# design 1

design_1/met1.png
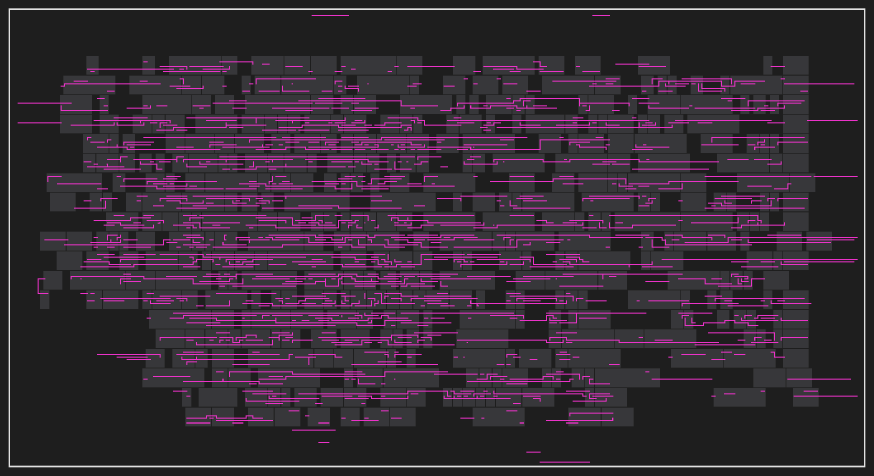
design_1/met4.png
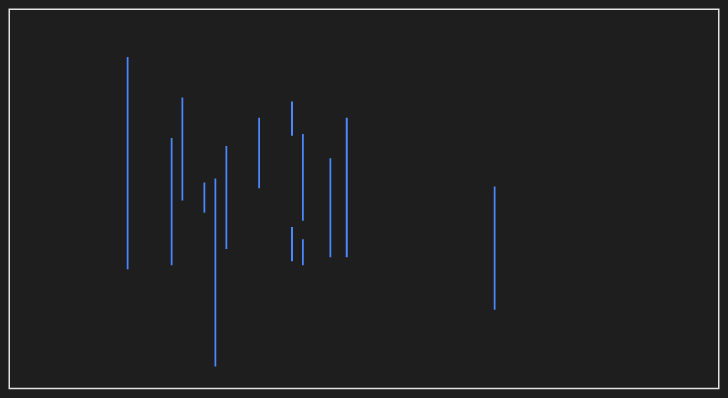
**src/rtl/lc3_fetch_unit.sv**
```systemverilog
// LC-3 instruction fetch: owns the PC, reads memory over req/gnt/rvalid and hands words to decode via valid/ready.
// gnt in N, rvalid in N+1 -> ir_valid in N+2; `LC3_FETCH_TIMEOUT_EN adds a sticky memory-timeout error state.
module lc3_fetch_unit #(
  parameter int unsigned       ADDR_W   = 16,
  parameter int unsigned       DATA_W   = 16,
  parameter logic [ADDR_W-1:0] RESET_PC = 16'h3000,
  parameter int unsigned       TIMEOUT  = 16
) (
  input  logic              clk,
  input  logic              rst_n,
  output logic              mem_req,
  output logic [ADDR_W-1:0] mem_addr,
  input  logic              mem_gnt,
  input  logic              mem_rvalid,
  input  logic [DATA_W-1:0] mem_rdata,
  output logic              ir_valid,
  output logic [DATA_W-1:0] ir,
  output logic [ADDR_W-1:0] ir_pc,
  input  logic              ir_ready,
  input  logic              redirect,
  input  logic [ADDR_W-1:0] redirect_pc,
  output logic              fetch_err
);

  typedef enum logic [2:0] {F_IDLE, F_REQ, F_WAIT, F_HOLD, F_DRAIN, F_ERR} state_t;

  state_t            state, state_n;
  logic [ADDR_W-1:0] pc, pc_n;
  logic              req_n, vld_n;
  logic [DATA_W-1:0] ir_n;
  logic [ADDR_W-1:0] ir_pc_n;

  assign mem_addr = pc;

`ifdef LC3_FETCH_TIMEOUT_EN
  localparam int unsigned      CNT_W    = $clog2(TIMEOUT + 1);
  localparam logic [CNT_W-1:0] CNT_LAST = CNT_W'(TIMEOUT - 1);
  logic [CNT_W-1:0] cnt, cnt_n;
  logic             err_n;
`else
  assign fetch_err = 1'b0;
`endif

  always_comb begin
    state_n = state;
    pc_n    = pc;
    req_n   = mem_req;
    vld_n   = ir_valid;
    ir_n    = ir;
    ir_pc_n = ir_pc;
`ifdef LC3_FETCH_TIMEOUT_EN
    cnt_n   = cnt;
    err_n   = fetch_err;
`endif
    case (state)
      F_IDLE: begin
        req_n   = 1'b1;
        state_n = F_REQ;
        if (redirect) pc_n = redirect_pc;
      end
      F_REQ: begin
        if (redirect) begin
          pc_n  = redirect_pc;
          vld_n = 1'b0;
          // A grant in the same cycle still owes us one rvalid, so it must be drained.
          if (mem_gnt) begin
            req_n   = 1'b0;
            state_n = F_DRAIN;
`ifdef LC3_FETCH_TIMEOUT_EN
            cnt_n   = '0;
`endif
          end else begin
            req_n   = 1'b1;
          end
        end else if (mem_gnt) begin
          pc_n    = pc + ADDR_W'(1);
          req_n   = 1'b0;
          state_n = F_WAIT;
`ifdef LC3_FETCH_TIMEOUT_EN
          cnt_n   = '0;
`endif
        end
      end
      F_WAIT: begin
        if (mem_rvalid) begin
          if (redirect) begin
            pc_n    = redirect_pc;
            vld_n   = 1'b0;
            req_n   = 1'b1;
            state_n = F_REQ;
          end else begin
            ir_n    = mem_rdata;
            ir_pc_n = pc;
            vld_n   = 1'b1;
            state_n = F_HOLD;
          end
        end else if (redirect) begin
          pc_n    = redirect_pc;
          vld_n   = 1'b0;
          req_n   = 1'b0;
          state_n = F_DRAIN;
`ifdef LC3_FETCH_TIMEOUT_EN
          cnt_n   = '0;
`endif
        end else begin
`ifdef LC3_FETCH_TIMEOUT_EN
          if (cnt == CNT_LAST) begin
            err_n   = 1'b1;
            req_n   = 1'b0;
            vld_n   = 1'b0;
            state_n = F_ERR;
          end else begin
            cnt_n   = cnt + CNT_W'(1);
          end
`endif
        end
      end
      F_HOLD: begin
        if (redirect || ir_ready) begin
          vld_n   = 1'b0;
          req_n   = 1'b1;
          state_n = F_REQ;
          if (redirect) pc_n = redirect_pc;
        end
      end
      F_DRAIN: begin
        if (redirect) begin
          pc_n  = redirect_pc;
          vld_n = 1'b0;
        end
        if (mem_rvalid) begin
          req_n   = 1'b1;
          state_n = F_REQ;
        end else begin
`ifdef LC3_FETCH_TIMEOUT_EN
          if (cnt == CNT_LAST) begin
            err_n   = 1'b1;
            req_n   = 1'b0;
            vld_n   = 1'b0;
            state_n = F_ERR;
          end else begin
            cnt_n   = cnt + CNT_W'(1);
          end
`endif
        end
      end
`ifdef LC3_FETCH_TIMEOUT_EN
      F_ERR: state_n = F_ERR;
`endif
      default: state_n = F_IDLE;
    endcase
  end

  always_ff @(posedge clk) begin
    if (!rst_n) begin
      state    <= F_IDLE;
      pc       <= RESET_PC;
      mem_req  <= 1'b0;
      ir_valid <= 1'b0;
      ir       <= '0;
      ir_pc    <= '0;
`ifdef LC3_FETCH_TIMEOUT_EN
      cnt      <= '0;
      fetch_err <= 1'b0;
`endif
    end else begin
      state    <= state_n;
      pc       <= pc_n;
      mem_req  <= req_n;
      ir_valid <= vld_n;
      ir       <= ir_n;
      ir_pc    <= ir_pc_n;
`ifdef LC3_FETCH_TIMEOUT_EN
      cnt      <= cnt_n;
      fetch_err <= err_n;
`endif
    end
  end

endmodule

```
**config.mk**
```make
export PLATFORM = sky130hd
export DESIGN_NAME = lc3_fetch_unit
export DESIGN_NICKNAME = d
export VERILOG_FILES = /design/src/rtl/lc3_fetch_unit.sv
export SDC_FILE = /design/constraint.sdc
export NUM_CORES = 1
export LEC_CHECK = 0
export CORE_ASPECT_RATIO = 0.5
export CORE_MARGIN = 4
export CORE_UTILIZATION = 40
export DETAILED_ROUTE_END_ITERATION = 10
export GPL_TIMING_DRIVEN = 0
export HOLD_SLACK_MARGIN = 0.1
export PLACE_DENSITY = 0.76
export SYNTH_ARGS = -nofsm -noshare
export SYNTH_HDL_FRONTEND = slang
export SYNTH_SLANG_ARGS = --single-unit
```
**constraint.sdc**
```tcl
create_clock -name clk -period 1.5 [get_ports clk]
set_input_delay 0.225 -clock clk [delete_from_list [all_inputs] [get_ports clk]]
set_output_delay 0.225 -clock clk [all_outputs]
set_load 0.02 [all_outputs]
```
==> Implementation_results.wiki <==
== Implementation results ==
{| class="wikitable"
! Metric !! Value
|-
| Count of unresolved DRC violations after routing || 0
|-
| Final setup viols || 6
|-
| Worst slew slack as a fraction of its limit || 58.54%
|-
| Clock tree from TritonCTS || built
|-
| Outcome || complete, but fails checks
|-
| Mean instance size in the synthesized netlist || 7.695 um2
|-
| Non-clk bufs || 134
|-
| N_taps || 73
|-
| Synthesis-to-layout area growth || 64.89%
|-
| Gate Count Post-Synth || 320
|-
| Endpoint of the worst register-to-register path || mem_addr[13]
|-
| Overall track demand over capacity in global routing || 21.59%
|-
| Finished Cell Area || 0.004060 mm2
|-
| Data required time of the worst path || 1.65 ns
|-
| Failing checks || setup timing
|-
| Worst-case register-to-register setup slack || -0.06 ns
|-
| Worst setup margin || -0.05533 ns
|-
| Critical Path Max Stage Delay || 0.32 ns
|-
| Register fraction of the total cell area || 26.72%
|-
| Cell variety after synth || 49
|-
| Library cell with the highest instance count after synthesis || sky130_fd_sc_hd__nand2_1
|-
| Number of cells traversed by the worst register-to-register path || 7
|}
Notes on design_1/met1.png above:
longest straight run	28.1 um
wire length on this layer	3710 um
main direction	horizontal
share of all routed wire	41%
nets with wire on the layer	439
global-route track usage on met1: 27.95%
routed vias: 2929

Notes on design_1/met4.png above:
nets with wire on the layer	13
longest straight run	35.4 um
share of all routed wire	2.5%
main direction	vertical
wire length on this layer	227 um
Total Routed Length: 9.090 mm

==> registers in the layout (all words and copies together), names as in the netlist <==
signal and cells:
ir 16, ir_valid 1, mem_req 1, state 3
mem_addr 16, ir_pc 16
==> per-layer routing <==
metal | vias to the layer above | GRT usage, %
met2 | 163 | 35.62
met1 | 1369 | 27.95
li1 | 1368 | -
met3 | 29 | 5.273
met5 | - | 0
met4 | 0 | 6.782
==> report_power, final <==
part           switching (mW)  total [mW]  leakage (nW)  internal [mW]
clock network           0.542        1.17        0.0712          0.624
logic                   0.349       0.694          1.27          0.344
registers              0.0980        1.56         0.436           1.47
total                   0.989        3.42          1.78           2.43
==> repair_timing <==
item                                    in CTS  in global routing
endpoints found under the setup margin      62                 63
pin swaps                                   12                 20
setup buffers                               16                  8
cloned                                       2                  4
resized                                     56                 55
hold endpoints to repair                     0                  0
==> worst max-delay path: cells and delay by family (launching register included) <==
| kind | cells | cell delay, ns |
|---|---|---|
| AOI/OAI and AO/OA | 3 | 0.55 |
| buffers and inverters | 2 | 0.27 |
| DFF | 1 | 0.32 |
| and+or+nand+nor | 2 | 0.26 |

# design 2

## config.mk

```make
export PLATFORM = sky130hd
export DESIGN_NAME = log_record_serializer
export DESIGN_NICKNAME = d
export VERILOG_FILES = /design/src/rtl/log_record_serializer.sv
export SDC_FILE = /design/constraint.sdc
export NUM_CORES = 1
export LEC_CHECK = 0
export CAP_MARGIN = 30
export CORE_ASPECT_RATIO = 2
export CORE_MARGIN = 1
export CORE_UTILIZATION = 54
export CTS_CLUSTER_DIAMETER = 60
export DETAILED_ROUTE_END_ITERATION = 10
export GPL_TIMING_DRIVEN = 0
export HOLD_SLACK_MARGIN = 0.05
export PLACE_DENSITY = 0.8
export SYNTH_ARGS = -nofsm -noshare
export SYNTH_HDL_FRONTEND = slang
export SYNTH_SLANG_ARGS = --single-unit
```

## constraint.sdc

```tcl
create_clock -name clk -period 20.8 [get_ports clk]
set_clock_uncertainty 0.1 [all_clocks]
set_input_delay 4.16 -clock clk [delete_from_list [all_inputs] [get_ports clk]]
set_output_delay 4.16 -clock clk [all_outputs]
set_load 0.01 [all_outputs]
```

## src/rtl/log_record_serializer.sv

```systemverilog
// Log record serializer: filters incoming log records against a runtime minimum
// level, queues them in a record FIFO and emits each one as a framed byte stream
// (A5, level, tag, payload MSB first, XOR checksum). The producer is never stalled;
// overflow and filtered records are counted with saturating counters.
// Ports:
//   clk, rst                 clock, synchronous active-high reset
//   min_level                filter threshold (records below it are discarded)
//   rec_valid/level/tag/payload  record input, consumed every valid cycle
//   byte_valid/ready/data    output byte stream with valid/ready handshake
//   filt_count, drop_count   saturating discard counters
//   busy                     FIFO non-empty or frame in progress
module log_record_serializer #(
  parameter int unsigned FIFO_DEPTH    = 8,
  parameter int unsigned PAYLOAD_BYTES = 4
) (
  input  logic                         clk,
  input  logic                         rst,
  input  logic [2:0]                   min_level,
  input  logic                         rec_valid,
  input  logic [2:0]                   rec_level,
  input  logic [7:0]                   rec_tag,
  input  logic [8*PAYLOAD_BYTES-1:0]   rec_payload,
  output logic                         byte_valid,
  input  logic                         byte_ready,
  output logic [7:0]                   byte_data,
  output logic [15:0]                  filt_count,
  output logic [15:0]                  drop_count,
  output logic                         busy
);

  localparam int unsigned PW    = 8 * PAYLOAD_BYTES;
  localparam int unsigned REC_W = 11 + PW;
  localparam int unsigned PTR_W = (FIFO_DEPTH > 1) ? $clog2(FIFO_DEPTH) : 1;
  localparam int unsigned CNT_W = PTR_W + 1;
  localparam int unsigned IDX_W = (PAYLOAD_BYTES > 1) ? $clog2(PAYLOAD_BYTES) : 1;

  typedef enum logic [2:0] {
    S_IDLE, S_SYNC, S_LEVEL, S_TAG, S_PAYLOAD, S_CSUM
  } state_t;

  state_t           state;
  logic [REC_W-1:0] mem [FIFO_DEPTH];
  logic [PTR_W-1:0] wr_ptr, rd_ptr;
  logic [CNT_W-1:0] count;

  logic [2:0]       hold_level;
  logic [7:0]       hold_tag;
  logic [PW-1:0]    shreg;
  logic [7:0]       hold_csum;
  logic [IDX_W-1:0] idx;

  logic             filt_hit_c, full_c, push_c, pop_c, frame_active_nxt_c;
  logic [CNT_W-1:0] count_nxt_c;
  logic [REC_W-1:0] head_c;
  logic [7:0]       head_csum_c;

  // Accept / push / pop decisions; full uses pre-pop occupancy
  always_comb begin
    filt_hit_c = rec_valid && (rec_level < min_level);
    full_c     = (count == CNT_W'(FIFO_DEPTH));
    push_c     = rec_valid && !filt_hit_c && !full_c;
    pop_c      = (state == S_IDLE) && (count != '0);
    head_c     = mem[rd_ptr];
  end

  // Occupancy and frame activity after this edge, used for registered busy
  always_comb begin
    count_nxt_c = count;
    if (push_c && !pop_c)      count_nxt_c = count + CNT_W'(1);
    else if (!push_c && pop_c) count_nxt_c = count - CNT_W'(1);
    case (state)
      S_IDLE:  frame_active_nxt_c = pop_c;
      S_CSUM:  frame_active_nxt_c = !byte_ready;
      default: frame_active_nxt_c = 1'b1;
    endcase
  end

  // Checksum of the head record: level byte, tag and all payload bytes
  always_comb begin
    head_csum_c = {5'b0, head_c[REC_W-1 -: 3]} ^ head_c[PW +: 8];
    for (int i = 0; i < int'(PAYLOAD_BYTES); i++) begin
      head_csum_c = head_csum_c ^ head_c[i*8 +: 8];
    end
  end

  // Record storage (no reset needed; validity tracked by count)
  always_ff @(posedge clk) begin
    if (push_c) mem[wr_ptr] <= {rec_level, rec_tag, rec_payload};
  end

  // FIFO pointers, counters, busy and the framing FSM
  always_ff @(posedge clk) begin
    if (rst) begin
      state      <= S_IDLE;
      wr_ptr     <= '0;
      rd_ptr     <= '0;
      count      <= '0;
      byte_valid <= 1'b0;
      byte_data  <= 8'h00;
      filt_count <= 16'h0000;
      drop_count <= 16'h0000;
      busy       <= 1'b0;
      hold_level <= 3'd0;
      hold_tag   <= 8'h00;
      shreg      <= '0;
      hold_csum  <= 8'h00;
      idx        <= '0;
    end else begin
      if (push_c) wr_ptr <= wr_ptr + PTR_W'(1);
      if (pop_c)  rd_ptr <= rd_ptr + PTR_W'(1);
      count <= count_nxt_c;
      busy  <= (count_nxt_c != '0) || frame_active_nxt_c;

      if (filt_hit_c && filt_count != 16'hFFFF) filt_count <= filt_count + 16'd1;
      if (rec_valid && !filt_hit_c && full_c && drop_count != 16'hFFFF)
        drop_count <= drop_count + 16'd1;

      case (state)
        S_IDLE: begin
          byte_valid <= 1'b0;
          if (pop_c) begin
            hold_level <= head_c[REC_W-1 -: 3];
            hold_tag   <= head_c[PW +: 8];
            shreg      <= head_c[PW-1:0];
            hold_csum  <= head_csum_c;
            byte_valid <= 1'b1;
            byte_data  <= 8'hA5;
            state      <= S_SYNC;
          end
        end
        S_SYNC: if (byte_ready) begin
          byte_data <= {5'b0, hold_level};
          state     <= S_LEVEL;
        end
        S_LEVEL: if (byte_ready) begin
          byte_data <= hold_tag;
          state     <= S_TAG;
        end
        S_TAG: if (byte_ready) begin
          byte_data <= shreg[PW-1 -: 8];
          shreg     <= shreg << 8;
          idx       <= '0;
          state     <= S_PAYLOAD;
        end
        S_PAYLOAD: if (byte_ready) begin
          if (idx == IDX_W'(PAYLOAD_BYTES - 1)) begin
            byte_data <= hold_csum;
            state     <= S_CSUM;
          end else begin
            byte_data <= shreg[PW-1 -: 8];
            shreg     <= shreg << 8;
            idx       <= idx + IDX_W'(1);
          end
        end
        S_CSUM: if (byte_ready) begin
          byte_valid <= 1'b0;
          state      <= S_IDLE;
        end
        default: state <= S_IDLE;
      endcase
    end
  end

endmodule

```

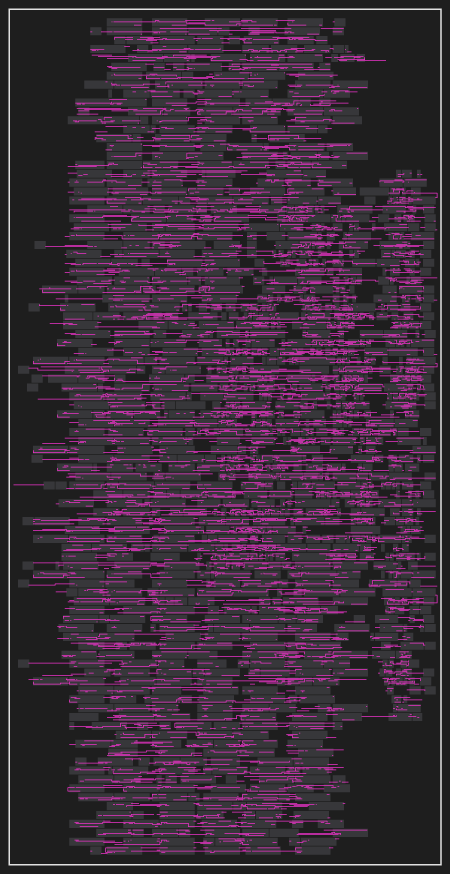
design_2/met1.png
wire length on this layer	14400 um
share of all routed wire	36%
global-route track usage on met1: 26.61%
Total Routed Length: 40.46 mm
routed vias: 10.58k

==> Implementation_results.wiki <==
== Implementation results ==
{| class="wikitable"
! Metric !! Value
|-
| Outcome || finished, final reports clean
|-
| Gate power share || 31.4%
|-
| Relative contribution of the clock network to total power || 27.0%
|-
| Final worst path period share || 36.00%
|-
| Clock latency reported for the late side of the worst-skew pair || 0.54 ns
|-
| Sequential-cell power consumption || 1.10 mW
|-
| Number of design-rule violations left by the first detailed-router iteration || 907
|-
| CTS Buf Count || 39
|-
| Share of flip-flops with an asynchronous set or reset || 0%
|-
| Post-Layout Cell Count || 1766
|-
| Critical Path Max Stage Delay || 0.69 ns
|-
| Kind of capture point of the worst setup path || flop
|-
| Number of antenna repair diodes || 3
|-
| Max Slew Vio Count || 0
|-
| Register fraction of the total cell area || 59.03%
|-
| Switching fraction of total power || 31.61%
|-
| Clock-net power || 0.716 mW
|}
## final timing paths
check,from,to,depth (start not counted),slack [ns]
min,idx[1],idx[1],2,0.37
max,rec_level[1],mem[0][35],11,13.31
min reg2reg,idx[1],idx[1],2,0.37
max reg2reg,count[0],mem[0][35],10,17.42
## flip-flops by register name (all words and copies together) (netlist names), named ones only
| signal | cells |
|---|---|
| byte_data | 8 |
| wr_ptr | 3 |
| filt_count | 16 |
| mem | 344 |
| hold_tag | 8 |
| state | 3 |
| hold_csum | 8 |
| rd_ptr | 3 |
| hold_level | 3 |
| shreg | 32 |
| idx | 2 |
| drop_count | 16 |
| byte_valid | 1 |
| count | 4 |
| busy | 1 |
## layout by cell type (no fill, tap or decap), drive strengths merged, types with 4 or more instances in the layout
cell type	instances
nand2	39
buf	72
a211oi	37
clkinv	18
o21ai	17
nor3	21
and4	7
a21oi	53
edfxtp	344
xor2	23
xnor3	7
nor2b	7
mux2i	41
a22oi	10
or3	6
nand4	4
inv	10
clkbuf	78
dfxtp	111
mux2	9
nand3	16
clkdlybuf4s50	90
and3	10
a222oi	4
nor2	142
ha	9
xnor2	29
mux4	86

# design 3

design_3/met3.png
The bar under the picture is 100 um long.
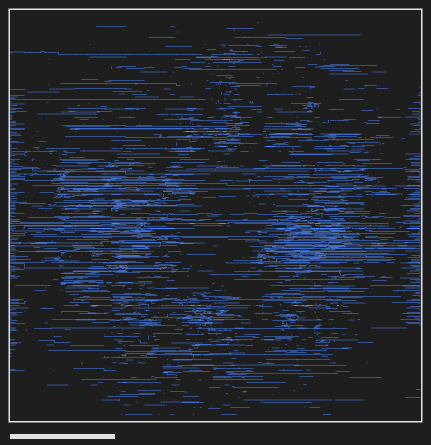
design_3/met1.png
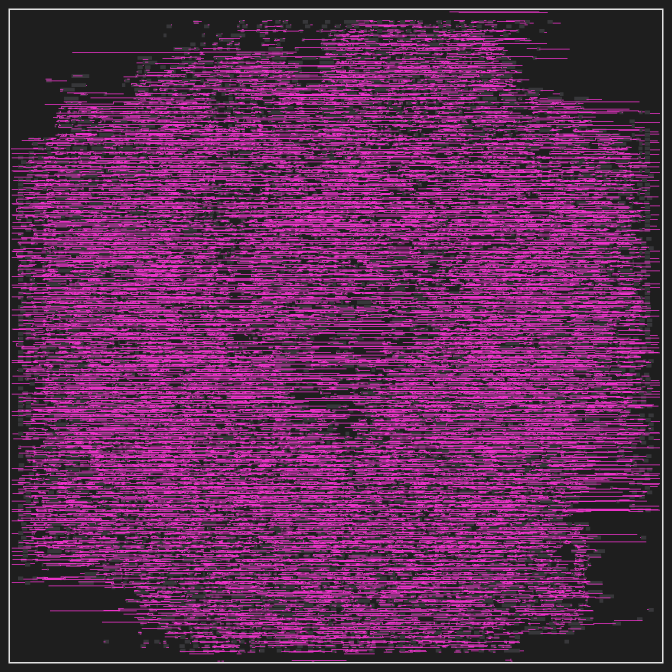
[src/rtl/two_power_mod.sv]
// two_power_mod: computes o_out = 2^i_power mod i_modulus. This is the
// Montgomery pre-scaling constant (R^2 mod N when i_power = 2*MOD_WIDTH).
// The datapath is iterative shift/conditional-subtract and does one doubling
// step per cycle. Both sides use valid/ready handshakes.
//
// Ports:
//   clk       clock
//   rst_n     asynchronous active-low reset
//   i_valid   request valid
//   i_ready   block can accept a request (high only in IDLE)
//   i_power   exponent k, sampled only at the accept edge
//   i_modulus modulus N, sampled only at the accept edge
//   o_valid   result valid (DONE state)
//   o_ready   downstream accepts result
//   o_out     2^k mod N, held stable while o_valid && !o_ready, 0 otherwise
module two_power_mod #(
  parameter int unsigned MOD_WIDTH   = 256,
  parameter int unsigned POWER_WIDTH = $clog2(2*MOD_WIDTH+1)
) (
  input  logic                   clk,
  input  logic                   rst_n,
  input  logic                   i_valid,
  output logic                   i_ready,
  input  logic [POWER_WIDTH-1:0] i_power,
  input  logic [MOD_WIDTH-1:0]   i_modulus,
  output logic                   o_valid,
  input  logic                   o_ready,
  output logic [MOD_WIDTH-1:0]   o_out
);

  typedef enum logic [1:0] {
    IDLE,
    RUN,
    DONE
  } state_t;

  state_t                 r_state;
  state_t                 w_state_nxt;
  logic [POWER_WIDTH-1:0] r_cnt;
  logic [POWER_WIDTH-1:0] r_k;
  logic [MOD_WIDTH-1:0]   r_n;
  logic [MOD_WIDTH-1:0]   r_x;

  logic [POWER_WIDTH-1:0] w_cnt_inc;
  logic [MOD_WIDTH:0]     w_t;
  logic [MOD_WIDTH-1:0]   w_sub;
  logic [MOD_WIDTH-1:0]   w_x_step;
  logic                   w_last;

  // Doubling step. Because x < N always holds, 2x < 2N, so a single
  // conditional subtract is enough. The subtraction only needs the low
  // MOD_WIDTH bits: when t >= N the true difference fits in MOD_WIDTH bits.
  assign w_cnt_inc = r_cnt + POWER_WIDTH'(1);
  assign w_t       = {r_x, 1'b0};
  assign w_sub     = w_t[MOD_WIDTH-1:0] - r_n;
  assign w_x_step  = (w_t >= {1'b0, r_n}) ? w_sub : w_t[MOD_WIDTH-1:0];
  assign w_last    = (w_cnt_inc == r_k);

  always_ff @(posedge clk or negedge rst_n) begin
    if (!rst_n) begin
      r_state <= IDLE;
    end else begin
      r_state <= w_state_nxt;
    end
  end

  always_comb begin
    w_state_nxt = r_state;
    i_ready     = 1'b0;
    o_valid     = 1'b0;
    o_out       = '0;
    case (r_state)
      IDLE: begin
        i_ready = 1'b1;
        if (i_valid) begin
          w_state_nxt = (i_power == '0) ? DONE : RUN;
        end
      end
      RUN: begin
        if (w_last) begin
          w_state_nxt = DONE;
        end
      end
      DONE: begin
        o_valid = 1'b1;
        o_out   = r_x;
        if (o_ready) begin
          w_state_nxt = IDLE;
        end
      end
      default: w_state_nxt = IDLE;
    endcase
  end

  always_ff @(posedge clk or negedge rst_n) begin
    if (!rst_n) begin
      r_cnt <= '0;
      r_k   <= '0;
      r_n   <= '0;
      r_x   <= '0;
    end else begin
      case (r_state)
        IDLE: begin
          if (i_valid) begin
            r_n   <= i_modulus;
            r_k   <= i_power;
            r_cnt <= '0;
            // Moduli 0 and 1 give 0 for every k; x stays 0 through RUN.
            r_x   <= (i_modulus >= MOD_WIDTH'(2)) ? MOD_WIDTH'(1) : '0;
          end
        end
        RUN: begin
          r_cnt <= w_cnt_inc;
          if (r_n >= MOD_WIDTH'(2)) begin
            r_x <= w_x_step;
          end
        end
        default: ;
      endcase
    end
  end

endmodule

[config.mk]
export PLATFORM = sky130hd
export DESIGN_NAME = two_power_mod
export DESIGN_NICKNAME = d
export VERILOG_FILES = /design/src/rtl/two_power_mod.sv
export SDC_FILE = /design/constraint.sdc
export NUM_CORES = 2
export LEC_CHECK = 0
export ABC_AREA = 0
export CAP_MARGIN = 30
export CELL_PAD_IN_SITES_DETAIL_PLACEMENT = 1
export CELL_PAD_IN_SITES_GLOBAL_PLACEMENT = 2
export CORE_MARGIN = 4
export CORE_UTILIZATION = 30
export CTS_CLUSTER_DIAMETER = 40
export DETAILED_ROUTE_END_ITERATION = 8
export GPL_ROUTABILITY_DRIVEN = 0
export HOLD_SLACK_MARGIN = 0.06
export PLACE_DENSITY = 0.77
export REMOVE_ABC_BUFFERS = 1
export SYNTH_ARGS = -nofsm -noshare
export SYNTH_HDL_FRONTEND = slang
export SYNTH_SLANG_ARGS = --single-unit
[constraint.sdc]
create_clock -name clk -period 4.1 [get_ports clk]
set_clock_uncertainty 0.2 [all_clocks]
set_input_delay 0.615 -clock clk [delete_from_list [all_inputs] [get_ports clk]]
set_output_delay 0.615 -clock clk [all_outputs]
set_load 0.02 [all_outputs]
==> Implementation_results.wiki <==
== Implementation results ==
{| class="wikitable"
! Metric !! Value
|-
| Outcome || complete, but fails checks
|-
| Failing checks || setup timing
|-
| Highest Clock Rate || 0.2057 GHz
|-
| Area of the mapped netlist || 0.04423 mm2
|-
| Yosys Chip Area || 0.04423 mm2
|-
| Multi-input gate share of the layout cell area || 42.22%
|-
| Layout clock buffer count || 140
|-
| Post-synth tally of flip-flops with integrated enable || 0
|-
| Cell row count || 140
|-
| Cell area leaders || sky130_fd_sc_hd__dfrtp_1 (30%), sky130_fd_sc_hd__o21ai_0 (9.0%), sky130_fd_sc_hd__a21oi_1 (7.8%)
|-
| Mean instance size in the synthesized netlist || 7.305 um2
|-
| Final setup viols || 256
|-
| Combined area of the multi-input logic cells || 0.03280 mm2
|-
| Share of synthesized area occupied by flip-flops and latches || 30.21%
|-
| Setup repair after global routing missed its margin || yes
|-
| Critical Path Max Stage Delay || 0.44 ns
|-
| Worst setup margin || -0.7604 ns
|-
| Max Root-Sink Buffers || 3
|-
| Dominant logic cell types in the final layout || sky130_fd_sc_hd__buf_4 (2004), sky130_fd_sc_hd__nand2_1 (856), sky130_fd_sc_hd__o21ai_0 (554), sky130_fd_sc_hd__dfrtp_1 (534), sky130_fd_sc_hd__clkdlybuf4s50_1 (526)
|-
| Starting utilization of the core area || 30.28%
|-
| Main flop type after synthesis || sky130_fd_sc_hd__dfrtp_1
|-
| Worst-path maximum fanout || 6
|}
Notes on design_3/met3.png above:
nets with wire on the layer	1416
wire length on this layer	30.9 mm
longest straight run	233 um
main direction	horizontal
Total Routed Length: 305.4 mm
routed vias: 61.30k

Notes on design_3/met1.png above:
main direction	horizontal
nets with wire on the layer	8669
wire length on this layer	120 mm
share of all routed wire	39%
longest straight run	116 um
global-route track usage on met1: 45.86%

==> cells by family (layout without fill, tap and decap cells) <==
family | after synthesis | in the layout | share of synthesized area [%]
fa+ha+maj | 258 | 258 | 7.315
xor+xnor | 251 | 251 | 4.970
simple gates | 2222 | 2222 | 23.92
other cells | 0 | 18 | 0
buf+inv | 692 | 3294 | 5.997
mux | 19 | 19 | 0.4300
compound gates | 2079 | 2079 | 27.15
flops | 534 | 534 | 30.21
==> per-stage QoR <==
stage                     cells  setup TNS [ns]  worst slack, ns
after floorplan            5735        -5615.73           -14.52
after global placement    10160         -157.58          -0.9635
after detailed placement  10170         -196.90           -1.042
after CTS                 10490         -123.40          -0.6131
after global routing      10570         -175.50          -0.8520
final                     10590         -152.67          -0.7604
==> registers in the layout, summed over array words and instances (netlist names) <==
register  cells
r_k          10
r_x         256
r_n         256
r_cnt        10
r_state       2
==> timing repair <==
item	in CTS	in global routing
buffers inserted	75	85
gates cloned	33	27
pin swaps	137	344
endpoints found under the setup margin	256	259
hold buffers	1	0
endpoints found under the hold margin	161	0
resized	682	699

# design 4

design_4/final_clocks.png
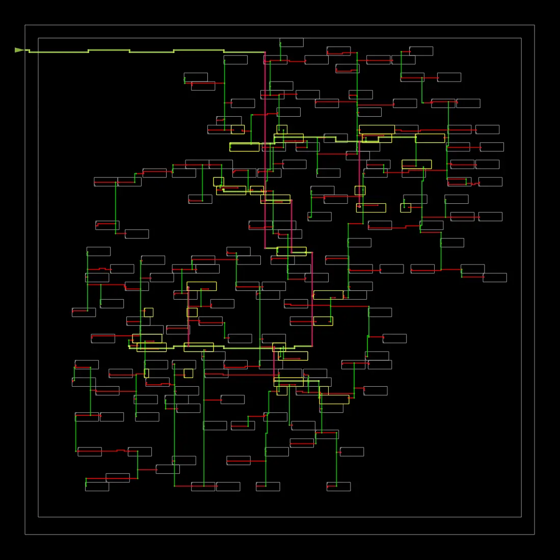
design_4/met2.png
The bar under the picture is 50 um long.
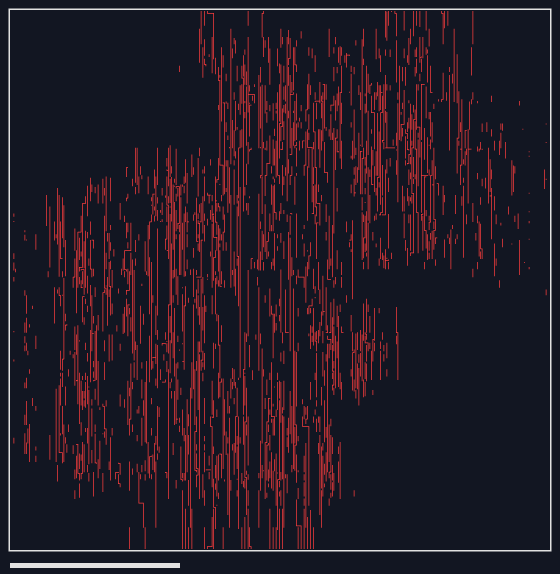
--- src/rtl/dumbrv_pkg.sv ---
// rtl/dumbrv_pkg.sv - shared constants, types and frame helpers for the SPI memory master
package dumbrv_pkg;

  localparam int ADDR_W = 24;

  localparam logic [7:0] SPI_CMD_READ  = 8'h03;
  localparam logic [7:0] SPI_CMD_WRITE = 8'h02;

  typedef enum logic [1:0] {
    SZ_BYTE = 2'd0,
    SZ_HALF = 2'd1,
    SZ_WORD = 2'd2,
    SZ_RSVD = 2'd3
  } size_e;

  typedef enum logic [1:0] {
    ST_IDLE  = 2'd0,
    ST_SHIFT = 2'd1,
    ST_DONE  = 2'd2
  } state_e;

  function automatic logic [6:0] frame_bits(input size_e size);
    case (size)
      SZ_BYTE: return 7'd40;
      SZ_HALF: return 7'd48;
      default: return 7'd64;
    endcase
  endfunction

  // Left-aligned frame: cmd, address, then data bytes lowest address first; read data slots are zero.
  function automatic logic [63:0] build_frame(input logic we, input size_e size,
                                              input logic [ADDR_W-1:0] addr, input logic [31:0] wdata);
    logic [31:0] data;
    data = we ? {wdata[7:0], wdata[15:8], wdata[23:16], wdata[31:24]} : 32'h0;
    case (size)
      SZ_BYTE: data[23:0] = 24'h0;
      SZ_HALF: data[15:0] = 16'h0;
      default: ;
    endcase
    return {(we ? SPI_CMD_WRITE : SPI_CMD_READ), addr, data};
  endfunction

  // The first byte to arrive sits highest in the receive register and belongs at rdata[7:0].
  function automatic logic [31:0] pack_rdata(input size_e size, input logic [31:0] rx);
    case (size)
      SZ_BYTE: return {24'h0, rx[7:0]};
      SZ_HALF: return {16'h0, rx[7:0], rx[15:8]};
      default: return {rx[7:0], rx[15:8], rx[23:16], rx[31:24]};
    endcase
  endfunction

endpackage

--- src/rtl/dumbrv_spi_mem_if.sv ---
// rtl/dumbrv_spi_mem_if.sv - request/response bus between the core and the SPI memory master
interface dumbrv_spi_mem_if;
  import dumbrv_pkg::*;

  logic              req_valid;
  logic              req_ready;
  logic              req_we;
  logic [1:0]        req_size;
  logic [ADDR_W-1:0] req_addr;
  logic [31:0]       req_wdata;
  logic              rsp_valid;
  logic [31:0]       rsp_rdata;

  modport master (
    output req_valid, req_we, req_size, req_addr, req_wdata,
    input  req_ready, rsp_valid, rsp_rdata
  );

  modport slave (
    input  req_valid, req_we, req_size, req_addr, req_wdata,
    output req_ready, rsp_valid, rsp_rdata
  );

endinterface

--- src/rtl/dumbrv_spi_shifter.sv ---
// rtl/dumbrv_spi_shifter.sv - mode-0 bit engine: SCK divider, TX/RX shift registers and bit counter
module dumbrv_spi_shifter #(
  parameter int CLK_DIV = 1
) (
  input  logic        clk,
  input  logic        rst_n,
  input  logic        start,
  input  logic [63:0] frame,
  input  logic [6:0]  nbits,
  input  logic        miso,
  output logic        sck,
  output logic        mosi,
  output logic        done,
  output logic [31:0] rx_next
);

  localparam logic [15:0] DIV_LAST = 16'(CLK_DIV - 1);

  logic        active;
  logic        sck_q;
  logic [15:0] div_cnt;
  logic [6:0]  bit_cnt;
  logic [63:0] tx;
  logic [31:0] rx;
  logic        phase_end;
  logic        bit_end;

  assign phase_end = active && (div_cnt == DIV_LAST);
  // A bit ends on the edge that closes its high phase; MISO is captured on that same edge.
  assign bit_end   = phase_end && sck_q;
  assign done      = bit_end && (bit_cnt == 7'd0);
  assign rx_next   = {rx[30:0], miso};
  assign sck       = sck_q;
  assign mosi      = active & tx[63];

  always_ff @(posedge clk) begin
    if (!rst_n) begin
      active  <= 1'b0;
      sck_q   <= 1'b0;
      div_cnt <= 16'd0;
      bit_cnt <= 7'd0;
      tx      <= 64'd0;
      rx      <= 32'd0;
    end else if (start) begin
      active  <= 1'b1;
      sck_q   <= 1'b0;
      div_cnt <= 16'd0;
      bit_cnt <= nbits - 7'd1;
      tx      <= frame;
      rx      <= 32'd0;
    end else if (active) begin
      if (phase_end) begin
        div_cnt <= 16'd0;
        sck_q   <= ~sck_q;
        if (bit_end) begin
          tx <= {tx[62:0], 1'b0};
          rx <= rx_next;
          if (bit_cnt == 7'd0) begin
            active <= 1'b0;
          end else begin
            bit_cnt <= bit_cnt - 7'd1;
          end
        end
      end else begin
        div_cnt <= div_cnt + 16'd1;
      end
    end
  end

endmodule

--- src/rtl/dumbrv_spi_mem.sv ---
// rtl/dumbrv_spi_mem.sv - SPI SRAM master turning one byte/half/word request into a READ or WRITE frame
module dumbrv_spi_mem
  import dumbrv_pkg::*;
#(
  parameter int CLK_DIV = 1
) (
  input  logic              clk,
  input  logic              rst_n,
  dumbrv_spi_mem_if.slave   bus,
  output logic              spi_cs,
  output logic              spi_sck,
  output logic              spi_mosi,
  input  logic              spi_miso
);

  state_e      state;
  state_e      state_nxt;
  logic        accept;
  logic        we_q;
  size_e       size_q;
  size_e       req_size_e;
  logic        shift_done;
  logic [31:0] rx_next;
  logic [63:0] frame;
  logic [6:0]  nbits;

  assign req_size_e    = size_e'(bus.req_size);
  assign bus.req_ready = rst_n && (state == ST_IDLE);
  assign accept        = bus.req_valid && bus.req_ready;
  assign frame         = build_frame(bus.req_we, req_size_e, bus.req_addr, bus.req_wdata);
  assign nbits         = frame_bits(req_size_e);

  assign spi_cs        = (state == ST_SHIFT);
  assign bus.rsp_valid = (state == ST_DONE);

  dumbrv_spi_shifter #(
    .CLK_DIV(CLK_DIV)
  ) u_shifter (
    .clk     (clk),
    .rst_n   (rst_n),
    .start   (accept),
    .frame   (frame),
    .nbits   (nbits),
    .miso    (spi_miso),
    .sck     (spi_sck),
    .mosi    (spi_mosi),
    .done    (shift_done),
    .rx_next (rx_next)
  );

  always_ff @(posedge clk) begin
    if (!rst_n) begin
      state         <= ST_IDLE;
      we_q          <= 1'b0;
      size_q        <= SZ_BYTE;
      bus.rsp_rdata <= 32'd0;
    end else begin
      state <= state_nxt;
      if (accept) begin
        we_q   <= bus.req_we;
        size_q <= req_size_e;
      end
      // Capture includes the bit arriving on this final edge, so rdata is ready alongside rsp_valid.
      if ((state == ST_SHIFT) && shift_done && !we_q) begin
        bus.rsp_rdata <= pack_rdata(size_q, rx_next);
      end
    end
  end

  always_comb begin
    state_nxt = state;
    case (state)
      ST_IDLE:  if (accept) state_nxt = ST_SHIFT;
      ST_SHIFT: if (shift_done) state_nxt = ST_DONE;
      ST_DONE:  state_nxt = ST_IDLE;
      default:  state_nxt = ST_IDLE;
    endcase
  end

endmodule

--- src/flat_wrapper.sv ---
// flat-port wrapper written by rule: the top's interface ports become plain ports
module dumbrv_spi_mem_flat import dumbrv_pkg::*;
#(
  parameter int CLK_DIV = 1
)
  (clk, rst_n, spi_cs, spi_sck, spi_mosi, spi_miso, bus_req_valid, bus_req_we, bus_req_size, bus_req_addr, bus_req_wdata, bus_req_ready, bus_rsp_valid, bus_rsp_rdata);
  dumbrv_spi_mem_if bus_i ();
  input  logic clk;
  input  logic rst_n;
  output logic spi_cs;
  output logic spi_sck;
  output logic spi_mosi;
  input  logic spi_miso;
  input wire logic [$bits(bus_i.req_valid)-1:0] bus_req_valid;
  input wire logic [$bits(bus_i.req_we)-1:0] bus_req_we;
  input wire logic [$bits(bus_i.req_size)-1:0] bus_req_size;
  input wire logic [$bits(bus_i.req_addr)-1:0] bus_req_addr;
  input wire logic [$bits(bus_i.req_wdata)-1:0] bus_req_wdata;
  output wire logic [$bits(bus_i.req_ready)-1:0] bus_req_ready;
  output wire logic [$bits(bus_i.rsp_valid)-1:0] bus_rsp_valid;
  output wire logic [$bits(bus_i.rsp_rdata)-1:0] bus_rsp_rdata;
  assign bus_i.req_valid = bus_req_valid;
  assign bus_i.req_we = bus_req_we;
  assign bus_i.req_size = bus_req_size;
  assign bus_i.req_addr = bus_req_addr;
  assign bus_i.req_wdata = bus_req_wdata;
  assign bus_req_ready = bus_i.req_ready;
  assign bus_rsp_valid = bus_i.rsp_valid;
  assign bus_rsp_rdata = bus_i.rsp_rdata;
  dumbrv_spi_mem #(.CLK_DIV(CLK_DIV)) u_core (.clk(clk), .rst_n(rst_n), .bus(bus_i), .spi_cs(spi_cs), .spi_sck(spi_sck), .spi_mosi(spi_mosi), .spi_miso(spi_miso));
endmodule
--- config.mk ---
export PLATFORM = sky130hd
export DESIGN_NAME = dumbrv_spi_mem_flat
export DESIGN_NICKNAME = d
export VERILOG_FILES = /design/src/rtl/dumbrv_pkg.sv /design/src/rtl/dumbrv_spi_mem_if.sv /design/src/rtl/dumbrv_spi_shifter.sv /design/src/rtl/dumbrv_spi_mem.sv /design/src/flat_wrapper.sv
export SDC_FILE = /design/constraint.sdc
export NUM_CORES = 1
export LEC_CHECK = 0
export CORE_MARGIN = 4
export CORE_UTILIZATION = 31
export CTS_BUF_LIST = sky130_fd_sc_hd__clkbuf_16
export DETAILED_ROUTE_END_ITERATION = 7
export PLACE_DENSITY_LB_ADDON = 0.25
export SLEW_MARGIN = 0
export SYNTH_ARGS = -nofsm -noshare
export SYNTH_HDL_FRONTEND = slang
export SYNTH_SLANG_ARGS = --single-unit
--- constraint.sdc ---
create_clock -name clk -period 4.7 [get_ports clk]
set_input_delay 0.47 -clock clk [delete_from_list [all_inputs] [get_ports clk]]
set_output_delay 0.47 -clock clk [all_outputs]
set_load 0.01 [all_outputs]
==> Implementation_results.wiki <==
== Implementation results ==
{| class="wikitable"
! Metric !! Value
|-
| Routed met1 length || 9.801 mm
|-
| Antenna violations before repair || 0
|-
| Outcome || finished, final reports clean
|-
| Post-synth tally of flip-flops with integrated enable || 0
|-
| Chip area || 0.02532 mm2
|-
| XOR/XNOR Fraction of Synth Area || 1.732%
|-
| WP buf/inv || 1
|-
| Most numerous logic cell after layout || sky130_fd_sc_hd__dfxtp_1
|-
| Yosys Chip Area || 0.007081 mm2
|-
| Worst slew slack as a fraction of its limit || 26.57%
|-
| Post-synthesis sequential element count || 157
|-
| Overall track demand over capacity in global routing || 15.33%
|-
| Top layer in use || met4
|-
| Clock slew at reported path FFs || 0.07 ns
|-
| Cell area leaders || sky130_fd_sc_hd__dfxtp_1 (44%), sky130_fd_sc_hd__o21ai_0 (7.3%), sky130_fd_sc_hd__a21oi_1 (5.7%)
|-
| Arrival time at the worst endpoint || 3.15 ns
|-
| Area of the mapped netlist || 0.007081 mm2
|-
| Largest Register || u_core.u_shifter.tx
|}
Notes on design_4/final_clocks.png above:
layout clock buffer count: 17
clock-net power: 1.38 mW
number of flip-flops and latches: 157
CTS Buf Count: 17

Notes on design_4/met2.png above:
wire length on this layer	8810 um
main direction	vertical
share of all routed wire	45%
Total Routed Length: 19.78 mm
met2 GRT Util: 23.53%
routed vias: 6501

metrics by stage:
step	hold slack (ns)	setup slack, ns	util, %
after floorplan	0.4275	2.467	-
final	0.4712	1.905	38.82
after global placement	0.4603	1.640	36.23
after detailed placement	0.4661	1.551	36.23
after global routing	0.4886	1.639	38.82
after CTS	0.4745	1.913	38.82
final cells by class:
cell class	instances	area [um2]	area share, %
multi-input cells	604	3547	40.48
flip-flops and latches	157	3144	35.88
repair buffers	114	1104	12.59
clock buffers	17	425.4	4.855
well taps	285	356.6	4.070
clock inverters	15	158.9	1.814
inverters	7	26.28	0.2999
final timing paths:
kind	startpoint	endpoint	slack, ns	depth (start not counted)
hold / removal	u_core.bus.rsp_rdata[25]	u_core.bus.rsp_rdata[25]	0.47	2
setup reg to reg	u_core.u_shifter.active	u_core.bus.rsp_rdata[30]	1.91	5
setup / recovery	u_core.u_shifter.active	u_core.bus.rsp_rdata[30]	1.91	5
hold reg to reg	u_core.bus.rsp_rdata[25]	u_core.bus.rsp_rdata[25]	0.47	2

# design 5

design_5/met1.png
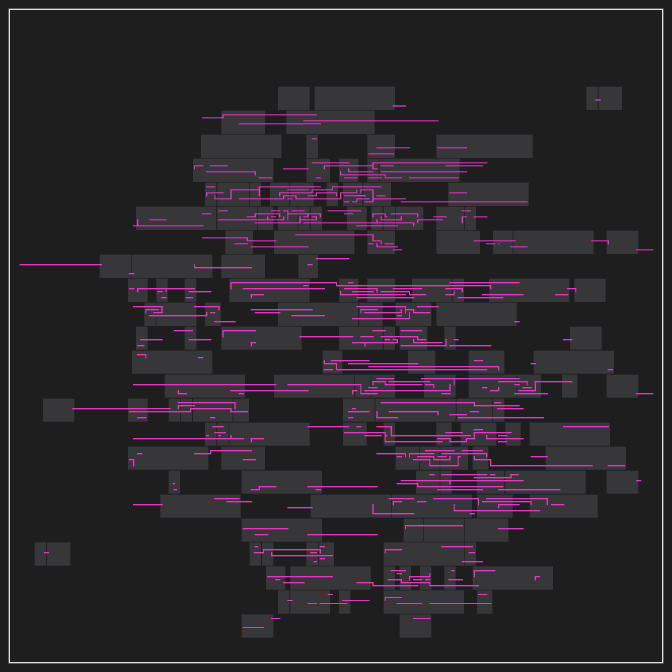
--- src/rtl/train_pkg.sv ---
// train_pkg: shared direction codes, interlock states and round-robin helper
package train_pkg;
    localparam logic [1:0] DIR_GO   = 2'b01;
    localparam logic [1:0] DIR_STOP = 2'b00;
    typedef enum logic [1:0] {IDLE, OCCUPIED, FAULT} state_t;
    function automatic int next_rr(input int idx, input int n);
        return (idx >= n - 1) ? 0 : idx + 1;
    endfunction
endpackage

--- src/rtl/sensor_debounce.sv ---
// sensor_debounce: level after DEBOUNCE_CYCLES consecutive high samples, one-cycle rise pulse
module sensor_debounce #(
    parameter int DEBOUNCE_CYCLES = 2
) (
    input  logic Clock,
    input  logic RESET,
    input  logic raw,
    output logic level,
    output logic rise
);
    localparam int CW = $clog2(DEBOUNCE_CYCLES + 1);
    logic [CW-1:0] r_cnt, w_cnt_nx;
    logic          w_level_nx;
    assign w_cnt_nx   = !raw ? '0 : (r_cnt == CW'(DEBOUNCE_CYCLES)) ? r_cnt : r_cnt + 1'b1;
    assign w_level_nx = (w_cnt_nx == CW'(DEBOUNCE_CYCLES));
    always_ff @(posedge Clock or posedge RESET) begin
        if (RESET) begin
            r_cnt <= '0;
            level <= 1'b0;
            rise  <= 1'b0;
        end else begin
            r_cnt <= w_cnt_nx;
            rise  <= w_level_nx & ~level;
            level <= w_level_nx;
        end
    end
endmodule

--- src/rtl/train_section_interlock.sv ---
// train_section_interlock: round-robin grant of one shared track section to NUM_TRAINS trains
// with debounced sensors, per-train GO/STOP commands and a latched watchdog fault.
module train_section_interlock
    import train_pkg::*;
#(
    parameter  int NUM_TRAINS      = 2,
    parameter  int DEBOUNCE_CYCLES = 2,
    parameter  int TIMEOUT_CYCLES  = 64,
    localparam int ID_W            = $clog2(NUM_TRAINS)
) (
    input  logic                    Clock,
    input  logic                    RESET,
    input  logic [NUM_TRAINS-1:0]   entry_sr,
    input  logic [NUM_TRAINS-1:0]   exit_sr,
    output logic [2*NUM_TRAINS-1:0] dir,
    output logic [ID_W-1:0]         route,
    output logic                    busy,
    output logic                    fault
);
    localparam int TW = (TIMEOUT_CYCLES > 0) ? $clog2(TIMEOUT_CYCLES + 1) : 1;

    logic [NUM_TRAINS-1:0]   w_entry_ev, w_exit_ev, w_owner_mask, w_pend, w_pend_nx, r_pending;
    logic [2*NUM_TRAINS-1:0] w_unused_lvl, w_dir_nx, r_dir;
    logic [ID_W-1:0]         r_route, w_route_nx, r_rr, w_rr_nx, w_base, w_win;
    logic [TW-1:0]           r_timer, w_timer_nx;
    logic                    w_release, w_bad_exit, w_timeout, w_grant, r_busy, r_fault;
    state_t                  r_state, w_state_nx;

    genvar t;
    for (t = 0; t < NUM_TRAINS; t++) begin : g_sensor
        sensor_debounce #(.DEBOUNCE_CYCLES(DEBOUNCE_CYCLES)) u_entry (
            .Clock(Clock), .RESET(RESET), .raw(entry_sr[t]), .level(w_unused_lvl[2*t]), .rise(w_entry_ev[t])
        );
        sensor_debounce #(.DEBOUNCE_CYCLES(DEBOUNCE_CYCLES)) u_exit (
            .Clock(Clock), .RESET(RESET), .raw(exit_sr[t]), .level(w_unused_lvl[2*t+1]), .rise(w_exit_ev[t])
        );
    end

    // route doubles as the owner index while OCCUPIED
    assign w_owner_mask = (r_state == OCCUPIED) ? NUM_TRAINS'(1) << r_route : '0;
    assign w_pend       = r_pending | ((r_state == FAULT) ? '0 : w_entry_ev & ~w_owner_mask);
    assign w_release    = (r_state == OCCUPIED) && w_exit_ev[r_route];
    assign w_bad_exit   = (r_state != FAULT) && |(w_exit_ev & ~w_owner_mask);
    assign w_timeout    = (TIMEOUT_CYCLES != 0) && (r_state == OCCUPIED) &&
                          (r_timer == TW'(TIMEOUT_CYCLES - 1));
    assign w_base       = w_release ? ID_W'(next_rr(int'(r_route), NUM_TRAINS)) : r_rr;

    // descending scan so the request closest to the pointer is written last and wins
    always_comb begin
        w_win = w_base;
        for (int k = NUM_TRAINS - 1; k >= 0; k--)
            if (w_pend[ID_W'((int'(w_base) + k) % NUM_TRAINS)]) w_win = ID_W'((int'(w_base) + k) % NUM_TRAINS);
    end

    always_comb begin
        w_state_nx = r_state;
        w_rr_nx    = w_release ? w_base : r_rr;
        w_timer_nx = (&r_timer) ? r_timer : r_timer + 1'b1;
        w_grant    = 1'b0;
        case (r_state)
            IDLE: begin
                w_state_nx = w_bad_exit ? FAULT : IDLE;
                w_grant    = !w_bad_exit && |w_pend;
            end
            OCCUPIED: begin
                w_state_nx = w_bad_exit ? FAULT : w_release ? IDLE : w_timeout ? FAULT : OCCUPIED;
                w_grant    = !w_bad_exit && w_release && |w_pend;
            end
            default: w_state_nx = FAULT;
        endcase
        w_route_nx = w_grant ? w_win : r_route;
        w_pend_nx  = w_pend;
        if (w_grant) begin
            w_pend_nx[w_win] = 1'b0;
            w_state_nx       = OCCUPIED;
            w_timer_nx       = '0;
        end
        for (int i = 0; i < NUM_TRAINS; i++)
            w_dir_nx[2*i +: 2] = (w_state_nx == FAULT ||
                                  (w_state_nx == OCCUPIED && i != int'(w_route_nx) && w_pend_nx[i])) ? DIR_STOP : DIR_GO;
    end

    always_ff @(posedge Clock or posedge RESET) begin
        if (RESET) begin
            r_state   <= IDLE;
            r_pending <= '0;
            r_rr      <= '0;
            r_timer   <= '0;
            r_route   <= '0;
            r_dir     <= '0;
            r_busy    <= 1'b0;
            r_fault   <= 1'b0;
        end else begin
            r_state   <= w_state_nx;
            r_pending <= w_pend_nx;
            r_rr      <= w_rr_nx;
            r_timer   <= w_timer_nx;
            r_route   <= w_route_nx;
            r_dir     <= w_dir_nx;
            r_busy    <= (w_state_nx == OCCUPIED);
            r_fault   <= (w_state_nx == FAULT);
        end
    end

    assign dir   = r_dir;
    assign route = r_route;
    assign busy  = r_busy;
    assign fault = r_fault;
endmodule

--- config.mk ---
export PLATFORM = sky130hd
export DESIGN_NAME = train_section_interlock
export DESIGN_NICKNAME = d
export VERILOG_FILES = /design/src/rtl/train_pkg.sv /design/src/rtl/sensor_debounce.sv /design/src/rtl/train_section_interlock.sv
export SDC_FILE = /design/constraint.sdc
export NUM_CORES = 1
export LEC_CHECK = 0
export CORE_MARGIN = 2
export CORE_UTILIZATION = 30
export DETAILED_ROUTE_END_ITERATION = 10
export GPL_TIMING_DRIVEN = 0
export SYNTH_ARGS = -nofsm -noshare
export SYNTH_HDL_FRONTEND = slang
export SYNTH_SLANG_ARGS = --single-unit
export TNS_END_PERCENT = 1
--- constraint.sdc ---
create_clock -name Clock -period 2.7 [get_ports Clock]
set_clock_uncertainty 0.2 [all_clocks]
set_input_delay 0.54 -clock Clock [delete_from_list [all_inputs] [get_ports Clock]]
set_output_delay 0.54 -clock Clock [all_outputs]
set_load 0.05 [all_outputs]
==> Implementation_results.wiki <==
== Implementation results ==
{| class="wikitable"
! Metric !! Value
|-
| Drt first pass iters || 4
|-
| Cell area leaders || sky130_fd_sc_hd__dfrtp_1 (56%), sky130_fd_sc_hd__ha_1 (4.3%), sky130_fd_sc_hd__inv_1 (4.1%)
|-
| Largest Register || r_timer
|-
| Die Span Y || 73.95 um
|-
| Clock-net power || 0.475 mW
|-
| Highest Clock Rate || 0.4598 GHz
|-
| Post-DP Area || 0.001655 mm2
|-
| Final antenna-violating net count || 0
|-
| Endpoint of the worst setup timing path || route
|-
| H-tree depth || 2
|-
| Pwr/cell area || 871.5 mW/mm2
|-
| Slowest stage cell on the critical path || sky130_fd_sc_hd__clkdlybuf4s50_1
|-
| Yosys Chip Area || 0.001468 mm2
|-
| Library cell with the highest instance count after synthesis || sky130_fd_sc_hd__dfrtp_1
|-
| Last weighted congestion value of the routability-driven placer || 0.8055
|-
| Largest net degree at the start of global routing || 34
|-
| Worst path depth || 1
|-
| Top layer in use || met4
|-
| Outcome || finished, final reports clean
|-
| Share of flip-flops with an asynchronous set or reset || 100.0%
|}
## Picture notes: design_5/met1.png
main direction	horizontal
nets with wire on the layer	142
Total Routed Length: 2.361 mm
routed vias: 960
global-route track usage on met1: 12.31%

==> kinds of logic (layout without fill, tap and decap cells) <==
| logic type | Yosys count | in the layout | share of synthesized area, % |
|---|---|---|---|
| muxes | 2 | 2 | 1.449 |
| buffers and inverters | 20 | 39 | 6.223 |
| DFF | 33 | 33 | 56.27 |
| other | 1 | 2 | 0.2555 |
| xor gates and xnor gates | 3 | 3 | 1.791 |
| AOI/OAI and AO/OA | 20 | 20 | 12.11 |
| and+or+nand+nor | 46 | 46 | 17.65 |
| adders and majority gates | 5 | 5 | 4.263 |
==> layout make-up <==
class | instances | area (um2) | area share [%]
inverters | 16 | 60.06 | 3.338
repair buffers | 11 | 127.6 | 7.093
multi-input cells | 78 | 554.3 | 30.81
clock inverters | 1 | 30.03 | 1.669
flip-flops and latches | 33 | 825.8 | 45.90
clock buffers | 7 | 86.33 | 4.798
plain buffers | 4 | 31.28 | 1.739
well taps | 67 | 83.83 | 4.659

# design 6

[config.mk]
export PLATFORM = sky130hd
export DESIGN_NAME = execute_unit
export DESIGN_NICKNAME = d
export VERILOG_FILES = /design/src/rtl/execute_unit_pkg.sv /design/src/rtl/execute_unit_mul.sv /design/src/rtl/execute_unit.sv
export SDC_FILE = /design/constraint.sdc
export NUM_CORES = 1
export LEC_CHECK = 0
export ABC_AREA = 0
export CAP_MARGIN = 25
export CORE_AREA = 2 2 193 195
export CTS_BUF_LIST = sky130_fd_sc_hd__clkbuf_4
export DETAILED_ROUTE_END_ITERATION = 10
export DIE_AREA = 0 0 195 197
export GPL_TIMING_DRIVEN = 0
export SLEW_MARGIN = 10
export SYNTH_ARGS = -nofsm -noshare
export SYNTH_HDL_FRONTEND = slang
export SYNTH_HIERARCHICAL = 1
export SYNTH_SLANG_ARGS = --single-unit
[constraint.sdc]
create_clock -name clk -period 3.25 [get_ports clk]
set_input_delay 0.975 -clock clk [delete_from_list [all_inputs] [get_ports clk]]
set_output_delay 0.975 -clock clk [all_outputs]
set_load 0.02 [all_outputs]
[src/rtl/execute_unit_pkg.sv]
// rtl/execute_unit_pkg.sv - shared opcodes, widths and FSM encoding for the execute stage
package execute_unit_pkg;

   localparam int WIDTH_DEF = 20;
   localparam int AW_DEF    = 4;
   localparam int SHW_DEF   = 5;

   localparam logic [3:0] OP_NOP = 4'd0;
   localparam logic [3:0] OP_ADD = 4'd1;
   localparam logic [3:0] OP_SUB = 4'd2;
   localparam logic [3:0] OP_AND = 4'd3;
   localparam logic [3:0] OP_OR  = 4'd4;
   localparam logic [3:0] OP_XOR = 4'd5;
   localparam logic [3:0] OP_SLL = 4'd6;
   localparam logic [3:0] OP_SRL = 4'd7;
   localparam logic [3:0] OP_SRA = 4'd8;
   localparam logic [3:0] OP_SLT = 4'd9;
   localparam logic [3:0] OP_MOV = 4'd10;
   localparam logic [3:0] OP_MUL = 4'd11;

   typedef enum logic {
      ST_IDLE = 1'b0,
      ST_MUL  = 1'b1
   } state_e;

   // Opcodes that write the register file one cycle after acceptance.
   function automatic logic is_single_op(input logic [3:0] op);
      return (op >= OP_ADD) && (op <= OP_MOV);
   endfunction

endpackage

[src/rtl/execute_unit_mul.sv]
// rtl/execute_unit_mul.sv - iterative shift-add multiplier, low WIDTH bits of the product
module seq_multiplier
   import execute_unit_pkg::*;
#(
   parameter int WIDTH = WIDTH_DEF
) (
   input  logic             clk,
   input  logic             rst_n,
   input  logic             start_i,
   input  logic [WIDTH-1:0] a_i,
   input  logic [WIDTH-1:0] b_i,
   output logic             busy_o,
   output logic             done_o,
   output logic [WIDTH-1:0] product_o
);

   localparam int CW = $clog2(WIDTH + 1);

   logic             busy_q, busy_d;
   logic [CW-1:0]    count_q, count_d;
   logic [WIDTH-1:0] mcand_q, mcand_d;
   logic [WIDTH-1:0] mplier_q, mplier_d;
   logic [WIDTH-1:0] acc_q, acc_d;
   logic [WIDTH-1:0] step_sum;

   // product_o is the accumulator after the step taken at the coming edge,
   // so the final result is visible while done_o is high.
   assign step_sum  = acc_q + (mplier_q[0] ? mcand_q : '0);
   assign done_o    = busy_q && (count_q == CW'(WIDTH - 1));
   assign busy_o    = busy_q;
   assign product_o = step_sum;

   always_comb begin
      busy_d   = busy_q;
      count_d  = count_q;
      mcand_d  = mcand_q;
      mplier_d = mplier_q;
      acc_d    = acc_q;
      if (busy_q) begin
         acc_d    = step_sum;
         mcand_d  = mcand_q << 1;
         mplier_d = mplier_q >> 1;
         count_d  = count_q + 1'b1;
         if (done_o) busy_d = 1'b0;
      end else if (start_i) begin
         busy_d   = 1'b1;
         count_d  = '0;
         mcand_d  = a_i;
         mplier_d = b_i;
         acc_d    = '0;
      end
   end

   always_ff @(posedge clk or negedge rst_n) begin
      if (!rst_n) begin
         busy_q   <= 1'b0;
         count_q  <= '0;
         mcand_q  <= '0;
         mplier_q <= '0;
         acc_q    <= '0;
      end else begin
         busy_q   <= busy_d;
         count_q  <= count_d;
         mcand_q  <= mcand_d;
         mplier_q <= mplier_d;
         acc_q    <= acc_d;
      end
   end

endmodule

[src/rtl/execute_unit.sv]
// rtl/execute_unit.sv - execute stage: single-cycle ALU, multi-cycle multiply, register file write port
module execute_unit
   import execute_unit_pkg::*;
#(
   parameter int WIDTH = WIDTH_DEF,
   parameter int AW    = AW_DEF,
   parameter int SHW   = SHW_DEF
) (
   input  logic             clk,
   input  logic             rst_n,
   input  logic             in_valid,
   output logic             in_ready,
   input  logic [3:0]       opcode,
   input  logic [WIDTH-1:0] op_a,
   input  logic [WIDTH-1:0] op_b,
   input  logic [AW-1:0]    dest,
   output logic             regwrite,
   output logic [AW-1:0]    regaddress,
   output logic [WIDTH-1:0] writedata,
   output logic             zero,
   output logic             ovf
);

   state_e           state_q, state_d;
   logic             regwrite_q, regwrite_d;
   logic [AW-1:0]    regaddress_q, regaddress_d;
   logic [WIDTH-1:0] writedata_q, writedata_d;
   logic             zero_q, zero_d;
   logic             ovf_q, ovf_d;
   logic [AW-1:0]    mul_dest_q, mul_dest_d;

   logic             accept;
   logic             mul_start, mul_busy, mul_done;
   logic [WIDTH-1:0] mul_product;
   logic [WIDTH-1:0] alu_res;
   logic             alu_ovf;
   logic [WIDTH-1:0] sum, diff;
   logic [SHW-1:0]   sh;
   logic             sh_big;

   assign accept    = in_valid && in_ready;
   assign mul_start = accept && (opcode == OP_MUL);

   seq_multiplier #(.WIDTH(WIDTH)) u_mul (
      .clk       (clk),
      .rst_n     (rst_n),
      .start_i   (mul_start),
      .a_i       (op_a),
      .b_i       (op_b),
      .busy_o    (mul_busy),
      .done_o    (mul_done),
      .product_o (mul_product)
   );

   assign sum    = op_a + op_b;
   assign diff   = op_a - op_b;
   assign sh     = op_b[SHW-1:0];
   assign sh_big = (32'(sh) >= WIDTH);

   always_comb begin
      alu_res = '0;
      alu_ovf = 1'b0;
      unique case (opcode)
         OP_ADD: begin
            alu_res = sum;
            alu_ovf = (op_a[WIDTH-1] == op_b[WIDTH-1]) && (sum[WIDTH-1] != op_a[WIDTH-1]);
         end
         OP_SUB: begin
            alu_res = diff;
            alu_ovf = (op_a[WIDTH-1] != op_b[WIDTH-1]) && (diff[WIDTH-1] != op_a[WIDTH-1]);
         end
         OP_AND:  alu_res = op_a & op_b;
         OP_OR:   alu_res = op_a | op_b;
         OP_XOR:  alu_res = op_a ^ op_b;
         OP_SLL:  alu_res = sh_big ? '0 : (op_a << sh);
         OP_SRL:  alu_res = sh_big ? '0 : (op_a >> sh);
         OP_SRA:  alu_res = sh_big ? {WIDTH{op_a[WIDTH-1]}} : WIDTH'($signed(op_a) >>> sh);
         OP_SLT:  alu_res = WIDTH'($signed(op_a) < $signed(op_b));
         OP_MOV:  alu_res = op_a;
         default: alu_res = '0;
      endcase
   end

   always_ff @(posedge clk or negedge rst_n) begin
      if (!rst_n) state_q <= ST_IDLE;
      else        state_q <= state_d;
   end

   always_comb begin
      state_d = state_q;
      unique case (state_q)
         ST_IDLE: if (mul_start) state_d = ST_MUL;
         ST_MUL:  if (mul_done || !mul_busy) state_d = ST_IDLE;
         default: state_d = ST_IDLE;
      endcase
   end

   assign in_ready = (state_q == ST_IDLE);

   // Write-port register next state; outputs hold between strobes.
   always_comb begin
      regwrite_d   = 1'b0;
      regaddress_d = regaddress_q;
      writedata_d  = writedata_q;
      zero_d       = zero_q;
      ovf_d        = ovf_q;
      mul_dest_d   = mul_dest_q;
      if ((state_q == ST_MUL) && mul_done) begin
         regwrite_d   = 1'b1;
         regaddress_d = mul_dest_q;
         writedata_d  = mul_product;
         zero_d       = (mul_product == '0);
         ovf_d        = 1'b0;
      end else if (accept && is_single_op(opcode)) begin
         regwrite_d   = 1'b1;
         regaddress_d = dest;
         writedata_d  = alu_res;
         zero_d       = (alu_res == '0);
         ovf_d        = alu_ovf;
      end
      if (mul_start) mul_dest_d = dest;
   end

   always_ff @(posedge clk or negedge rst_n) begin
      if (!rst_n) begin
         regwrite_q   <= 1'b0;
         regaddress_q <= '0;
         writedata_q  <= '0;
         zero_q       <= 1'b0;
         ovf_q        <= 1'b0;
         mul_dest_q   <= '0;
      end else begin
         regwrite_q   <= regwrite_d;
         regaddress_q <= regaddress_d;
         writedata_q  <= writedata_d;
         zero_q       <= zero_d;
         ovf_q        <= ovf_d;
         mul_dest_q   <= mul_dest_d;
      end
   end

   assign regwrite   = regwrite_q;
   assign regaddress = regaddress_q;
   assign writedata  = writedata_q;
   assign zero       = zero_q;
   assign ovf        = ovf_q;

endmodule

==> Implementation_results.wiki <==
== Implementation results ==
{| class="wikitable"
! Metric !! Value
|-
| Dominant kind of cell by area || multi-input combinational cells
|-
| Outcome || complete, but fails checks
|-
| Combined area of the multi-input logic cells || 0.009158 mm2
|-
| Post-route minimum period || 3.724 ns
|-
| Failing checks || setup timing
|-
| Arrival time at the worst endpoint || 4.15 ns
|-
| Number of design-rule violations left by the first detailed-router iteration || 1799
|-
| Clock slew at reported path FFs || 0.17 ns
|-
| Worst setup margin || -0.4742 ns
|-
| Register area || 0.002452 mm2
|-
| Routed length per instance || 26.50 um
|-
| Worst-case register-to-register setup slack || -0.18 ns
|-
| Non-clock buffers, area share || 13.96%
|-
| Number of buffers added to fix hold violations after cts || 0
|-
| Final setup viols || 9
|-
| Peak ir drop on the vdd network || 200.7 uV
|}
-- stage by stage --
step,utilization (%),hold slack (ns)
4_1_cts,38.89,0.2659
5_1_grt,40.67,0.2774
6_report,40.67,0.3034
2_1_floorplan,-,0.4523
3_5_place_dp,35.99,0.4637
3_3_place_gp,35.83,0.4670
-- critical path, stage by stage --
cell	delay, ns
sky130_fd_sc_hd__dlygate4sd2_1	0.36
sky130_fd_sc_hd__nor4b_2	0.59
sky130_fd_sc_hd__clkbuf_1	0.46
sky130_fd_sc_hd__nor2_2	0.19
sky130_fd_sc_hd__nor2_2	0.42
sky130_fd_sc_hd__nand3_1	0.13
sky130_fd_sc_hd__o211ai_1	0.28
sky130_fd_sc_hd__a21oi_2	0.10
sky130_fd_sc_hd__nand4_1	0.17
sky130_fd_sc_hd__nor4_4	0.07
sky130_fd_sc_hd__nand4_1	0.11
sky130_fd_sc_hd__nor2_1	0.04
sky130_fd_sc_hd__a211o_1	0.26
-- cell families (layout without fill, tap and decap cells) --
logic type,count (synthesis),count (layout)
buffers and inverters,192,341
other,0,1
and+or+nand+nor,434,434
DFF,98,98
AOI/OAI and AO/OA,462,462
xor gates and xnor gates,27,27
adders and majority gates,84,84
muxes,114,114
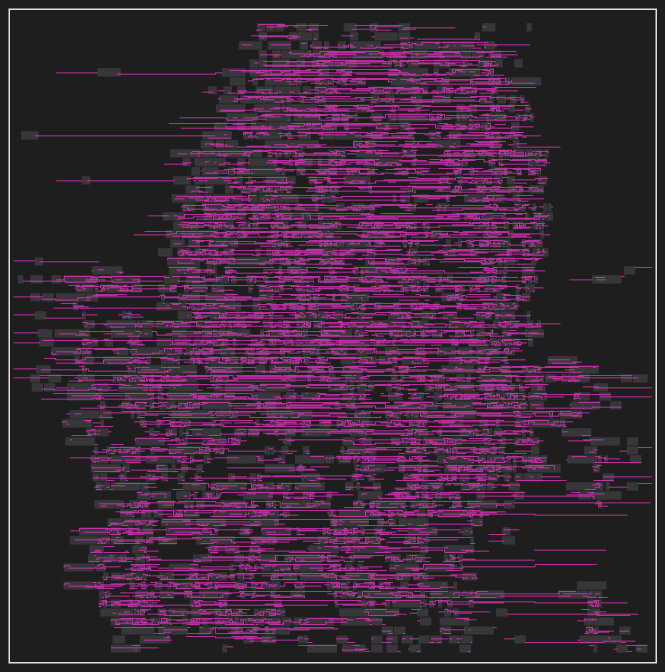
design_6/met1.png
nets with wire on the layer	1576
wire length on this layer	21.7 mm
longest straight run	66.7 um
share of all routed wire	40%
global-route track usage on met1: 36.57%
Total Routed Length: 53.78 mm


# design 7

[src/rtl/ca_code_pkg.sv]
// Shared constants for the GPS L1 C/A code generator: LFSR masks, G2 phase
// taps per PRN, and a helper that forms the C/A chip from the G1/G2 states.
package ca_code_pkg;

  localparam int CA_CODE_LEN   = 1023;
  localparam int CA_MS_PER_BIT = 20;

  localparam logic [9:0] CA_LFSR_INIT = 10'h3FF;

  // Bit i of a mask or state is LFSR stage i+1; G1 taps 3,10; G2 taps 2,3,6,8,9,10.
  localparam logic [9:0] CA_G1_MASK = 10'h204;
  localparam logic [9:0] CA_G2_MASK = 10'h3A6;

  localparam logic [3:0] CA_G2_TAP1 [32] = '{
    4'd2, 4'd3, 4'd4, 4'd5, 4'd1, 4'd2, 4'd1, 4'd2,
    4'd3, 4'd2, 4'd3, 4'd5, 4'd6, 4'd7, 4'd8, 4'd9,
    4'd1, 4'd2, 4'd3, 4'd4, 4'd5, 4'd6, 4'd1, 4'd4,
    4'd5, 4'd6, 4'd7, 4'd8, 4'd1, 4'd2, 4'd3, 4'd4
  };

  localparam logic [3:0] CA_G2_TAP2 [32] = '{
    4'd6,  4'd7,  4'd8,  4'd9,  4'd9,  4'd10, 4'd8,  4'd9,
    4'd10, 4'd3,  4'd4,  4'd6,  4'd7,  4'd8,  4'd9,  4'd10,
    4'd4,  4'd5,  4'd6,  4'd7,  4'd8,  4'd9,  4'd3,  4'd6,
    4'd7,  4'd8,  4'd9,  4'd10, 4'd6,  4'd7,  4'd8,  4'd9
  };

  function automatic logic prn_valid(input logic [5:0] prn);
    return (prn >= 6'd1) && (prn <= 6'd32);
  endfunction

  // Invalid PRNs force the chip to 0 rather than indexing past the tap table.
  function automatic logic ca_chip(input logic [9:0] g1, input logic [9:0] g2,
                                   input logic [5:0] prn);
    logic [4:0] idx;
    logic [3:0] t1;
    logic [3:0] t2;
    idx = 5'(prn - 6'd1);
    t1  = CA_G2_TAP1[idx] - 4'd1;
    t2  = CA_G2_TAP2[idx] - 4'd1;
    return prn_valid(prn) & (g1[9] ^ g2[t1] ^ g2[t2]);
  endfunction

endpackage

[src/rtl/ca_lfsr10.sv]
// 10-stage Fibonacci LFSR shifting toward stage 10, with an all-ones restart
// that takes priority over a step.
module ca_lfsr10
  import ca_code_pkg::*;
#(
  parameter logic [9:0] MASK = CA_G1_MASK
) (
  input  logic       clk,
  input  logic       reset_n,
  input  logic       step,
  input  logic       load,
  output logic [9:0] state,
  output logic [9:0] stepped
);

  assign stepped = {state[8:0], ^(state & MASK)};

  always_ff @(posedge clk) begin
    if (!reset_n) begin
      state <= CA_LFSR_INIT;
    end else if (load) begin
      state <= CA_LFSR_INIT;
    end else if (step) begin
      state <= stepped;
    end
  end

endmodule

[src/rtl/ca_code_gen.sv]
// GPS L1 C/A code generator clocked by the code DDS MSB: one chip per rising
// edge of code_clk, with chip index, ms epoch and 20 ms data-bit epoch strobes.
module ca_code_gen
  import ca_code_pkg::*;
#(
  parameter int CODE_LEN   = CA_CODE_LEN,
  parameter int MS_PER_BIT = CA_MS_PER_BIT,
  parameter int PRN_WIDTH  = 6
) (
  input  logic                 clk,
  input  logic                 reset_n,
  input  logic                 code_clk,
  input  logic                 enable,
  input  logic [PRN_WIDTH-1:0] prn,
  input  logic                 prn_load,
  output logic                 chip,
  output logic                 chip_stb,
  output logic [9:0]           chip_index,
  output logic                 epoch,
  output logic [4:0]           ms_count,
  output logic                 bit_epoch,
  output logic                 prn_err
);

  localparam logic [9:0] LAST_IDX = 10'(CODE_LEN - 1);
  localparam logic [4:0] LAST_MS  = 5'(MS_PER_BIT - 1);

  logic                 code_clk_d;
  logic [PRN_WIDTH-1:0] prn_q;
  logic                 tick;
  logic                 wrap;
  logic [9:0]           g1_state;
  logic [9:0]           g2_state;
  logic [9:0]           g1_stepped;
  logic [9:0]           g2_stepped;
  logic [9:0]           g1_nxt;
  logic [9:0]           g2_nxt;

  assign tick = code_clk & ~code_clk_d & enable;
  assign wrap = (chip_index == LAST_IDX);

  // Both registers restart together on a PRN load or a code-period wrap.
  ca_lfsr10 #(.MASK(CA_G1_MASK)) u_g1 (
    .clk     (clk),
    .reset_n (reset_n),
    .step    (tick),
    .load    (prn_load | (tick & wrap)),
    .state   (g1_state),
    .stepped (g1_stepped)
  );

  ca_lfsr10 #(.MASK(CA_G2_MASK)) u_g2 (
    .clk     (clk),
    .reset_n (reset_n),
    .step    (tick),
    .load    (prn_load | (tick & wrap)),
    .state   (g2_state),
    .stepped (g2_stepped)
  );

  // The chip register is formed from the values the LFSRs take at this edge.
  assign g1_nxt = wrap ? CA_LFSR_INIT : g1_stepped;
  assign g2_nxt = wrap ? CA_LFSR_INIT : g2_stepped;

  always_ff @(posedge clk) begin
    if (!reset_n) begin
      code_clk_d <= 1'b0;
      prn_q      <= PRN_WIDTH'(1);
      chip_index <= '0;
      ms_count   <= '0;
      chip       <= 1'b1;
      chip_stb   <= 1'b0;
      epoch      <= 1'b0;
      bit_epoch  <= 1'b0;
      prn_err    <= 1'b0;
    end else begin
      code_clk_d <= code_clk;
      chip_stb   <= 1'b0;
      epoch      <= 1'b0;
      bit_epoch  <= 1'b0;
      if (prn_load) begin
        prn_q      <= prn;
        prn_err    <= !prn_valid(6'(prn));
        chip_index <= '0;
        ms_count   <= '0;
        chip       <= ca_chip(CA_LFSR_INIT, CA_LFSR_INIT, 6'(prn));
      end else if (tick) begin
        chip_stb   <= 1'b1;
        chip       <= ca_chip(g1_nxt, g2_nxt, 6'(prn_q));
        chip_index <= wrap ? 10'd0 : chip_index + 10'd1;
        if (wrap) begin
          epoch     <= 1'b1;
          ms_count  <= (ms_count == LAST_MS) ? 5'd0 : ms_count + 5'd1;
          bit_epoch <= (ms_count == LAST_MS);
        end
      end
    end
  end

endmodule

[config.mk]
export PLATFORM = sky130hd
export DESIGN_NAME = ca_code_gen
export DESIGN_NICKNAME = d
export VERILOG_FILES = /design/src/rtl/ca_code_pkg.sv /design/src/rtl/ca_lfsr10.sv /design/src/rtl/ca_code_gen.sv
export SDC_FILE = /design/constraint.sdc
export NUM_CORES = 1
export LEC_CHECK = 0
export CELL_PAD_IN_SITES_DETAIL_PLACEMENT = 1
export CELL_PAD_IN_SITES_GLOBAL_PLACEMENT = 1
export CORE_MARGIN = 4
export CORE_UTILIZATION = 40
export CTS_BUF_LIST = sky130_fd_sc_hd__clkbuf_8
export DETAILED_ROUTE_END_ITERATION = 10
export PLACE_DENSITY = 0.85
export SYNTH_ARGS = -nofsm -noshare
export SYNTH_HDL_FRONTEND = slang
export SYNTH_HIERARCHICAL = 1
export SYNTH_SLANG_ARGS = --single-unit
[constraint.sdc]
create_clock -name clk -period 5.44 [get_ports clk]
set_input_delay 1.36 -clock clk [delete_from_list [all_inputs] [get_ports clk]]
set_output_delay 1.36 -clock clk [all_outputs]
set_load 0.01 [all_outputs]
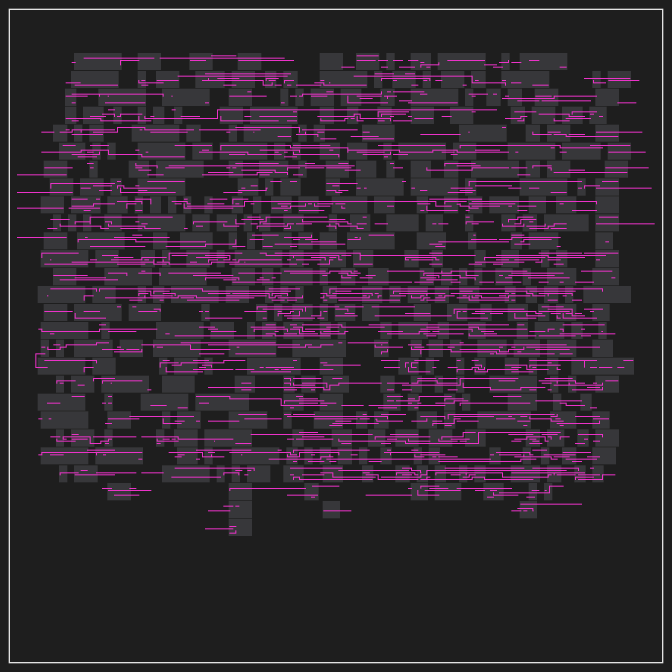
design_7/met1.png
wire length on this layer	4040 um
nets with wire on the layer	395
routed vias: 2882
global-route track usage on met1: 23.06%
Total Routed Length: 9.147 mm

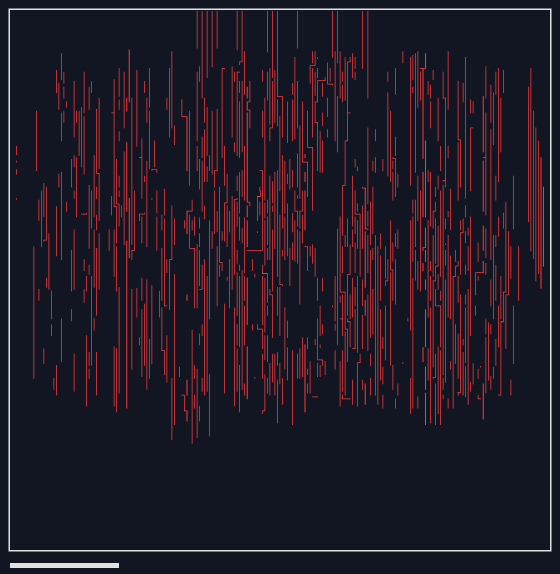
design_7/met2.png
The bar under the picture is 20 um long.
main direction	vertical
wire length on this layer	4670 um
met2 GRT Util: 33.73%

==> Implementation_results.wiki <==
== Implementation results ==
{| class="wikitable"
! Metric !! Value
|-
| Vias/cell || 5.752
|-
| Number of nets in the layout || 423
|-
| Root buffer cell || sky130_fd_sc_hd__clkbuf_8
|-
| Gr busiest metal || met2
|-
| Number of cells traversed by the worst register-to-register path || 17
|-
| Synthesis-to-layout area growth || 11.35%
|-
| Routed length per instance || 18.26 um
|-
| Worst-path maximum fanout || 16
|-
| First-pass GRT wire length || 15.16 mm
|-
| Setup TNS after final layout || 0 ns
|-
| CP Launch Type || flop
|-
| Largest net degree at the start of global routing || 22
|-
| Outcome || finished, final reports clean
|-
| Pwr/cell area || 237.8 mW/mm2
|-
| Peak ir drop on the vdd network || 145.3 uV
|-
| Final worst path period share || 90.66%
|-
| Highest Clock Rate || 0.2028 GHz
|-
| Filler cell count in the final layout || 932
|-
| Routed met1 length || 4.037 mm
|-
| Worst setup skew after layout || 0.01248 ns
|-
| Tot Pwr || 0.8760 mW
|-
| Detail Placement HPWL || 6.654 mm
|-
| Antenna violations before repair || 0
|-
| Worst min-delay path startpoint || u_g1/state[3]
|-
| End point of the most critical hold path || u_g1/state[4]
|-
| Critical Path Max Stage Delay || 0.62 ns
|-
| Multi-input gates || 295
|-
| Layout clock buffer count || 5
|-
| CTS sink count || 47
|-
| Overall track demand over capacity in global routing || 18.71%
|}
[worst max-delay path by stage]
stage	startpoint	end	slack, ns	cells past startpoint
final	prn_q[0]	chip	0.51	17
after global routing	prn_q[0]	chip	0.07	19
after CTS	prn_q[0]	chip	0.54	17
after detailed placement	prn_q[0]	chip	0.57	17
after global placement	prn_q[0]	chip	0.89	17
after floorplan	prn_q[0]	chip	1.24	19
[tightest hold or removal path, stage by stage, from the launching register on]
cell and delay, ns:
sky130_fd_sc_hd__dfxtp_1 0.33, sky130_fd_sc_hd__mux2i_1 0.07, sky130_fd_sc_hd__nand2_1 0.06
[flip-flops by register name (all words and copies together), names as in the netlist]
register / cells
u_g2/state: 10
chip_stb: 1
chip: 1
prn_err: 1
bit_epoch: 1
prn_q: 6
chip_index: 10
code_clk_d: 1
ms_count: 5
epoch: 1
u_g1/state: 10
[where the power goes]
group          internal, mW  switching, mW  leakage, nW
Sequential            0.349         0.0115        0.382
Clock                0.0923          0.128       0.0485
Combinational         0.127          0.168        0.953

# design 8

===== config.mk =====
export PLATFORM = sky130hd
export DESIGN_NAME = impulse_frame_rx_flat
export DESIGN_NICKNAME = d
export VERILOG_FILES = /design/src/rtl/impulse_frame_rx_if.sv /design/src/rtl/impulse_frame_rx.sv /design/src/flat_wrapper.sv
export SDC_FILE = /design/constraint.sdc
export NUM_CORES = 1
export LEC_CHECK = 0
export CORE_MARGIN = 2
export CORE_UTILIZATION = 48
export DETAILED_ROUTE_END_ITERATION = 12
export HOLD_SLACK_MARGIN = 0.06
export PLACE_DENSITY = 0.64
export SYNTH_ARGS = -nofsm -noshare
export SYNTH_HDL_FRONTEND = slang
export SYNTH_SLANG_ARGS = --single-unit

===== constraint.sdc =====
create_clock -name clk -period 2.8 [get_ports clk]
set_clock_uncertainty 0.05 [all_clocks]
set_input_delay 0.56 -clock clk [delete_from_list [all_inputs] [get_ports clk]]
set_output_delay 0.56 -clock clk [all_outputs]
set_load 0.03 [all_outputs]

===== src/rtl/impulse_frame_rx_if.sv =====
// Bus bundle for impulse_frame_rx: serial link inputs, register-file read port and word/status outputs.
interface impulse_frame_rx_if #(
    parameter int unsigned WIDTH  = 16,
    parameter int unsigned NUM_CH = 8,
    parameter int unsigned ADDR_W = 4
);
    logic              serial_in;
    logic              sl_in;
    logic [ADDR_W-1:0] addr_in;
    logic              ovf_global_in;
    logic              ovf_rtc_in;
    logic [ADDR_W-1:0] rd_addr;
    logic [WIDTH-1:0]  rd_data;
    logic              word_valid;
    logic [ADDR_W-1:0] word_ch;
    logic [WIDTH-1:0]  word_data;
    logic              frame_err;
    logic              addr_err;
    logic [NUM_CH-1:0] ovf_flags;
    logic              rtc_seen;

    modport master (
        output serial_in, sl_in, addr_in, ovf_global_in, ovf_rtc_in, rd_addr,
        input  rd_data, word_valid, word_ch, word_data, frame_err, addr_err, ovf_flags, rtc_seen
    );

    modport slave (
        input  serial_in, sl_in, addr_in, ovf_global_in, ovf_rtc_in, rd_addr,
        output rd_data, word_valid, word_ch, word_data, frame_err, addr_err, ovf_flags, rtc_seen
    );
endinterface


===== src/rtl/impulse_frame_rx.sv =====
// Deserializes SL-framed counter words into a per-channel register file with overflow capture.
// Optional macro RX_PARITY_EN appends one even-parity bit to each frame.
module impulse_frame_rx #(
    parameter int unsigned WIDTH  = 16,
    parameter int unsigned NUM_CH = 8,
    parameter int unsigned ADDR_W = 4
) (
    input logic               clk,
    input logic               reset,
    impulse_frame_rx_if.slave bus
);
`ifdef RX_PARITY_EN
    localparam int unsigned FRAME_BITS = WIDTH + 1;
`else
    localparam int unsigned FRAME_BITS = WIDTH;
`endif
    localparam int unsigned CNT_W = $clog2(FRAME_BITS + 1);
    localparam int unsigned CH_W  = (NUM_CH > 1) ? $clog2(NUM_CH) : 1;

    typedef enum logic [1:0] {IDLE, SHIFT, WAIT} state_t;

    state_t            state;
    state_t            state_next;
    logic              start_c;
    logic              shift_c;
    logic              last_c;
    logic              short_c;
    logic              par_ok_c;
    logic              wr_ok_c;
    logic              rd_ok_c;

    logic [WIDTH-1:0]  shreg;
    logic [CNT_W-1:0]  bitcnt;
    logic [ADDR_W-1:0] addr_lat;
    logic              rtc_acc;
    logic              ovf_last;
    logic              cmp_pend;
    logic [WIDTH-1:0]  regs [NUM_CH];

    assign wr_ok_c = ({1'b0, addr_lat} < (ADDR_W + 1)'(NUM_CH));
    assign rd_ok_c = ({1'b0, bus.rd_addr} < (ADDR_W + 1)'(NUM_CH));

    always_ff @(posedge clk) begin
        if (reset) state <= IDLE;
        else       state <= state_next;
    end

    always_comb begin
        state_next = state;
        start_c    = 1'b0;
        shift_c    = 1'b0;
        last_c     = 1'b0;
        short_c    = 1'b0;
        case (state)
            IDLE: begin
                if (!bus.sl_in) begin
                    start_c    = 1'b1;
                    state_next = SHIFT;
                end
            end
            SHIFT: begin
                if (bus.sl_in) begin
                    short_c    = 1'b1;
                    state_next = IDLE;
                end else begin
                    shift_c = 1'b1;
                    if (bitcnt == CNT_W'(FRAME_BITS - 1)) begin
                        last_c     = 1'b1;
                        state_next = WAIT;
                    end
                end
            end
            WAIT: begin
                if (bus.sl_in) state_next = IDLE;
            end
            default: state_next = IDLE;
        endcase
    end

`ifdef RX_PARITY_EN
    // Running XOR over every received bit, parity bit included; even parity leaves it 0.
    logic par_acc;
    always_ff @(posedge clk) begin
        if (reset)        par_acc <= 1'b0;
        else if (start_c) par_acc <= bus.serial_in;
        else if (shift_c) par_acc <= par_acc ^ bus.serial_in;
    end
    assign par_ok_c = ~par_acc;
`else
    assign par_ok_c = 1'b1;
`endif

    // Completion is applied one edge after the last bit, from state latched at that bit.
    always_ff @(posedge clk) begin
        if (reset) begin
            shreg          <= '0;
            bitcnt         <= '0;
            addr_lat       <= '0;
            rtc_acc        <= 1'b0;
            ovf_last       <= 1'b0;
            cmp_pend       <= 1'b0;
            bus.word_valid <= 1'b0;
            bus.frame_err  <= 1'b0;
            bus.addr_err   <= 1'b0;
            bus.word_ch    <= '0;
            bus.word_data  <= '0;
            bus.ovf_flags  <= '0;
            bus.rtc_seen   <= 1'b0;
            bus.rd_data    <= '0;
            for (int i = 0; i < int'(NUM_CH); i++) regs[i] <= '0;
        end else begin
            cmp_pend       <= last_c;
            bus.word_valid <= 1'b0;
            bus.frame_err  <= 1'b0;
            bus.addr_err   <= 1'b0;

            if (start_c) begin
                shreg    <= WIDTH'(bus.serial_in);
                bitcnt   <= CNT_W'(1);
                addr_lat <= bus.addr_in;
                rtc_acc  <= bus.ovf_rtc_in;
            end

            if (shift_c) begin
                // The parity bit, when present, arrives after WIDTH data bits and is not stored.
                if (bitcnt < CNT_W'(WIDTH)) shreg <= {shreg[WIDTH-2:0], bus.serial_in};
                bitcnt  <= bitcnt + CNT_W'(1);
                rtc_acc <= rtc_acc | bus.ovf_rtc_in;
                if (last_c) ovf_last <= bus.ovf_global_in;
            end

            if (short_c) begin
                bitcnt        <= '0;
                bus.frame_err <= 1'b1;
            end

            if (cmp_pend) begin
                bitcnt       <= '0;
                bus.rtc_seen <= bus.rtc_seen | rtc_acc;
                if (!par_ok_c) begin
                    bus.frame_err <= 1'b1;
                end else begin
                    bus.word_data <= shreg;
                    bus.word_ch   <= addr_lat;
                    if (wr_ok_c) begin
                        regs[addr_lat[CH_W-1:0]]          <= shreg;
                        bus.ovf_flags[addr_lat[CH_W-1:0]] <= ovf_last;
                        bus.word_valid                    <= 1'b1;
                    end else begin
                        bus.addr_err <= 1'b1;
                    end
                end
            end

            bus.rd_data <= rd_ok_c ? regs[bus.rd_addr[CH_W-1:0]] : '0;
        end
    end
endmodule


===== src/flat_wrapper.sv =====
// flat-port wrapper written by rule: the top's interface ports become plain ports
module impulse_frame_rx_flat 
#(
    parameter int unsigned WIDTH  = 16,
    parameter int unsigned NUM_CH = 8,
    parameter int unsigned ADDR_W = 4
)
  (clk, reset, bus_serial_in, bus_sl_in, bus_addr_in, bus_ovf_global_in, bus_ovf_rtc_in, bus_rd_addr, bus_rd_data, bus_word_valid, bus_word_ch, bus_word_data, bus_frame_err, bus_addr_err, bus_ovf_flags, bus_rtc_seen);
  impulse_frame_rx_if #(.WIDTH(WIDTH), .NUM_CH(NUM_CH), .ADDR_W(ADDR_W)) bus_i ();
  input logic clk;
  input logic reset;
  input wire logic [$bits(bus_i.serial_in)-1:0] bus_serial_in;
  input wire logic [$bits(bus_i.sl_in)-1:0] bus_sl_in;
  input wire logic [$bits(bus_i.addr_in)-1:0] bus_addr_in;
  input wire logic [$bits(bus_i.ovf_global_in)-1:0] bus_ovf_global_in;
  input wire logic [$bits(bus_i.ovf_rtc_in)-1:0] bus_ovf_rtc_in;
  input wire logic [$bits(bus_i.rd_addr)-1:0] bus_rd_addr;
  output wire logic [$bits(bus_i.rd_data)-1:0] bus_rd_data;
  output wire logic [$bits(bus_i.word_valid)-1:0] bus_word_valid;
  output wire logic [$bits(bus_i.word_ch)-1:0] bus_word_ch;
  output wire logic [$bits(bus_i.word_data)-1:0] bus_word_data;
  output wire logic [$bits(bus_i.frame_err)-1:0] bus_frame_err;
  output wire logic [$bits(bus_i.addr_err)-1:0] bus_addr_err;
  output wire logic [$bits(bus_i.ovf_flags)-1:0] bus_ovf_flags;
  output wire logic [$bits(bus_i.rtc_seen)-1:0] bus_rtc_seen;
  assign bus_i.serial_in = bus_serial_in;
  assign bus_i.sl_in = bus_sl_in;
  assign bus_i.addr_in = bus_addr_in;
  assign bus_i.ovf_global_in = bus_ovf_global_in;
  assign bus_i.ovf_rtc_in = bus_ovf_rtc_in;
  assign bus_i.rd_addr = bus_rd_addr;
  assign bus_rd_data = bus_i.rd_data;
  assign bus_word_valid = bus_i.word_valid;
  assign bus_word_ch = bus_i.word_ch;
  assign bus_word_data = bus_i.word_data;
  assign bus_frame_err = bus_i.frame_err;
  assign bus_addr_err = bus_i.addr_err;
  assign bus_ovf_flags = bus_i.ovf_flags;
  assign bus_rtc_seen = bus_i.rtc_seen;
  impulse_frame_rx #(.WIDTH(WIDTH), .NUM_CH(NUM_CH), .ADDR_W(ADDR_W)) u_core (.clk(clk), .reset(reset), .bus(bus_i));
endmodule

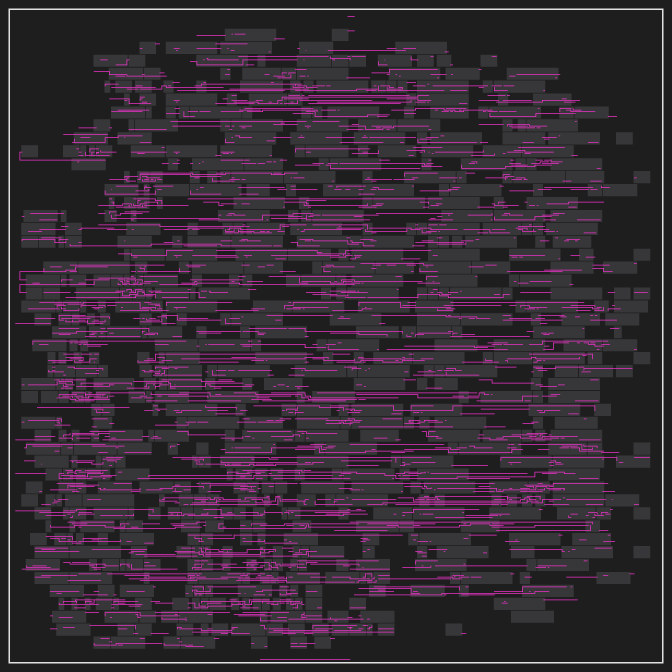
design_8/met1.png
longest straight run	53.4 um
wire length on this layer	7770 um
nets with wire on the layer	644
share of all routed wire	42%
global-route track usage on met1: 26.41%
Total Routed Length: 18.38 mm
routed vias: 4940

==> Implementation_results.wiki <==
== Implementation results ==
{| class="wikitable"
! Metric !! Value
|-
| Outcome || finished, final reports clean
|-
| Kind of capture point of the worst setup path || output pin
|-
| Met2 WL || 9.254 mm
|-
| Adder share || 0.2940%
|-
| Post-synth tally of flip-flops with integrated enable || 128
|-
| Multi-input gate share of the layout cell area || 28.03%
|-
| H-tree depth || 1
|-
| Met3 WL post-DR || 965 um
|-
| Number of buffers added to fix hold violations after cts || 0
|-
| Non-clock buffers, area share || 7.724%
|-
| Clock slew at reported path FFs || 0.06 ns
|-
| Layout clock buffer count || 28
|-
| Max Slew Vio Count || 0
|-
| CP Launch Type || flop
|-
| Largest family of logic cells by area || simple AND/OR/NAND/NOR gates
|-
| Multi-input gates || 358
|-
| Worst-case register-to-register setup slack || 0.76 ns
|-
| Arrival time at the worst endpoint || 1.56 ns
|-
| Number of nets in the synthesized netlist || 637
|-
| Non-clk bufs || 82
|-
| Post-synthesis share of cell area spent on and, or, nand and nor gates || 15.86%
|-
| Die Span X || 137.2 um
|-
| Number of cells traversed by the worst register-to-register path || 3
|-
| Number of design-rule violations left by the first detailed-router iteration || 345
|-
| Start point of the critical path || u_core.bus.rd_data[0]
|}
[sequential cells by signal, indices dropped and copies added (netlist names)]
name	count
u_core.regs	128
u_core.bus.rd_data	16
u_core.bus.word_data	16
u_core.shreg	16
u_core.bus.ovf_flags	8
u_core.bitcnt	5
u_core.addr_lat	4
u_core.bus.word_ch	4
u_core.state	2
u_core.bus.addr_err	1
u_core.bus.frame_err	1
u_core.bus.rtc_seen	1
u_core.bus.word_valid	1
u_core.cmp_pend	1
u_core.ovf_last	1
u_core.rtc_acc	1
[metrics by stage]
step / worst slack [ns] / instances / util (%)
CTS: 0.6152 / 913 / 58.63
finish: 0.6345 / 913 / 58.63
global route: 0.6008 / 913 / 58.63
global placement: 0.6709 / 873 / 53.88
detailed placement: 0.5904 / 873 / 53.88
floorplan: 0.5848 / 621 / -
[worst reg2reg max path, cell delays in order, from the launching register on]
cell,delay [ns]
sky130_fd_sc_hd__dfxtp_1,0.64
sky130_fd_sc_hd__or3b_2,0.56
sky130_fd_sc_hd__o21bai_1,0.15
sky130_fd_sc_hd__buf_4,0.30
[power by group]
group / switching, mW / internal (mW)
logic: 0.176 / 0.141
registers: 0.0364 / 3.30
clock network: 1.18 / 2.06

# design 9

design_9/met1.png
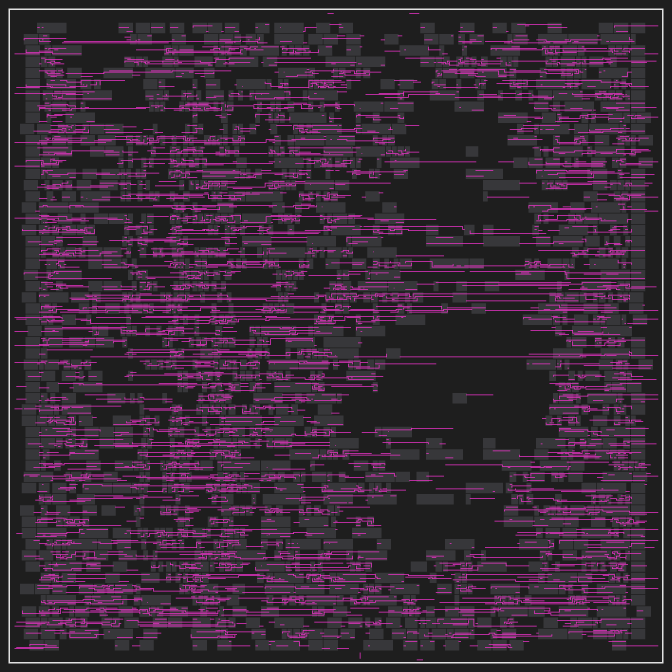
design_9/met2.png
The bar under the picture is 50 um long.
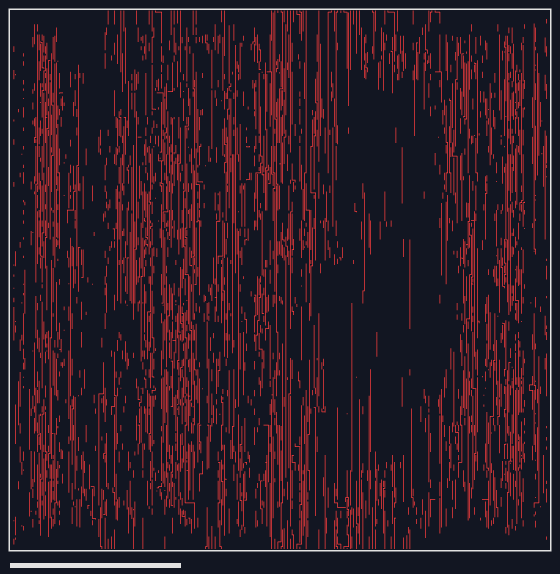
**src/rtl/alu_issue_ctrl_pkg.sv**
```systemverilog
`default_nettype none
// ============================================================================
// Package     : rv_alu_pkg
// Description : Shared constants for the ALU issue front end: ALU control
//               codes, RV32I opcode/funct3 values and the issue FSM states.
// Revision    : 1.0 - initial release
// ============================================================================
package rv_alu_pkg;

    // ALU control words. PASS is not decoded by the ALU; it falls into the
    // ALU default arm, which returns operand A.
    localparam logic [3:0] c_ALU_AND  = 4'b0000;
    localparam logic [3:0] c_ALU_OR   = 4'b0001;
    localparam logic [3:0] c_ALU_ADD  = 4'b0010;
    localparam logic [3:0] c_ALU_SUB  = 4'b0110;
    localparam logic [3:0] c_ALU_PASS = 4'b1111;

    // RV32I major opcodes handled by this block
    localparam logic [6:0] c_OP_RTYPE  = 7'b0110011;
    localparam logic [6:0] c_OP_ITYPE  = 7'b0010011;
    localparam logic [6:0] c_OP_LOAD   = 7'b0000011;
    localparam logic [6:0] c_OP_STORE  = 7'b0100011;
    localparam logic [6:0] c_OP_BRANCH = 7'b1100011;

    // funct3 values
    localparam logic [2:0] c_F3_ADD = 3'b000;
    localparam logic [2:0] c_F3_OR  = 3'b110;
    localparam logic [2:0] c_F3_AND = 3'b111;
    localparam logic [2:0] c_F3_BEQ = 3'b000;
    localparam logic [2:0] c_F3_BNE = 3'b001;

    // Issue FSM states
    typedef enum logic [1:0] {
        S_IDLE = 2'd0,
        S_EXEC = 2'd1,
        S_RESP = 2'd2
    } state_t;

endpackage
`default_nettype wire

```
**src/rtl/alu_issue_ctrl_if.sv**
```systemverilog
`default_nettype none
// ============================================================================
// Interface   : alu_issue_if
// Description : Bundles the instruction-in handshake, the ALU operand/result
//               path and the response-out handshake of alu_issue_ctrl.
//               slave  : view taken by alu_issue_ctrl
//               master : view taken by the surrounding pipeline / ALU
// Revision    : 1.0 - initial release
// ============================================================================
interface alu_issue_if #(
    parameter int XLEN = 32
);
    // instruction record handshake
    logic            in_valid;
    logic            in_ready;
    logic [6:0]      opcode;
    logic [2:0]      funct3;
    logic            funct7_5;
    logic [XLEN-1:0] rs1_val;
    logic [XLEN-1:0] rs2_val;
    logic [XLEN-1:0] imm;
    logic [XLEN-1:0] pc;
    // ALU path
    logic [XLEN-1:0] alu_a;
    logic [XLEN-1:0] alu_b;
    logic [3:0]      alu_ctrl;
    logic [XLEN-1:0] alu_result;
    logic            alu_zero;
    // response handshake
    logic            out_valid;
    logic            out_ready;
    logic [XLEN-1:0] wb_data;
    logic            br_taken;
    logic [XLEN-1:0] br_target;
    logic            illegal;

    modport slave (
        input  in_valid, opcode, funct3, funct7_5, rs1_val, rs2_val, imm, pc,
               alu_result, alu_zero, out_ready,
        output in_ready, alu_a, alu_b, alu_ctrl, out_valid, wb_data,
               br_taken, br_target, illegal
    );

    modport master (
        output in_valid, opcode, funct3, funct7_5, rs1_val, rs2_val, imm, pc,
               alu_result, alu_zero, out_ready,
        input  in_ready, alu_a, alu_b, alu_ctrl, out_valid, wb_data,
               br_taken, br_target, illegal
    );

endinterface
`default_nettype wire

```
**src/rtl/alu_issue_ctrl_dec.sv**
```systemverilog
`default_nettype none
// ============================================================================
// Module      : alu_ctrl_dec
// Description : Combinational RV32I -> ALU control decoder.
//               in  : opcode[6:0], funct3[2:0], funct7_5
//               out : alu_ctrl[3:0], use_imm, is_branch, br_ne, illegal
//               Unsupported encodings decode to PASS with illegal set.
// Revision    : 1.0 - initial release
// ============================================================================
module alu_ctrl_dec
    import rv_alu_pkg::*;
(
    input  wire logic [6:0] opcode,
    input  wire logic [2:0] funct3,
    input  wire logic       funct7_5,
    output logic      [3:0] alu_ctrl,
    output logic            use_imm,
    output logic            is_branch,
    output logic            br_ne,
    output logic            illegal
);

    always_comb begin
        alu_ctrl  = c_ALU_PASS;
        use_imm   = 1'b0;
        is_branch = 1'b0;
        br_ne     = 1'b0;
        illegal   = 1'b1;

        case (opcode)
            c_OP_RTYPE: begin
                case (funct3)
                    c_F3_ADD: begin
                        alu_ctrl = funct7_5 ? c_ALU_SUB : c_ALU_ADD;
                        illegal  = 1'b0;
                    end
                    c_F3_AND: begin alu_ctrl = c_ALU_AND; illegal = 1'b0; end
                    c_F3_OR:  begin alu_ctrl = c_ALU_OR;  illegal = 1'b0; end
                    default:  ;
                endcase
            end
            c_OP_ITYPE: begin
                use_imm = 1'b1;
                case (funct3)
                    c_F3_ADD: begin alu_ctrl = c_ALU_ADD; illegal = 1'b0; end
                    c_F3_AND: begin alu_ctrl = c_ALU_AND; illegal = 1'b0; end
                    c_F3_OR:  begin alu_ctrl = c_ALU_OR;  illegal = 1'b0; end
                    default:  ;
                endcase
            end
            // effective address = rs1 + imm, regardless of access width
            c_OP_LOAD, c_OP_STORE: begin
                alu_ctrl = c_ALU_ADD;
                use_imm  = 1'b1;
                illegal  = 1'b0;
            end
            c_OP_BRANCH: begin
                if (funct3 == c_F3_BEQ || funct3 == c_F3_BNE) begin
                    alu_ctrl  = c_ALU_SUB;
                    is_branch = 1'b1;
                    br_ne     = (funct3 == c_F3_BNE);
                    illegal   = 1'b0;
                end
            end
            default: ;
        endcase
    end

endmodule
`default_nettype wire

```
**src/rtl/alu_issue_ctrl.sv**
```systemverilog
`default_nettype none
// ============================================================================
// Module      : alu_issue_ctrl
// Description : Sequencing front end for the integer ALU. Accepts a decoded
//               instruction, drives registered operands into the external
//               combinational ALU for one cycle, and returns a write-back /
//               branch-resolution record.
//               clk   : rising-edge clock
//               rst_n : synchronous active-low reset
//               bus   : alu_issue_if.slave (in handshake, ALU path, response)
// Revision    : 1.0 - initial release
// ============================================================================
module alu_issue_ctrl
    import rv_alu_pkg::*;
#(
    parameter int XLEN = 32
) (
    input  wire logic  clk,
    input  wire logic  rst_n,
    alu_issue_if.slave bus
);

    state_t          r_state;
    state_t          w_state_nxt;
    logic            w_in_ready;
    logic            w_accept;

    logic [3:0]      w_dec_ctrl;
    logic            w_dec_use_imm;
    logic            w_dec_is_branch;
    logic            w_dec_br_ne;
    logic            w_dec_illegal;

    // operand stage (valid from EXEC onward)
    logic [XLEN-1:0] r_alu_a;
    logic [XLEN-1:0] r_alu_b;
    logic [3:0]      r_alu_ctrl;
    logic            r_is_branch;
    logic            r_br_ne;
    logic            r_illegal_op;
    logic [XLEN-1:0] r_target_op;

    // response stage (valid in RESP)
    logic [XLEN-1:0] r_wb_data;
    logic            r_br_taken;
    logic [XLEN-1:0] r_br_target;
    logic            r_illegal;

    logic [XLEN-1:0] w_wb_data;
    logic            w_br_taken;

    alu_ctrl_dec u_dec (
        .opcode    (bus.opcode),
        .funct3    (bus.funct3),
        .funct7_5  (bus.funct7_5),
        .alu_ctrl  (w_dec_ctrl),
        .use_imm   (w_dec_use_imm),
        .is_branch (w_dec_is_branch),
        .br_ne     (w_dec_br_ne),
        .illegal   (w_dec_illegal)
    );

    // ---------------------------------------------------------------- FSM
    always_ff @(posedge clk) begin
        if (!rst_n) r_state <= S_IDLE;
        else        r_state <= w_state_nxt;
    end

    always_comb begin
        w_state_nxt = r_state;
        w_in_ready  = 1'b0;
        case (r_state)
            S_IDLE: begin
                w_in_ready = 1'b1;
                if (bus.in_valid) w_state_nxt = S_EXEC;
            end
            S_EXEC: w_state_nxt = S_RESP;
            S_RESP: begin
                // retiring the response frees the operand stage this edge
                w_in_ready = bus.out_ready;
                if (bus.out_ready) w_state_nxt = bus.in_valid ? S_EXEC : S_IDLE;
            end
            default: w_state_nxt = S_IDLE;
        endcase
        // ready is withheld for the whole time reset is asserted
        w_in_ready = w_in_ready & rst_n;
    end

    assign w_accept = w_in_ready & bus.in_valid;

    // ------------------------------------------------- response formation
    // The ALU leaves its result untouched on a zero SUB, so that case is
    // forced to 0 here rather than trusting alu_result.
    always_comb begin
        if (r_illegal_op)
            w_wb_data = r_alu_a;
        else if (r_alu_ctrl == c_ALU_SUB && bus.alu_zero)
            w_wb_data = '0;
        else
            w_wb_data = bus.alu_result;
    end

    assign w_br_taken = r_is_branch & (r_br_ne ? ~bus.alu_zero : bus.alu_zero);

    // ------------------------------------------------------------ datapath
    always_ff @(posedge clk) begin
        if (!rst_n) begin
            r_alu_a      <= '0;
            r_alu_b      <= '0;
            r_alu_ctrl   <= 4'b0000;
            r_is_branch  <= 1'b0;
            r_br_ne      <= 1'b0;
            r_illegal_op <= 1'b0;
            r_target_op  <= '0;
            r_wb_data    <= '0;
            r_br_taken   <= 1'b0;
            r_br_target  <= '0;
            r_illegal    <= 1'b0;
        end else begin
            if (w_accept) begin
                r_alu_a      <= bus.rs1_val;
                r_alu_b      <= w_dec_use_imm ? bus.imm : bus.rs2_val;
                r_alu_ctrl   <= w_dec_ctrl;
                r_is_branch  <= w_dec_is_branch;
                r_br_ne      <= w_dec_br_ne;
                r_illegal_op <= w_dec_illegal;
                r_target_op  <= bus.pc + bus.imm;
            end
            if (r_state == S_EXEC) begin
                r_wb_data   <= w_wb_data;
                r_br_taken  <= w_br_taken;
                r_br_target <= r_target_op;
                r_illegal   <= r_illegal_op;
            end
        end
    end

    assign bus.in_ready  = w_in_ready;
    assign bus.out_valid = (r_state == S_RESP);
    assign bus.alu_a     = r_alu_a;
    assign bus.alu_b     = r_alu_b;
    assign bus.alu_ctrl  = r_alu_ctrl;
    assign bus.wb_data   = r_wb_data;
    assign bus.br_taken  = r_br_taken;
    assign bus.br_target = r_br_target;
    assign bus.illegal   = r_illegal;

endmodule
`default_nettype wire

```
**src/flat_wrapper.sv**
```systemverilog
// flat-port wrapper written by rule: the top's interface ports become plain ports
module alu_issue_ctrl_flat import rv_alu_pkg::*;
#(
    parameter int XLEN = 32
)
  (clk, rst_n, bus_in_valid, bus_opcode, bus_funct3, bus_funct7_5, bus_rs1_val, bus_rs2_val, bus_imm, bus_pc, bus_alu_result, bus_alu_zero, bus_out_ready, bus_in_ready, bus_alu_a, bus_alu_b, bus_alu_ctrl, bus_out_valid, bus_wb_data, bus_br_taken, bus_br_target, bus_illegal);
  alu_issue_if #(.XLEN(XLEN)) bus_i ();
  input  wire logic clk;
  input  wire logic rst_n;
  input wire logic [$bits(bus_i.in_valid)-1:0] bus_in_valid;
  input wire logic [$bits(bus_i.opcode)-1:0] bus_opcode;
  input wire logic [$bits(bus_i.funct3)-1:0] bus_funct3;
  input wire logic [$bits(bus_i.funct7_5)-1:0] bus_funct7_5;
  input wire logic [$bits(bus_i.rs1_val)-1:0] bus_rs1_val;
  input wire logic [$bits(bus_i.rs2_val)-1:0] bus_rs2_val;
  input wire logic [$bits(bus_i.imm)-1:0] bus_imm;
  input wire logic [$bits(bus_i.pc)-1:0] bus_pc;
  input wire logic [$bits(bus_i.alu_result)-1:0] bus_alu_result;
  input wire logic [$bits(bus_i.alu_zero)-1:0] bus_alu_zero;
  input wire logic [$bits(bus_i.out_ready)-1:0] bus_out_ready;
  output wire logic [$bits(bus_i.in_ready)-1:0] bus_in_ready;
  output wire logic [$bits(bus_i.alu_a)-1:0] bus_alu_a;
  output wire logic [$bits(bus_i.alu_b)-1:0] bus_alu_b;
  output wire logic [$bits(bus_i.alu_ctrl)-1:0] bus_alu_ctrl;
  output wire logic [$bits(bus_i.out_valid)-1:0] bus_out_valid;
  output wire logic [$bits(bus_i.wb_data)-1:0] bus_wb_data;
  output wire logic [$bits(bus_i.br_taken)-1:0] bus_br_taken;
  output wire logic [$bits(bus_i.br_target)-1:0] bus_br_target;
  output wire logic [$bits(bus_i.illegal)-1:0] bus_illegal;
  assign bus_i.in_valid = bus_in_valid;
  assign bus_i.opcode = bus_opcode;
  assign bus_i.funct3 = bus_funct3;
  assign bus_i.funct7_5 = bus_funct7_5;
  assign bus_i.rs1_val = bus_rs1_val;
  assign bus_i.rs2_val = bus_rs2_val;
  assign bus_i.imm = bus_imm;
  assign bus_i.pc = bus_pc;
  assign bus_i.alu_result = bus_alu_result;
  assign bus_i.alu_zero = bus_alu_zero;
  assign bus_i.out_ready = bus_out_ready;
  assign bus_in_ready = bus_i.in_ready;
  assign bus_alu_a = bus_i.alu_a;
  assign bus_alu_b = bus_i.alu_b;
  assign bus_alu_ctrl = bus_i.alu_ctrl;
  assign bus_out_valid = bus_i.out_valid;
  assign bus_wb_data = bus_i.wb_data;
  assign bus_br_taken = bus_i.br_taken;
  assign bus_br_target = bus_i.br_target;
  assign bus_illegal = bus_i.illegal;
  alu_issue_ctrl #(.XLEN(XLEN)) u_core (.clk(clk), .rst_n(rst_n), .bus(bus_i));
endmodule
```
**config.mk**
```make
export PLATFORM = sky130hd
export DESIGN_NAME = alu_issue_ctrl_flat
export DESIGN_NICKNAME = d
export VERILOG_FILES = /design/src/rtl/alu_issue_ctrl_pkg.sv /design/src/rtl/alu_issue_ctrl_if.sv /design/src/rtl/alu_issue_ctrl_dec.sv /design/src/rtl/alu_issue_ctrl.sv /design/src/flat_wrapper.sv
export SDC_FILE = /design/constraint.sdc
export NUM_CORES = 1
export LEC_CHECK = 0
export ABC_AREA = 1
export CORE_MARGIN = 2
export CORE_UTILIZATION = 38
export CTS_CLUSTER_DIAMETER = 100
export DETAILED_ROUTE_END_ITERATION = 6
export GPL_TIMING_DRIVEN = 1
export PLACE_DENSITY = 0.72
export SKIP_LAST_GASP = 1
export SYNTH_ARGS = -nofsm -noshare
export SYNTH_HDL_FRONTEND = slang
export SYNTH_SLANG_ARGS = --single-unit
```
**constraint.sdc**
```tcl
create_clock -name clk -period 3.5 [get_ports clk]
set_input_delay 0.525 -clock clk [delete_from_list [all_inputs] [get_ports clk]]
set_output_delay 0.525 -clock clk [all_outputs]
set_load 0.05 [all_outputs]
```
==> Implementation_results.wiki <==
== Implementation results ==
{| class="wikitable"
! Metric !! Value
|-
| H-tree depth || 4
|-
| Min-delay worst type || reg -> reg
|-
| Clock latency reported for the late side of the worst-skew pair || 0.43 ns
|-
| Cell row count || 56
|-
| Number of flip-flops and latches || 171
|-
| Number of antenna repair diodes || 0
|-
| Number of design-rule violations left by the first detailed-router iteration || 570
|-
| Layout clock buffer count || 19
|-
| Post-DP Area || 0.01232 mm2
|-
| Multi-input gate share of the layout cell area || 35.19%
|-
| Share of synthesized area occupied by flip-flops and latches || 37.96%
|-
| Vias in the first global route || 9002
|-
| Library cell appearing most often on the critical path || sky130_fd_sc_hd__clkdlybuf4s50_1
|-
| Leakage power summed over all cells || 5.683 nW
|-
| Outcome || finished, final reports clean
|-
| Worst-path maximum fanout || 2
|-
| Finished Cell Area || 0.01286 mm2
|-
| N_taps || 319
|}
About design_9/met1.png:
nets with wire on the layer	1672
share of all routed wire	43%
main direction	horizontal
longest straight run	58.4 um
global-route track usage on met1: 27.47%
routed vias: 9701
Total Routed Length: 29.39 mm

About design_9/met2.png:
nets with wire on the layer	1473
longest straight run	66.6 um
met2 GRT Util: 40.81%

[flip-flops by register name (all words and copies together), names as in the netlist]
register              cells
u_core.bus.alu_b         32
u_core.r_illegal_op       1
u_core.bus.alu_a         32
u_core.bus.br_taken       1
u_core.bus.wb_data       32
u_core.r_target_op       32
u_core.r_is_branch        1
u_core.bus.br_target     32
u_core.r_br_ne            1
u_core.bus.illegal        1
u_core.r_state            2
u_core.bus.alu_ctrl       4
[cell families after synthesis]
logic type / synth area share [%]
simple gates: 27.08
compound gates: 17.13
fa+ha+maj: 4.523
buf+inv: 11.95
flops: 37.96
xor+xnor: 1.360
[report_power, final]
| part | leakage (nW) | internal, mW | switching [mW] | total, mW |
|---|---|---|---|---|
| Sequential | 1.41 | 2.10 | 0.0837 | 2.18 |
| Combinational | 4.02 | 0.588 | 0.961 | 1.55 |
| Clock | 0.255 | 0.929 | 0.867 | 1.80 |
| Total | 5.68 | 3.62 | 1.91 | 5.53 |
[layer usage]
metal	track usage, %	up-vias	wire length, um
met1	27.47	4403	12750
met5	0	-	0
met2	40.81	334	13850
met3	5.694	35	2336
met4	6.135	0	450
li1	-	4929	-

# design 10

design_10/met1.png
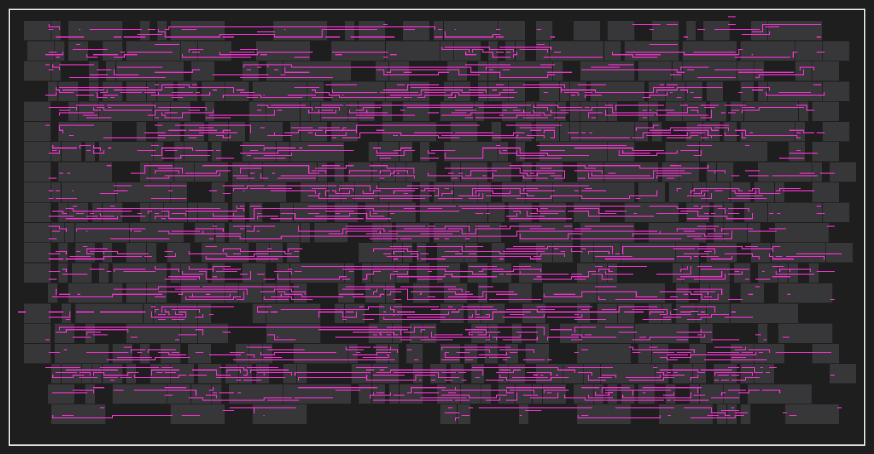
`src/rtl/sigmoid_pwl_ctrl_if.sv`:
```
// Handshake bundle for the piecewise-linear sigmoid sequencer.
// The master side supplies samples and consumes results; the slave side is the sequencer.
interface sigmoid_pwl_ctrl_if #(
    parameter int DATA_W = 16
);
    logic              in_valid;
    logic              in_ready;
    logic [DATA_W-1:0] in_data;
    logic              out_valid;
    logic              out_ready;
    logic [DATA_W-1:0] out_data;
    logic              busy;

    modport master (
        output in_valid, in_data, out_ready,
        input  in_ready, out_valid, out_data, busy
    );

    modport slave (
        input  in_valid, in_data, out_ready,
        output in_ready, out_valid, out_data, busy
    );
endinterface

```
`src/rtl/sigmoid_pwl_ctrl.sv`:
```
// Piecewise-linear sigmoid sequencer: one signed Q8.8 sample in, one unsigned
// Q8.8 result out, via IDLE -> ABS -> SEG -> EVAL -> MIRROR -> DONE.
// Slopes are powers of two, so evaluation uses shifts only.
// Optional build macro SIGMOID_SEG_DBG_EN adds seg_dbg/sat_dbg outputs that
// report the segment of the result currently presented.
module sigmoid_pwl_ctrl #(
    parameter int                DATA_W = 16,
    parameter int                FRAC_W = 8,
    parameter logic [DATA_W-1:0] BP1    = 16'h0100,
    parameter logic [DATA_W-1:0] BP2    = 16'h0260,
    parameter logic [DATA_W-1:0] BP3    = 16'h0500
) (
    input  logic                  clk,
    input  logic                  rst_n,
    sigmoid_pwl_ctrl_if.slave     bus
`ifdef SIGMOID_SEG_DBG_EN
    ,
    output logic [1:0]            seg_dbg,
    output logic                  sat_dbg
`endif
);

    localparam logic [2:0] ST_IDLE   = 3'd0;
    localparam logic [2:0] ST_ABS    = 3'd1;
    localparam logic [2:0] ST_SEG    = 3'd2;
    localparam logic [2:0] ST_EVAL   = 3'd3;
    localparam logic [2:0] ST_MIRROR = 3'd4;
    localparam logic [2:0] ST_DONE   = 3'd5;

    // 1.0 in the working fixed-point format; 0.5 is the curve value at x=0
    localparam logic [DATA_W-1:0] ONE      = DATA_W'(1) << FRAC_W;
    localparam logic [DATA_W-1:0] HALF     = ONE >> 1;
    localparam logic [DATA_W-1:0] MOST_NEG = {1'b1, {(DATA_W-1){1'b0}}};
    localparam logic [3*DATA_W-1:0] BP_TAB = {BP3, BP2, BP1};

    logic [2:0]        state_reg;
    logic [2:0]        state_next;
    logic [DATA_W-1:0] x_reg;
    logic              sign_reg;
    logic              sat_reg;
    logic [DATA_W-1:0] a_reg;
    logic [1:0]        seg_reg;
    logic [DATA_W-1:0] y_reg;
    logic [DATA_W-1:0] out_data_reg;
    logic              out_valid_reg;
    logic [2:0]        a_ge;
    logic [1:0]        seg_cmp;
    logic [DATA_W-1:0] y_mirror;
    logic [DATA_W-1:0] y_clamped;
`ifdef SIGMOID_SEG_DBG_EN
    logic [1:0]        seg_dbg_reg;
    logic              sat_dbg_reg;
`endif

    // One unsigned magnitude comparator per breakpoint
    generate
        for (genvar gi = 0; gi < 3; gi++) begin : g_bp_cmp
            assign a_ge[gi] = (a_reg >= BP_TAB[gi*DATA_W +: DATA_W]);
        end
    endgenerate

    // Breakpoints are ascending, so the comparator vector is a thermometer code
    always_comb begin
        seg_cmp = 2'd3;
        case (a_ge)
            3'b000:  seg_cmp = 2'd0;
            3'b001:  seg_cmp = 2'd1;
            3'b011:  seg_cmp = 2'd2;
            default: seg_cmp = 2'd3;
        endcase
    end

    // Negative inputs reflect around 0.5: ~y + 0x0101 == 1.0 - y; clamp to 1.0
    always_comb begin
        y_mirror  = sign_reg ? (~y_reg + (ONE + DATA_W'(1))) : y_reg;
        y_clamped = (y_mirror > ONE) ? ONE : y_mirror;
    end

    // Next-state: one cycle per stage, DONE waits for the consumer
    always_comb begin
        state_next = state_reg;
        case (state_reg)
            ST_IDLE:   if (bus.in_valid) state_next = ST_ABS;
            ST_ABS:    state_next = ST_SEG;
            ST_SEG:    state_next = ST_EVAL;
            ST_EVAL:   state_next = ST_MIRROR;
            ST_MIRROR: state_next = ST_DONE;
            ST_DONE:   if (bus.out_ready) state_next = ST_IDLE;
            default:   state_next = ST_IDLE;
        endcase
    end

    // State register and per-stage datapath registers
    always_ff @(posedge clk) begin
        if (!rst_n) begin
            state_reg     <= ST_IDLE;
            x_reg         <= '0;
            sign_reg      <= 1'b0;
            sat_reg       <= 1'b0;
            a_reg         <= '0;
            seg_reg       <= 2'd0;
            y_reg         <= '0;
            out_data_reg  <= '0;
            out_valid_reg <= 1'b0;
        end else begin
            state_reg <= state_next;
            case (state_reg)
                ST_IDLE: begin
                    if (bus.in_valid) begin
                        x_reg    <= bus.in_data;
                        sign_reg <= bus.in_data[DATA_W-1];
                    end
                end
                ST_ABS: begin
                    // The most negative code has no positive twin; force saturation
                    if (x_reg == MOST_NEG) begin
                        sat_reg <= 1'b1;
                        a_reg   <= BP3;
                    end else begin
                        sat_reg <= 1'b0;
                        a_reg   <= sign_reg ? (-x_reg) : x_reg;
                    end
                end
                ST_SEG: begin
                    seg_reg <= sat_reg ? 2'd3 : seg_cmp;
                end
                ST_EVAL: begin
                    case (seg_reg)
                        2'd0:    y_reg <= (a_reg >> 2) + HALF;
                        2'd1:    y_reg <= (a_reg >> 3) + DATA_W'(16'h00A0);
                        2'd2:    y_reg <= (a_reg >> 5) + DATA_W'(16'h00D8);
                        default: y_reg <= ONE;
                    endcase
                end
                ST_MIRROR: begin
                    out_data_reg  <= y_clamped;
                    out_valid_reg <= 1'b1;
                end
                ST_DONE: begin
                    if (bus.out_ready) out_valid_reg <= 1'b0;
                end
                default: ;
            endcase
        end
    end

`ifdef SIGMOID_SEG_DBG_EN
    // Segment tag captured alongside the result so it stays valid with out_valid
    always_ff @(posedge clk) begin
        if (!rst_n) begin
            seg_dbg_reg <= 2'd0;
            sat_dbg_reg <= 1'b0;
        end else if (state_reg == ST_MIRROR) begin
            seg_dbg_reg <= seg_reg;
            sat_dbg_reg <= (seg_reg == 2'd3);
        end
    end

    assign seg_dbg = seg_dbg_reg;
    assign sat_dbg = sat_dbg_reg;
`endif

    assign bus.in_ready  = (state_reg == ST_IDLE);
    assign bus.busy      = (state_reg != ST_IDLE);
    assign bus.out_valid = out_valid_reg;
    assign bus.out_data  = out_data_reg;

endmodule
```
`src/flat_wrapper.sv`:
```
// flat-port wrapper written by rule: the top's interface ports become plain ports
module sigmoid_pwl_ctrl_flat 
#(
    parameter int                DATA_W = 16,
    parameter int                FRAC_W = 8,
    parameter logic [DATA_W-1:0] BP1    = 16'h0100,
    parameter logic [DATA_W-1:0] BP2    = 16'h0260,
    parameter logic [DATA_W-1:0] BP3    = 16'h0500
)
  (clk, rst_n, bus_in_valid, bus_in_data, bus_out_ready, bus_in_ready, bus_out_valid, bus_out_data, bus_busy);
  sigmoid_pwl_ctrl_if #(.DATA_W(DATA_W)) bus_i ();
  input  logic clk;
  input  logic rst_n;
  input wire logic [$bits(bus_i.in_valid)-1:0] bus_in_valid;
  input wire logic [$bits(bus_i.in_data)-1:0] bus_in_data;
  input wire logic [$bits(bus_i.out_ready)-1:0] bus_out_ready;
  output wire logic [$bits(bus_i.in_ready)-1:0] bus_in_ready;
  output wire logic [$bits(bus_i.out_valid)-1:0] bus_out_valid;
  output wire logic [$bits(bus_i.out_data)-1:0] bus_out_data;
  output wire logic [$bits(bus_i.busy)-1:0] bus_busy;
  assign bus_i.in_valid = bus_in_valid;
  assign bus_i.in_data = bus_in_data;
  assign bus_i.out_ready = bus_out_ready;
  assign bus_in_ready = bus_i.in_ready;
  assign bus_out_valid = bus_i.out_valid;
  assign bus_out_data = bus_i.out_data;
  assign bus_busy = bus_i.busy;
  sigmoid_pwl_ctrl #(.DATA_W(DATA_W), .FRAC_W(FRAC_W), .BP1(BP1), .BP2(BP2), .BP3(BP3)) u_core (.clk(clk), .rst_n(rst_n), .bus(bus_i));
endmodule
```
`config.mk`:
```
export PLATFORM = sky130hd
export DESIGN_NAME = sigmoid_pwl_ctrl_flat
export DESIGN_NICKNAME = d
export VERILOG_FILES = /design/src/rtl/sigmoid_pwl_ctrl_if.sv /design/src/rtl/sigmoid_pwl_ctrl.sv /design/src/flat_wrapper.sv
export SDC_FILE = /design/constraint.sdc
export NUM_CORES = 1
export LEC_CHECK = 0
export CORE_ASPECT_RATIO = 0.5
export CORE_UTILIZATION = 62
export CTS_BUF_LIST = sky130_fd_sc_hd__clkbuf_4 sky130_fd_sc_hd__clkbuf_8 sky130_fd_sc_hd__clkbuf_16
export CTS_CLUSTER_DIAMETER = 200
export CTS_CLUSTER_SIZE = 16
export DETAILED_ROUTE_END_ITERATION = 10
export GPL_TIMING_DRIVEN = 0
export PLACE_DENSITY = 0.86
export SYNTH_ARGS = -nofsm -noshare
export SYNTH_HDL_FRONTEND = slang
export SYNTH_SLANG_ARGS = --single-unit
```
`constraint.sdc`:
```
create_clock -name clk -period 5 [get_ports clk]
set_clock_uncertainty 0.1 [all_clocks]
set_input_delay 0.75 -clock clk [delete_from_list [all_inputs] [get_ports clk]]
set_output_delay 0.75 -clock clk [all_outputs]
set_load 0.01 [all_outputs]
```
==> Implementation_results.wiki <==
== Implementation results ==
{| class="wikitable"
! Metric !! Value
|-
| Routed length per instance || 15.76 um
|-
| Antenna violations before repair || 0
|-
| Cell count after placement || 600
|-
| Die Span X || 115.1 um
|-
| Library cell with the highest instance count after synthesis || sky130_fd_sc_hd__nand2_1
|-
| Kind of capture point of the worst setup path || output pin
|-
| Final core utilization || 76.84%
|-
| Post-CTS setup buffer count || 0
|-
| CP Launch Type || flop
|-
| Outcome || finished, final reports clean
|-
| Area of the mapped netlist || 0.003965 mm2
|-
| Worst slew slack as a fraction of its limit || 47.38%
|-
| Combined area of the multi-input logic cells || 0.002381 mm2
|-
| Cell row count || 20
|-
| Adder share || 2.840%
|-
| Tool warning count || 31
|-
| Number of cells traversed by the worst register-to-register path || 8
|-
| Number of nets in the synthesized netlist || 504
|-
| XOR/XNOR Fraction of Synth Area || 6.627%
|-
| Largest family of logic cells by area || AND-OR/OR-AND gates
|-
| Final setup viols || 0
|-
| Final worst path period share || 56.67%
|-
| Post-synthesis sequential element count || 70
|}
Notes on design_10/met1.png above:
nets with wire on the layer	499
wire length on this layer	4530 um
main direction	horizontal
global-route track usage on met1: 39.41%
Total Routed Length: 9.694 mm
routed vias: 3630

-- cells by family after synthesis --
logic type               count (synthesis)
AND/OR/NAND/NOR                        179
AND-OR/OR-AND                          133
flip-flops                              70
buffers and inverters                   46
XOR/XNOR                                30
adder cells (fa/ha/maj)                  9
multiplexers                             8
-- routing by layer --
layer	share of wire (%)	vias up	track usage [%]	wire length, um
li1	-	1793	-	-
met5	0	-	0	0
met3	7.3	17	9.681	707
met1	47	1681	39.41	4534
met4	1.7	0	11.32	163
met2	44	139	49.91	4289
-- power breakdown --
part | internal, mW | total [mW] | switching, mW
logic | 0.152 | 0.376 | 0.225
clock network | 0.353 | 0.574 | 0.221
registers | 0.595 | 0.638 | 0.0433
-- layout make-up --
class	count	area share, %
Timing Repair Buffer	37	7.862
Clock inverter	2	0.2125
Tap cell	88	2.337
Inverter	13	1.036
Clock buffer	13	5.418
Buffer	33	2.842
Multi-Input combinational cell	359	50.54
Sequential cell	70	29.75
-- worst max-delay path, delay by kind of cell, from the launching register on --
kind | cells | cell delay (ns)
simple gates | 1 | 0.50
buf+inv | 3 | 0.85
flops | 1 | 0.29


## Gallery

The metal 3 layer.
picture 1
The bar under the picture is 50 um long.
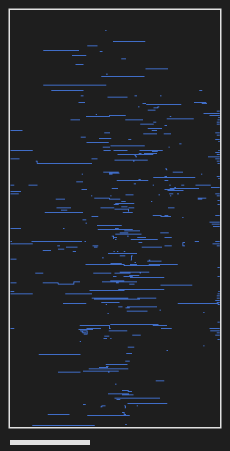
picture 2
The bar under the picture is 20 um long.
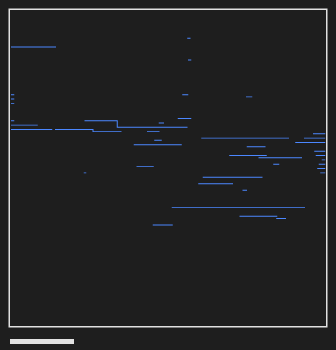
picture 3
The bar under the picture is 50 um long.
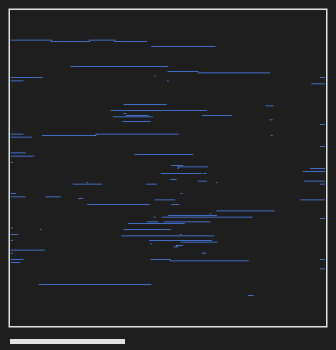
picture 4
The bar under the picture is 50 um long.
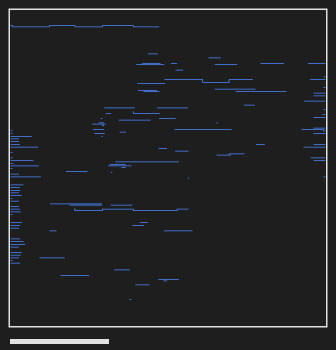
picture 5
The bar under the picture is 50 um long.
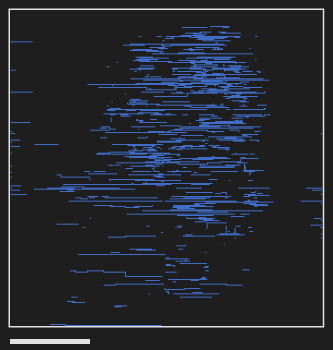
picture 6
The bar under the picture is 20 um long.
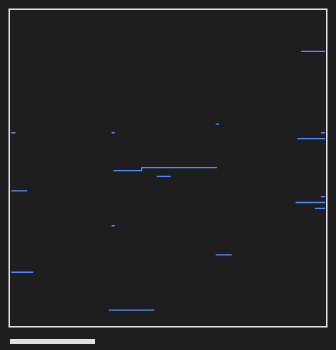
design 8 -> picture 3
design 7 -> picture 2
design 5 -> picture 6
design 6 -> picture 5
design 4 -> picture 4
design 2 -> picture 1

Key to picture 5:
share of all routed wire	10%
longest straight run	78.7 um
wire length on this layer	5610 um


==> notes/layouts.md <==
Pictures saved along the way, in no particular order.

Signal wires on met4.
Plate I
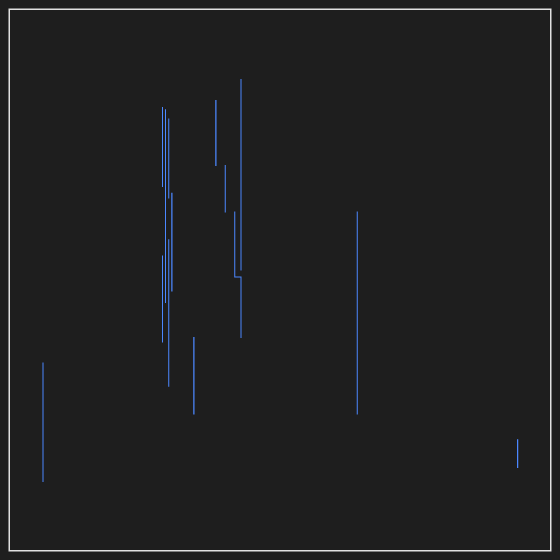
Plate II
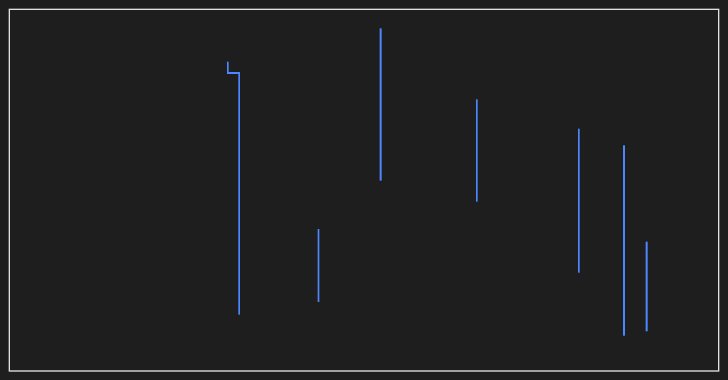
Plate III
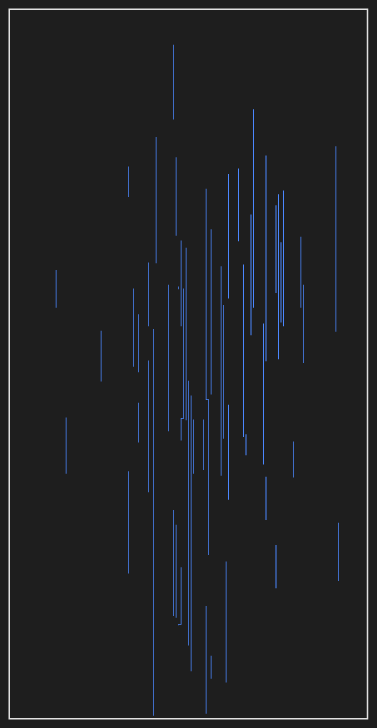
Plate IV
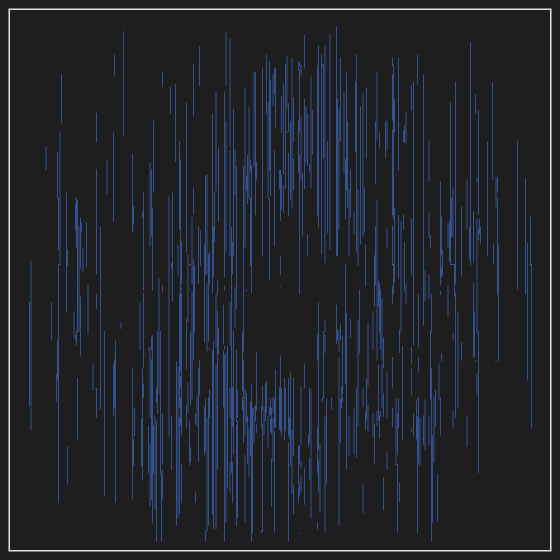
Plate V
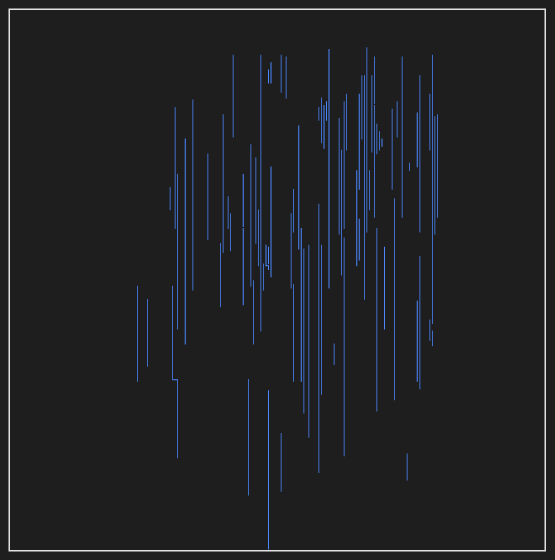
Plate III -> design 2
Plate V -> design 6
Plate IV -> design 3
Plate II -> design 10
Plate I -> design 9

Power is estimated from default activity; no workload was simulated.
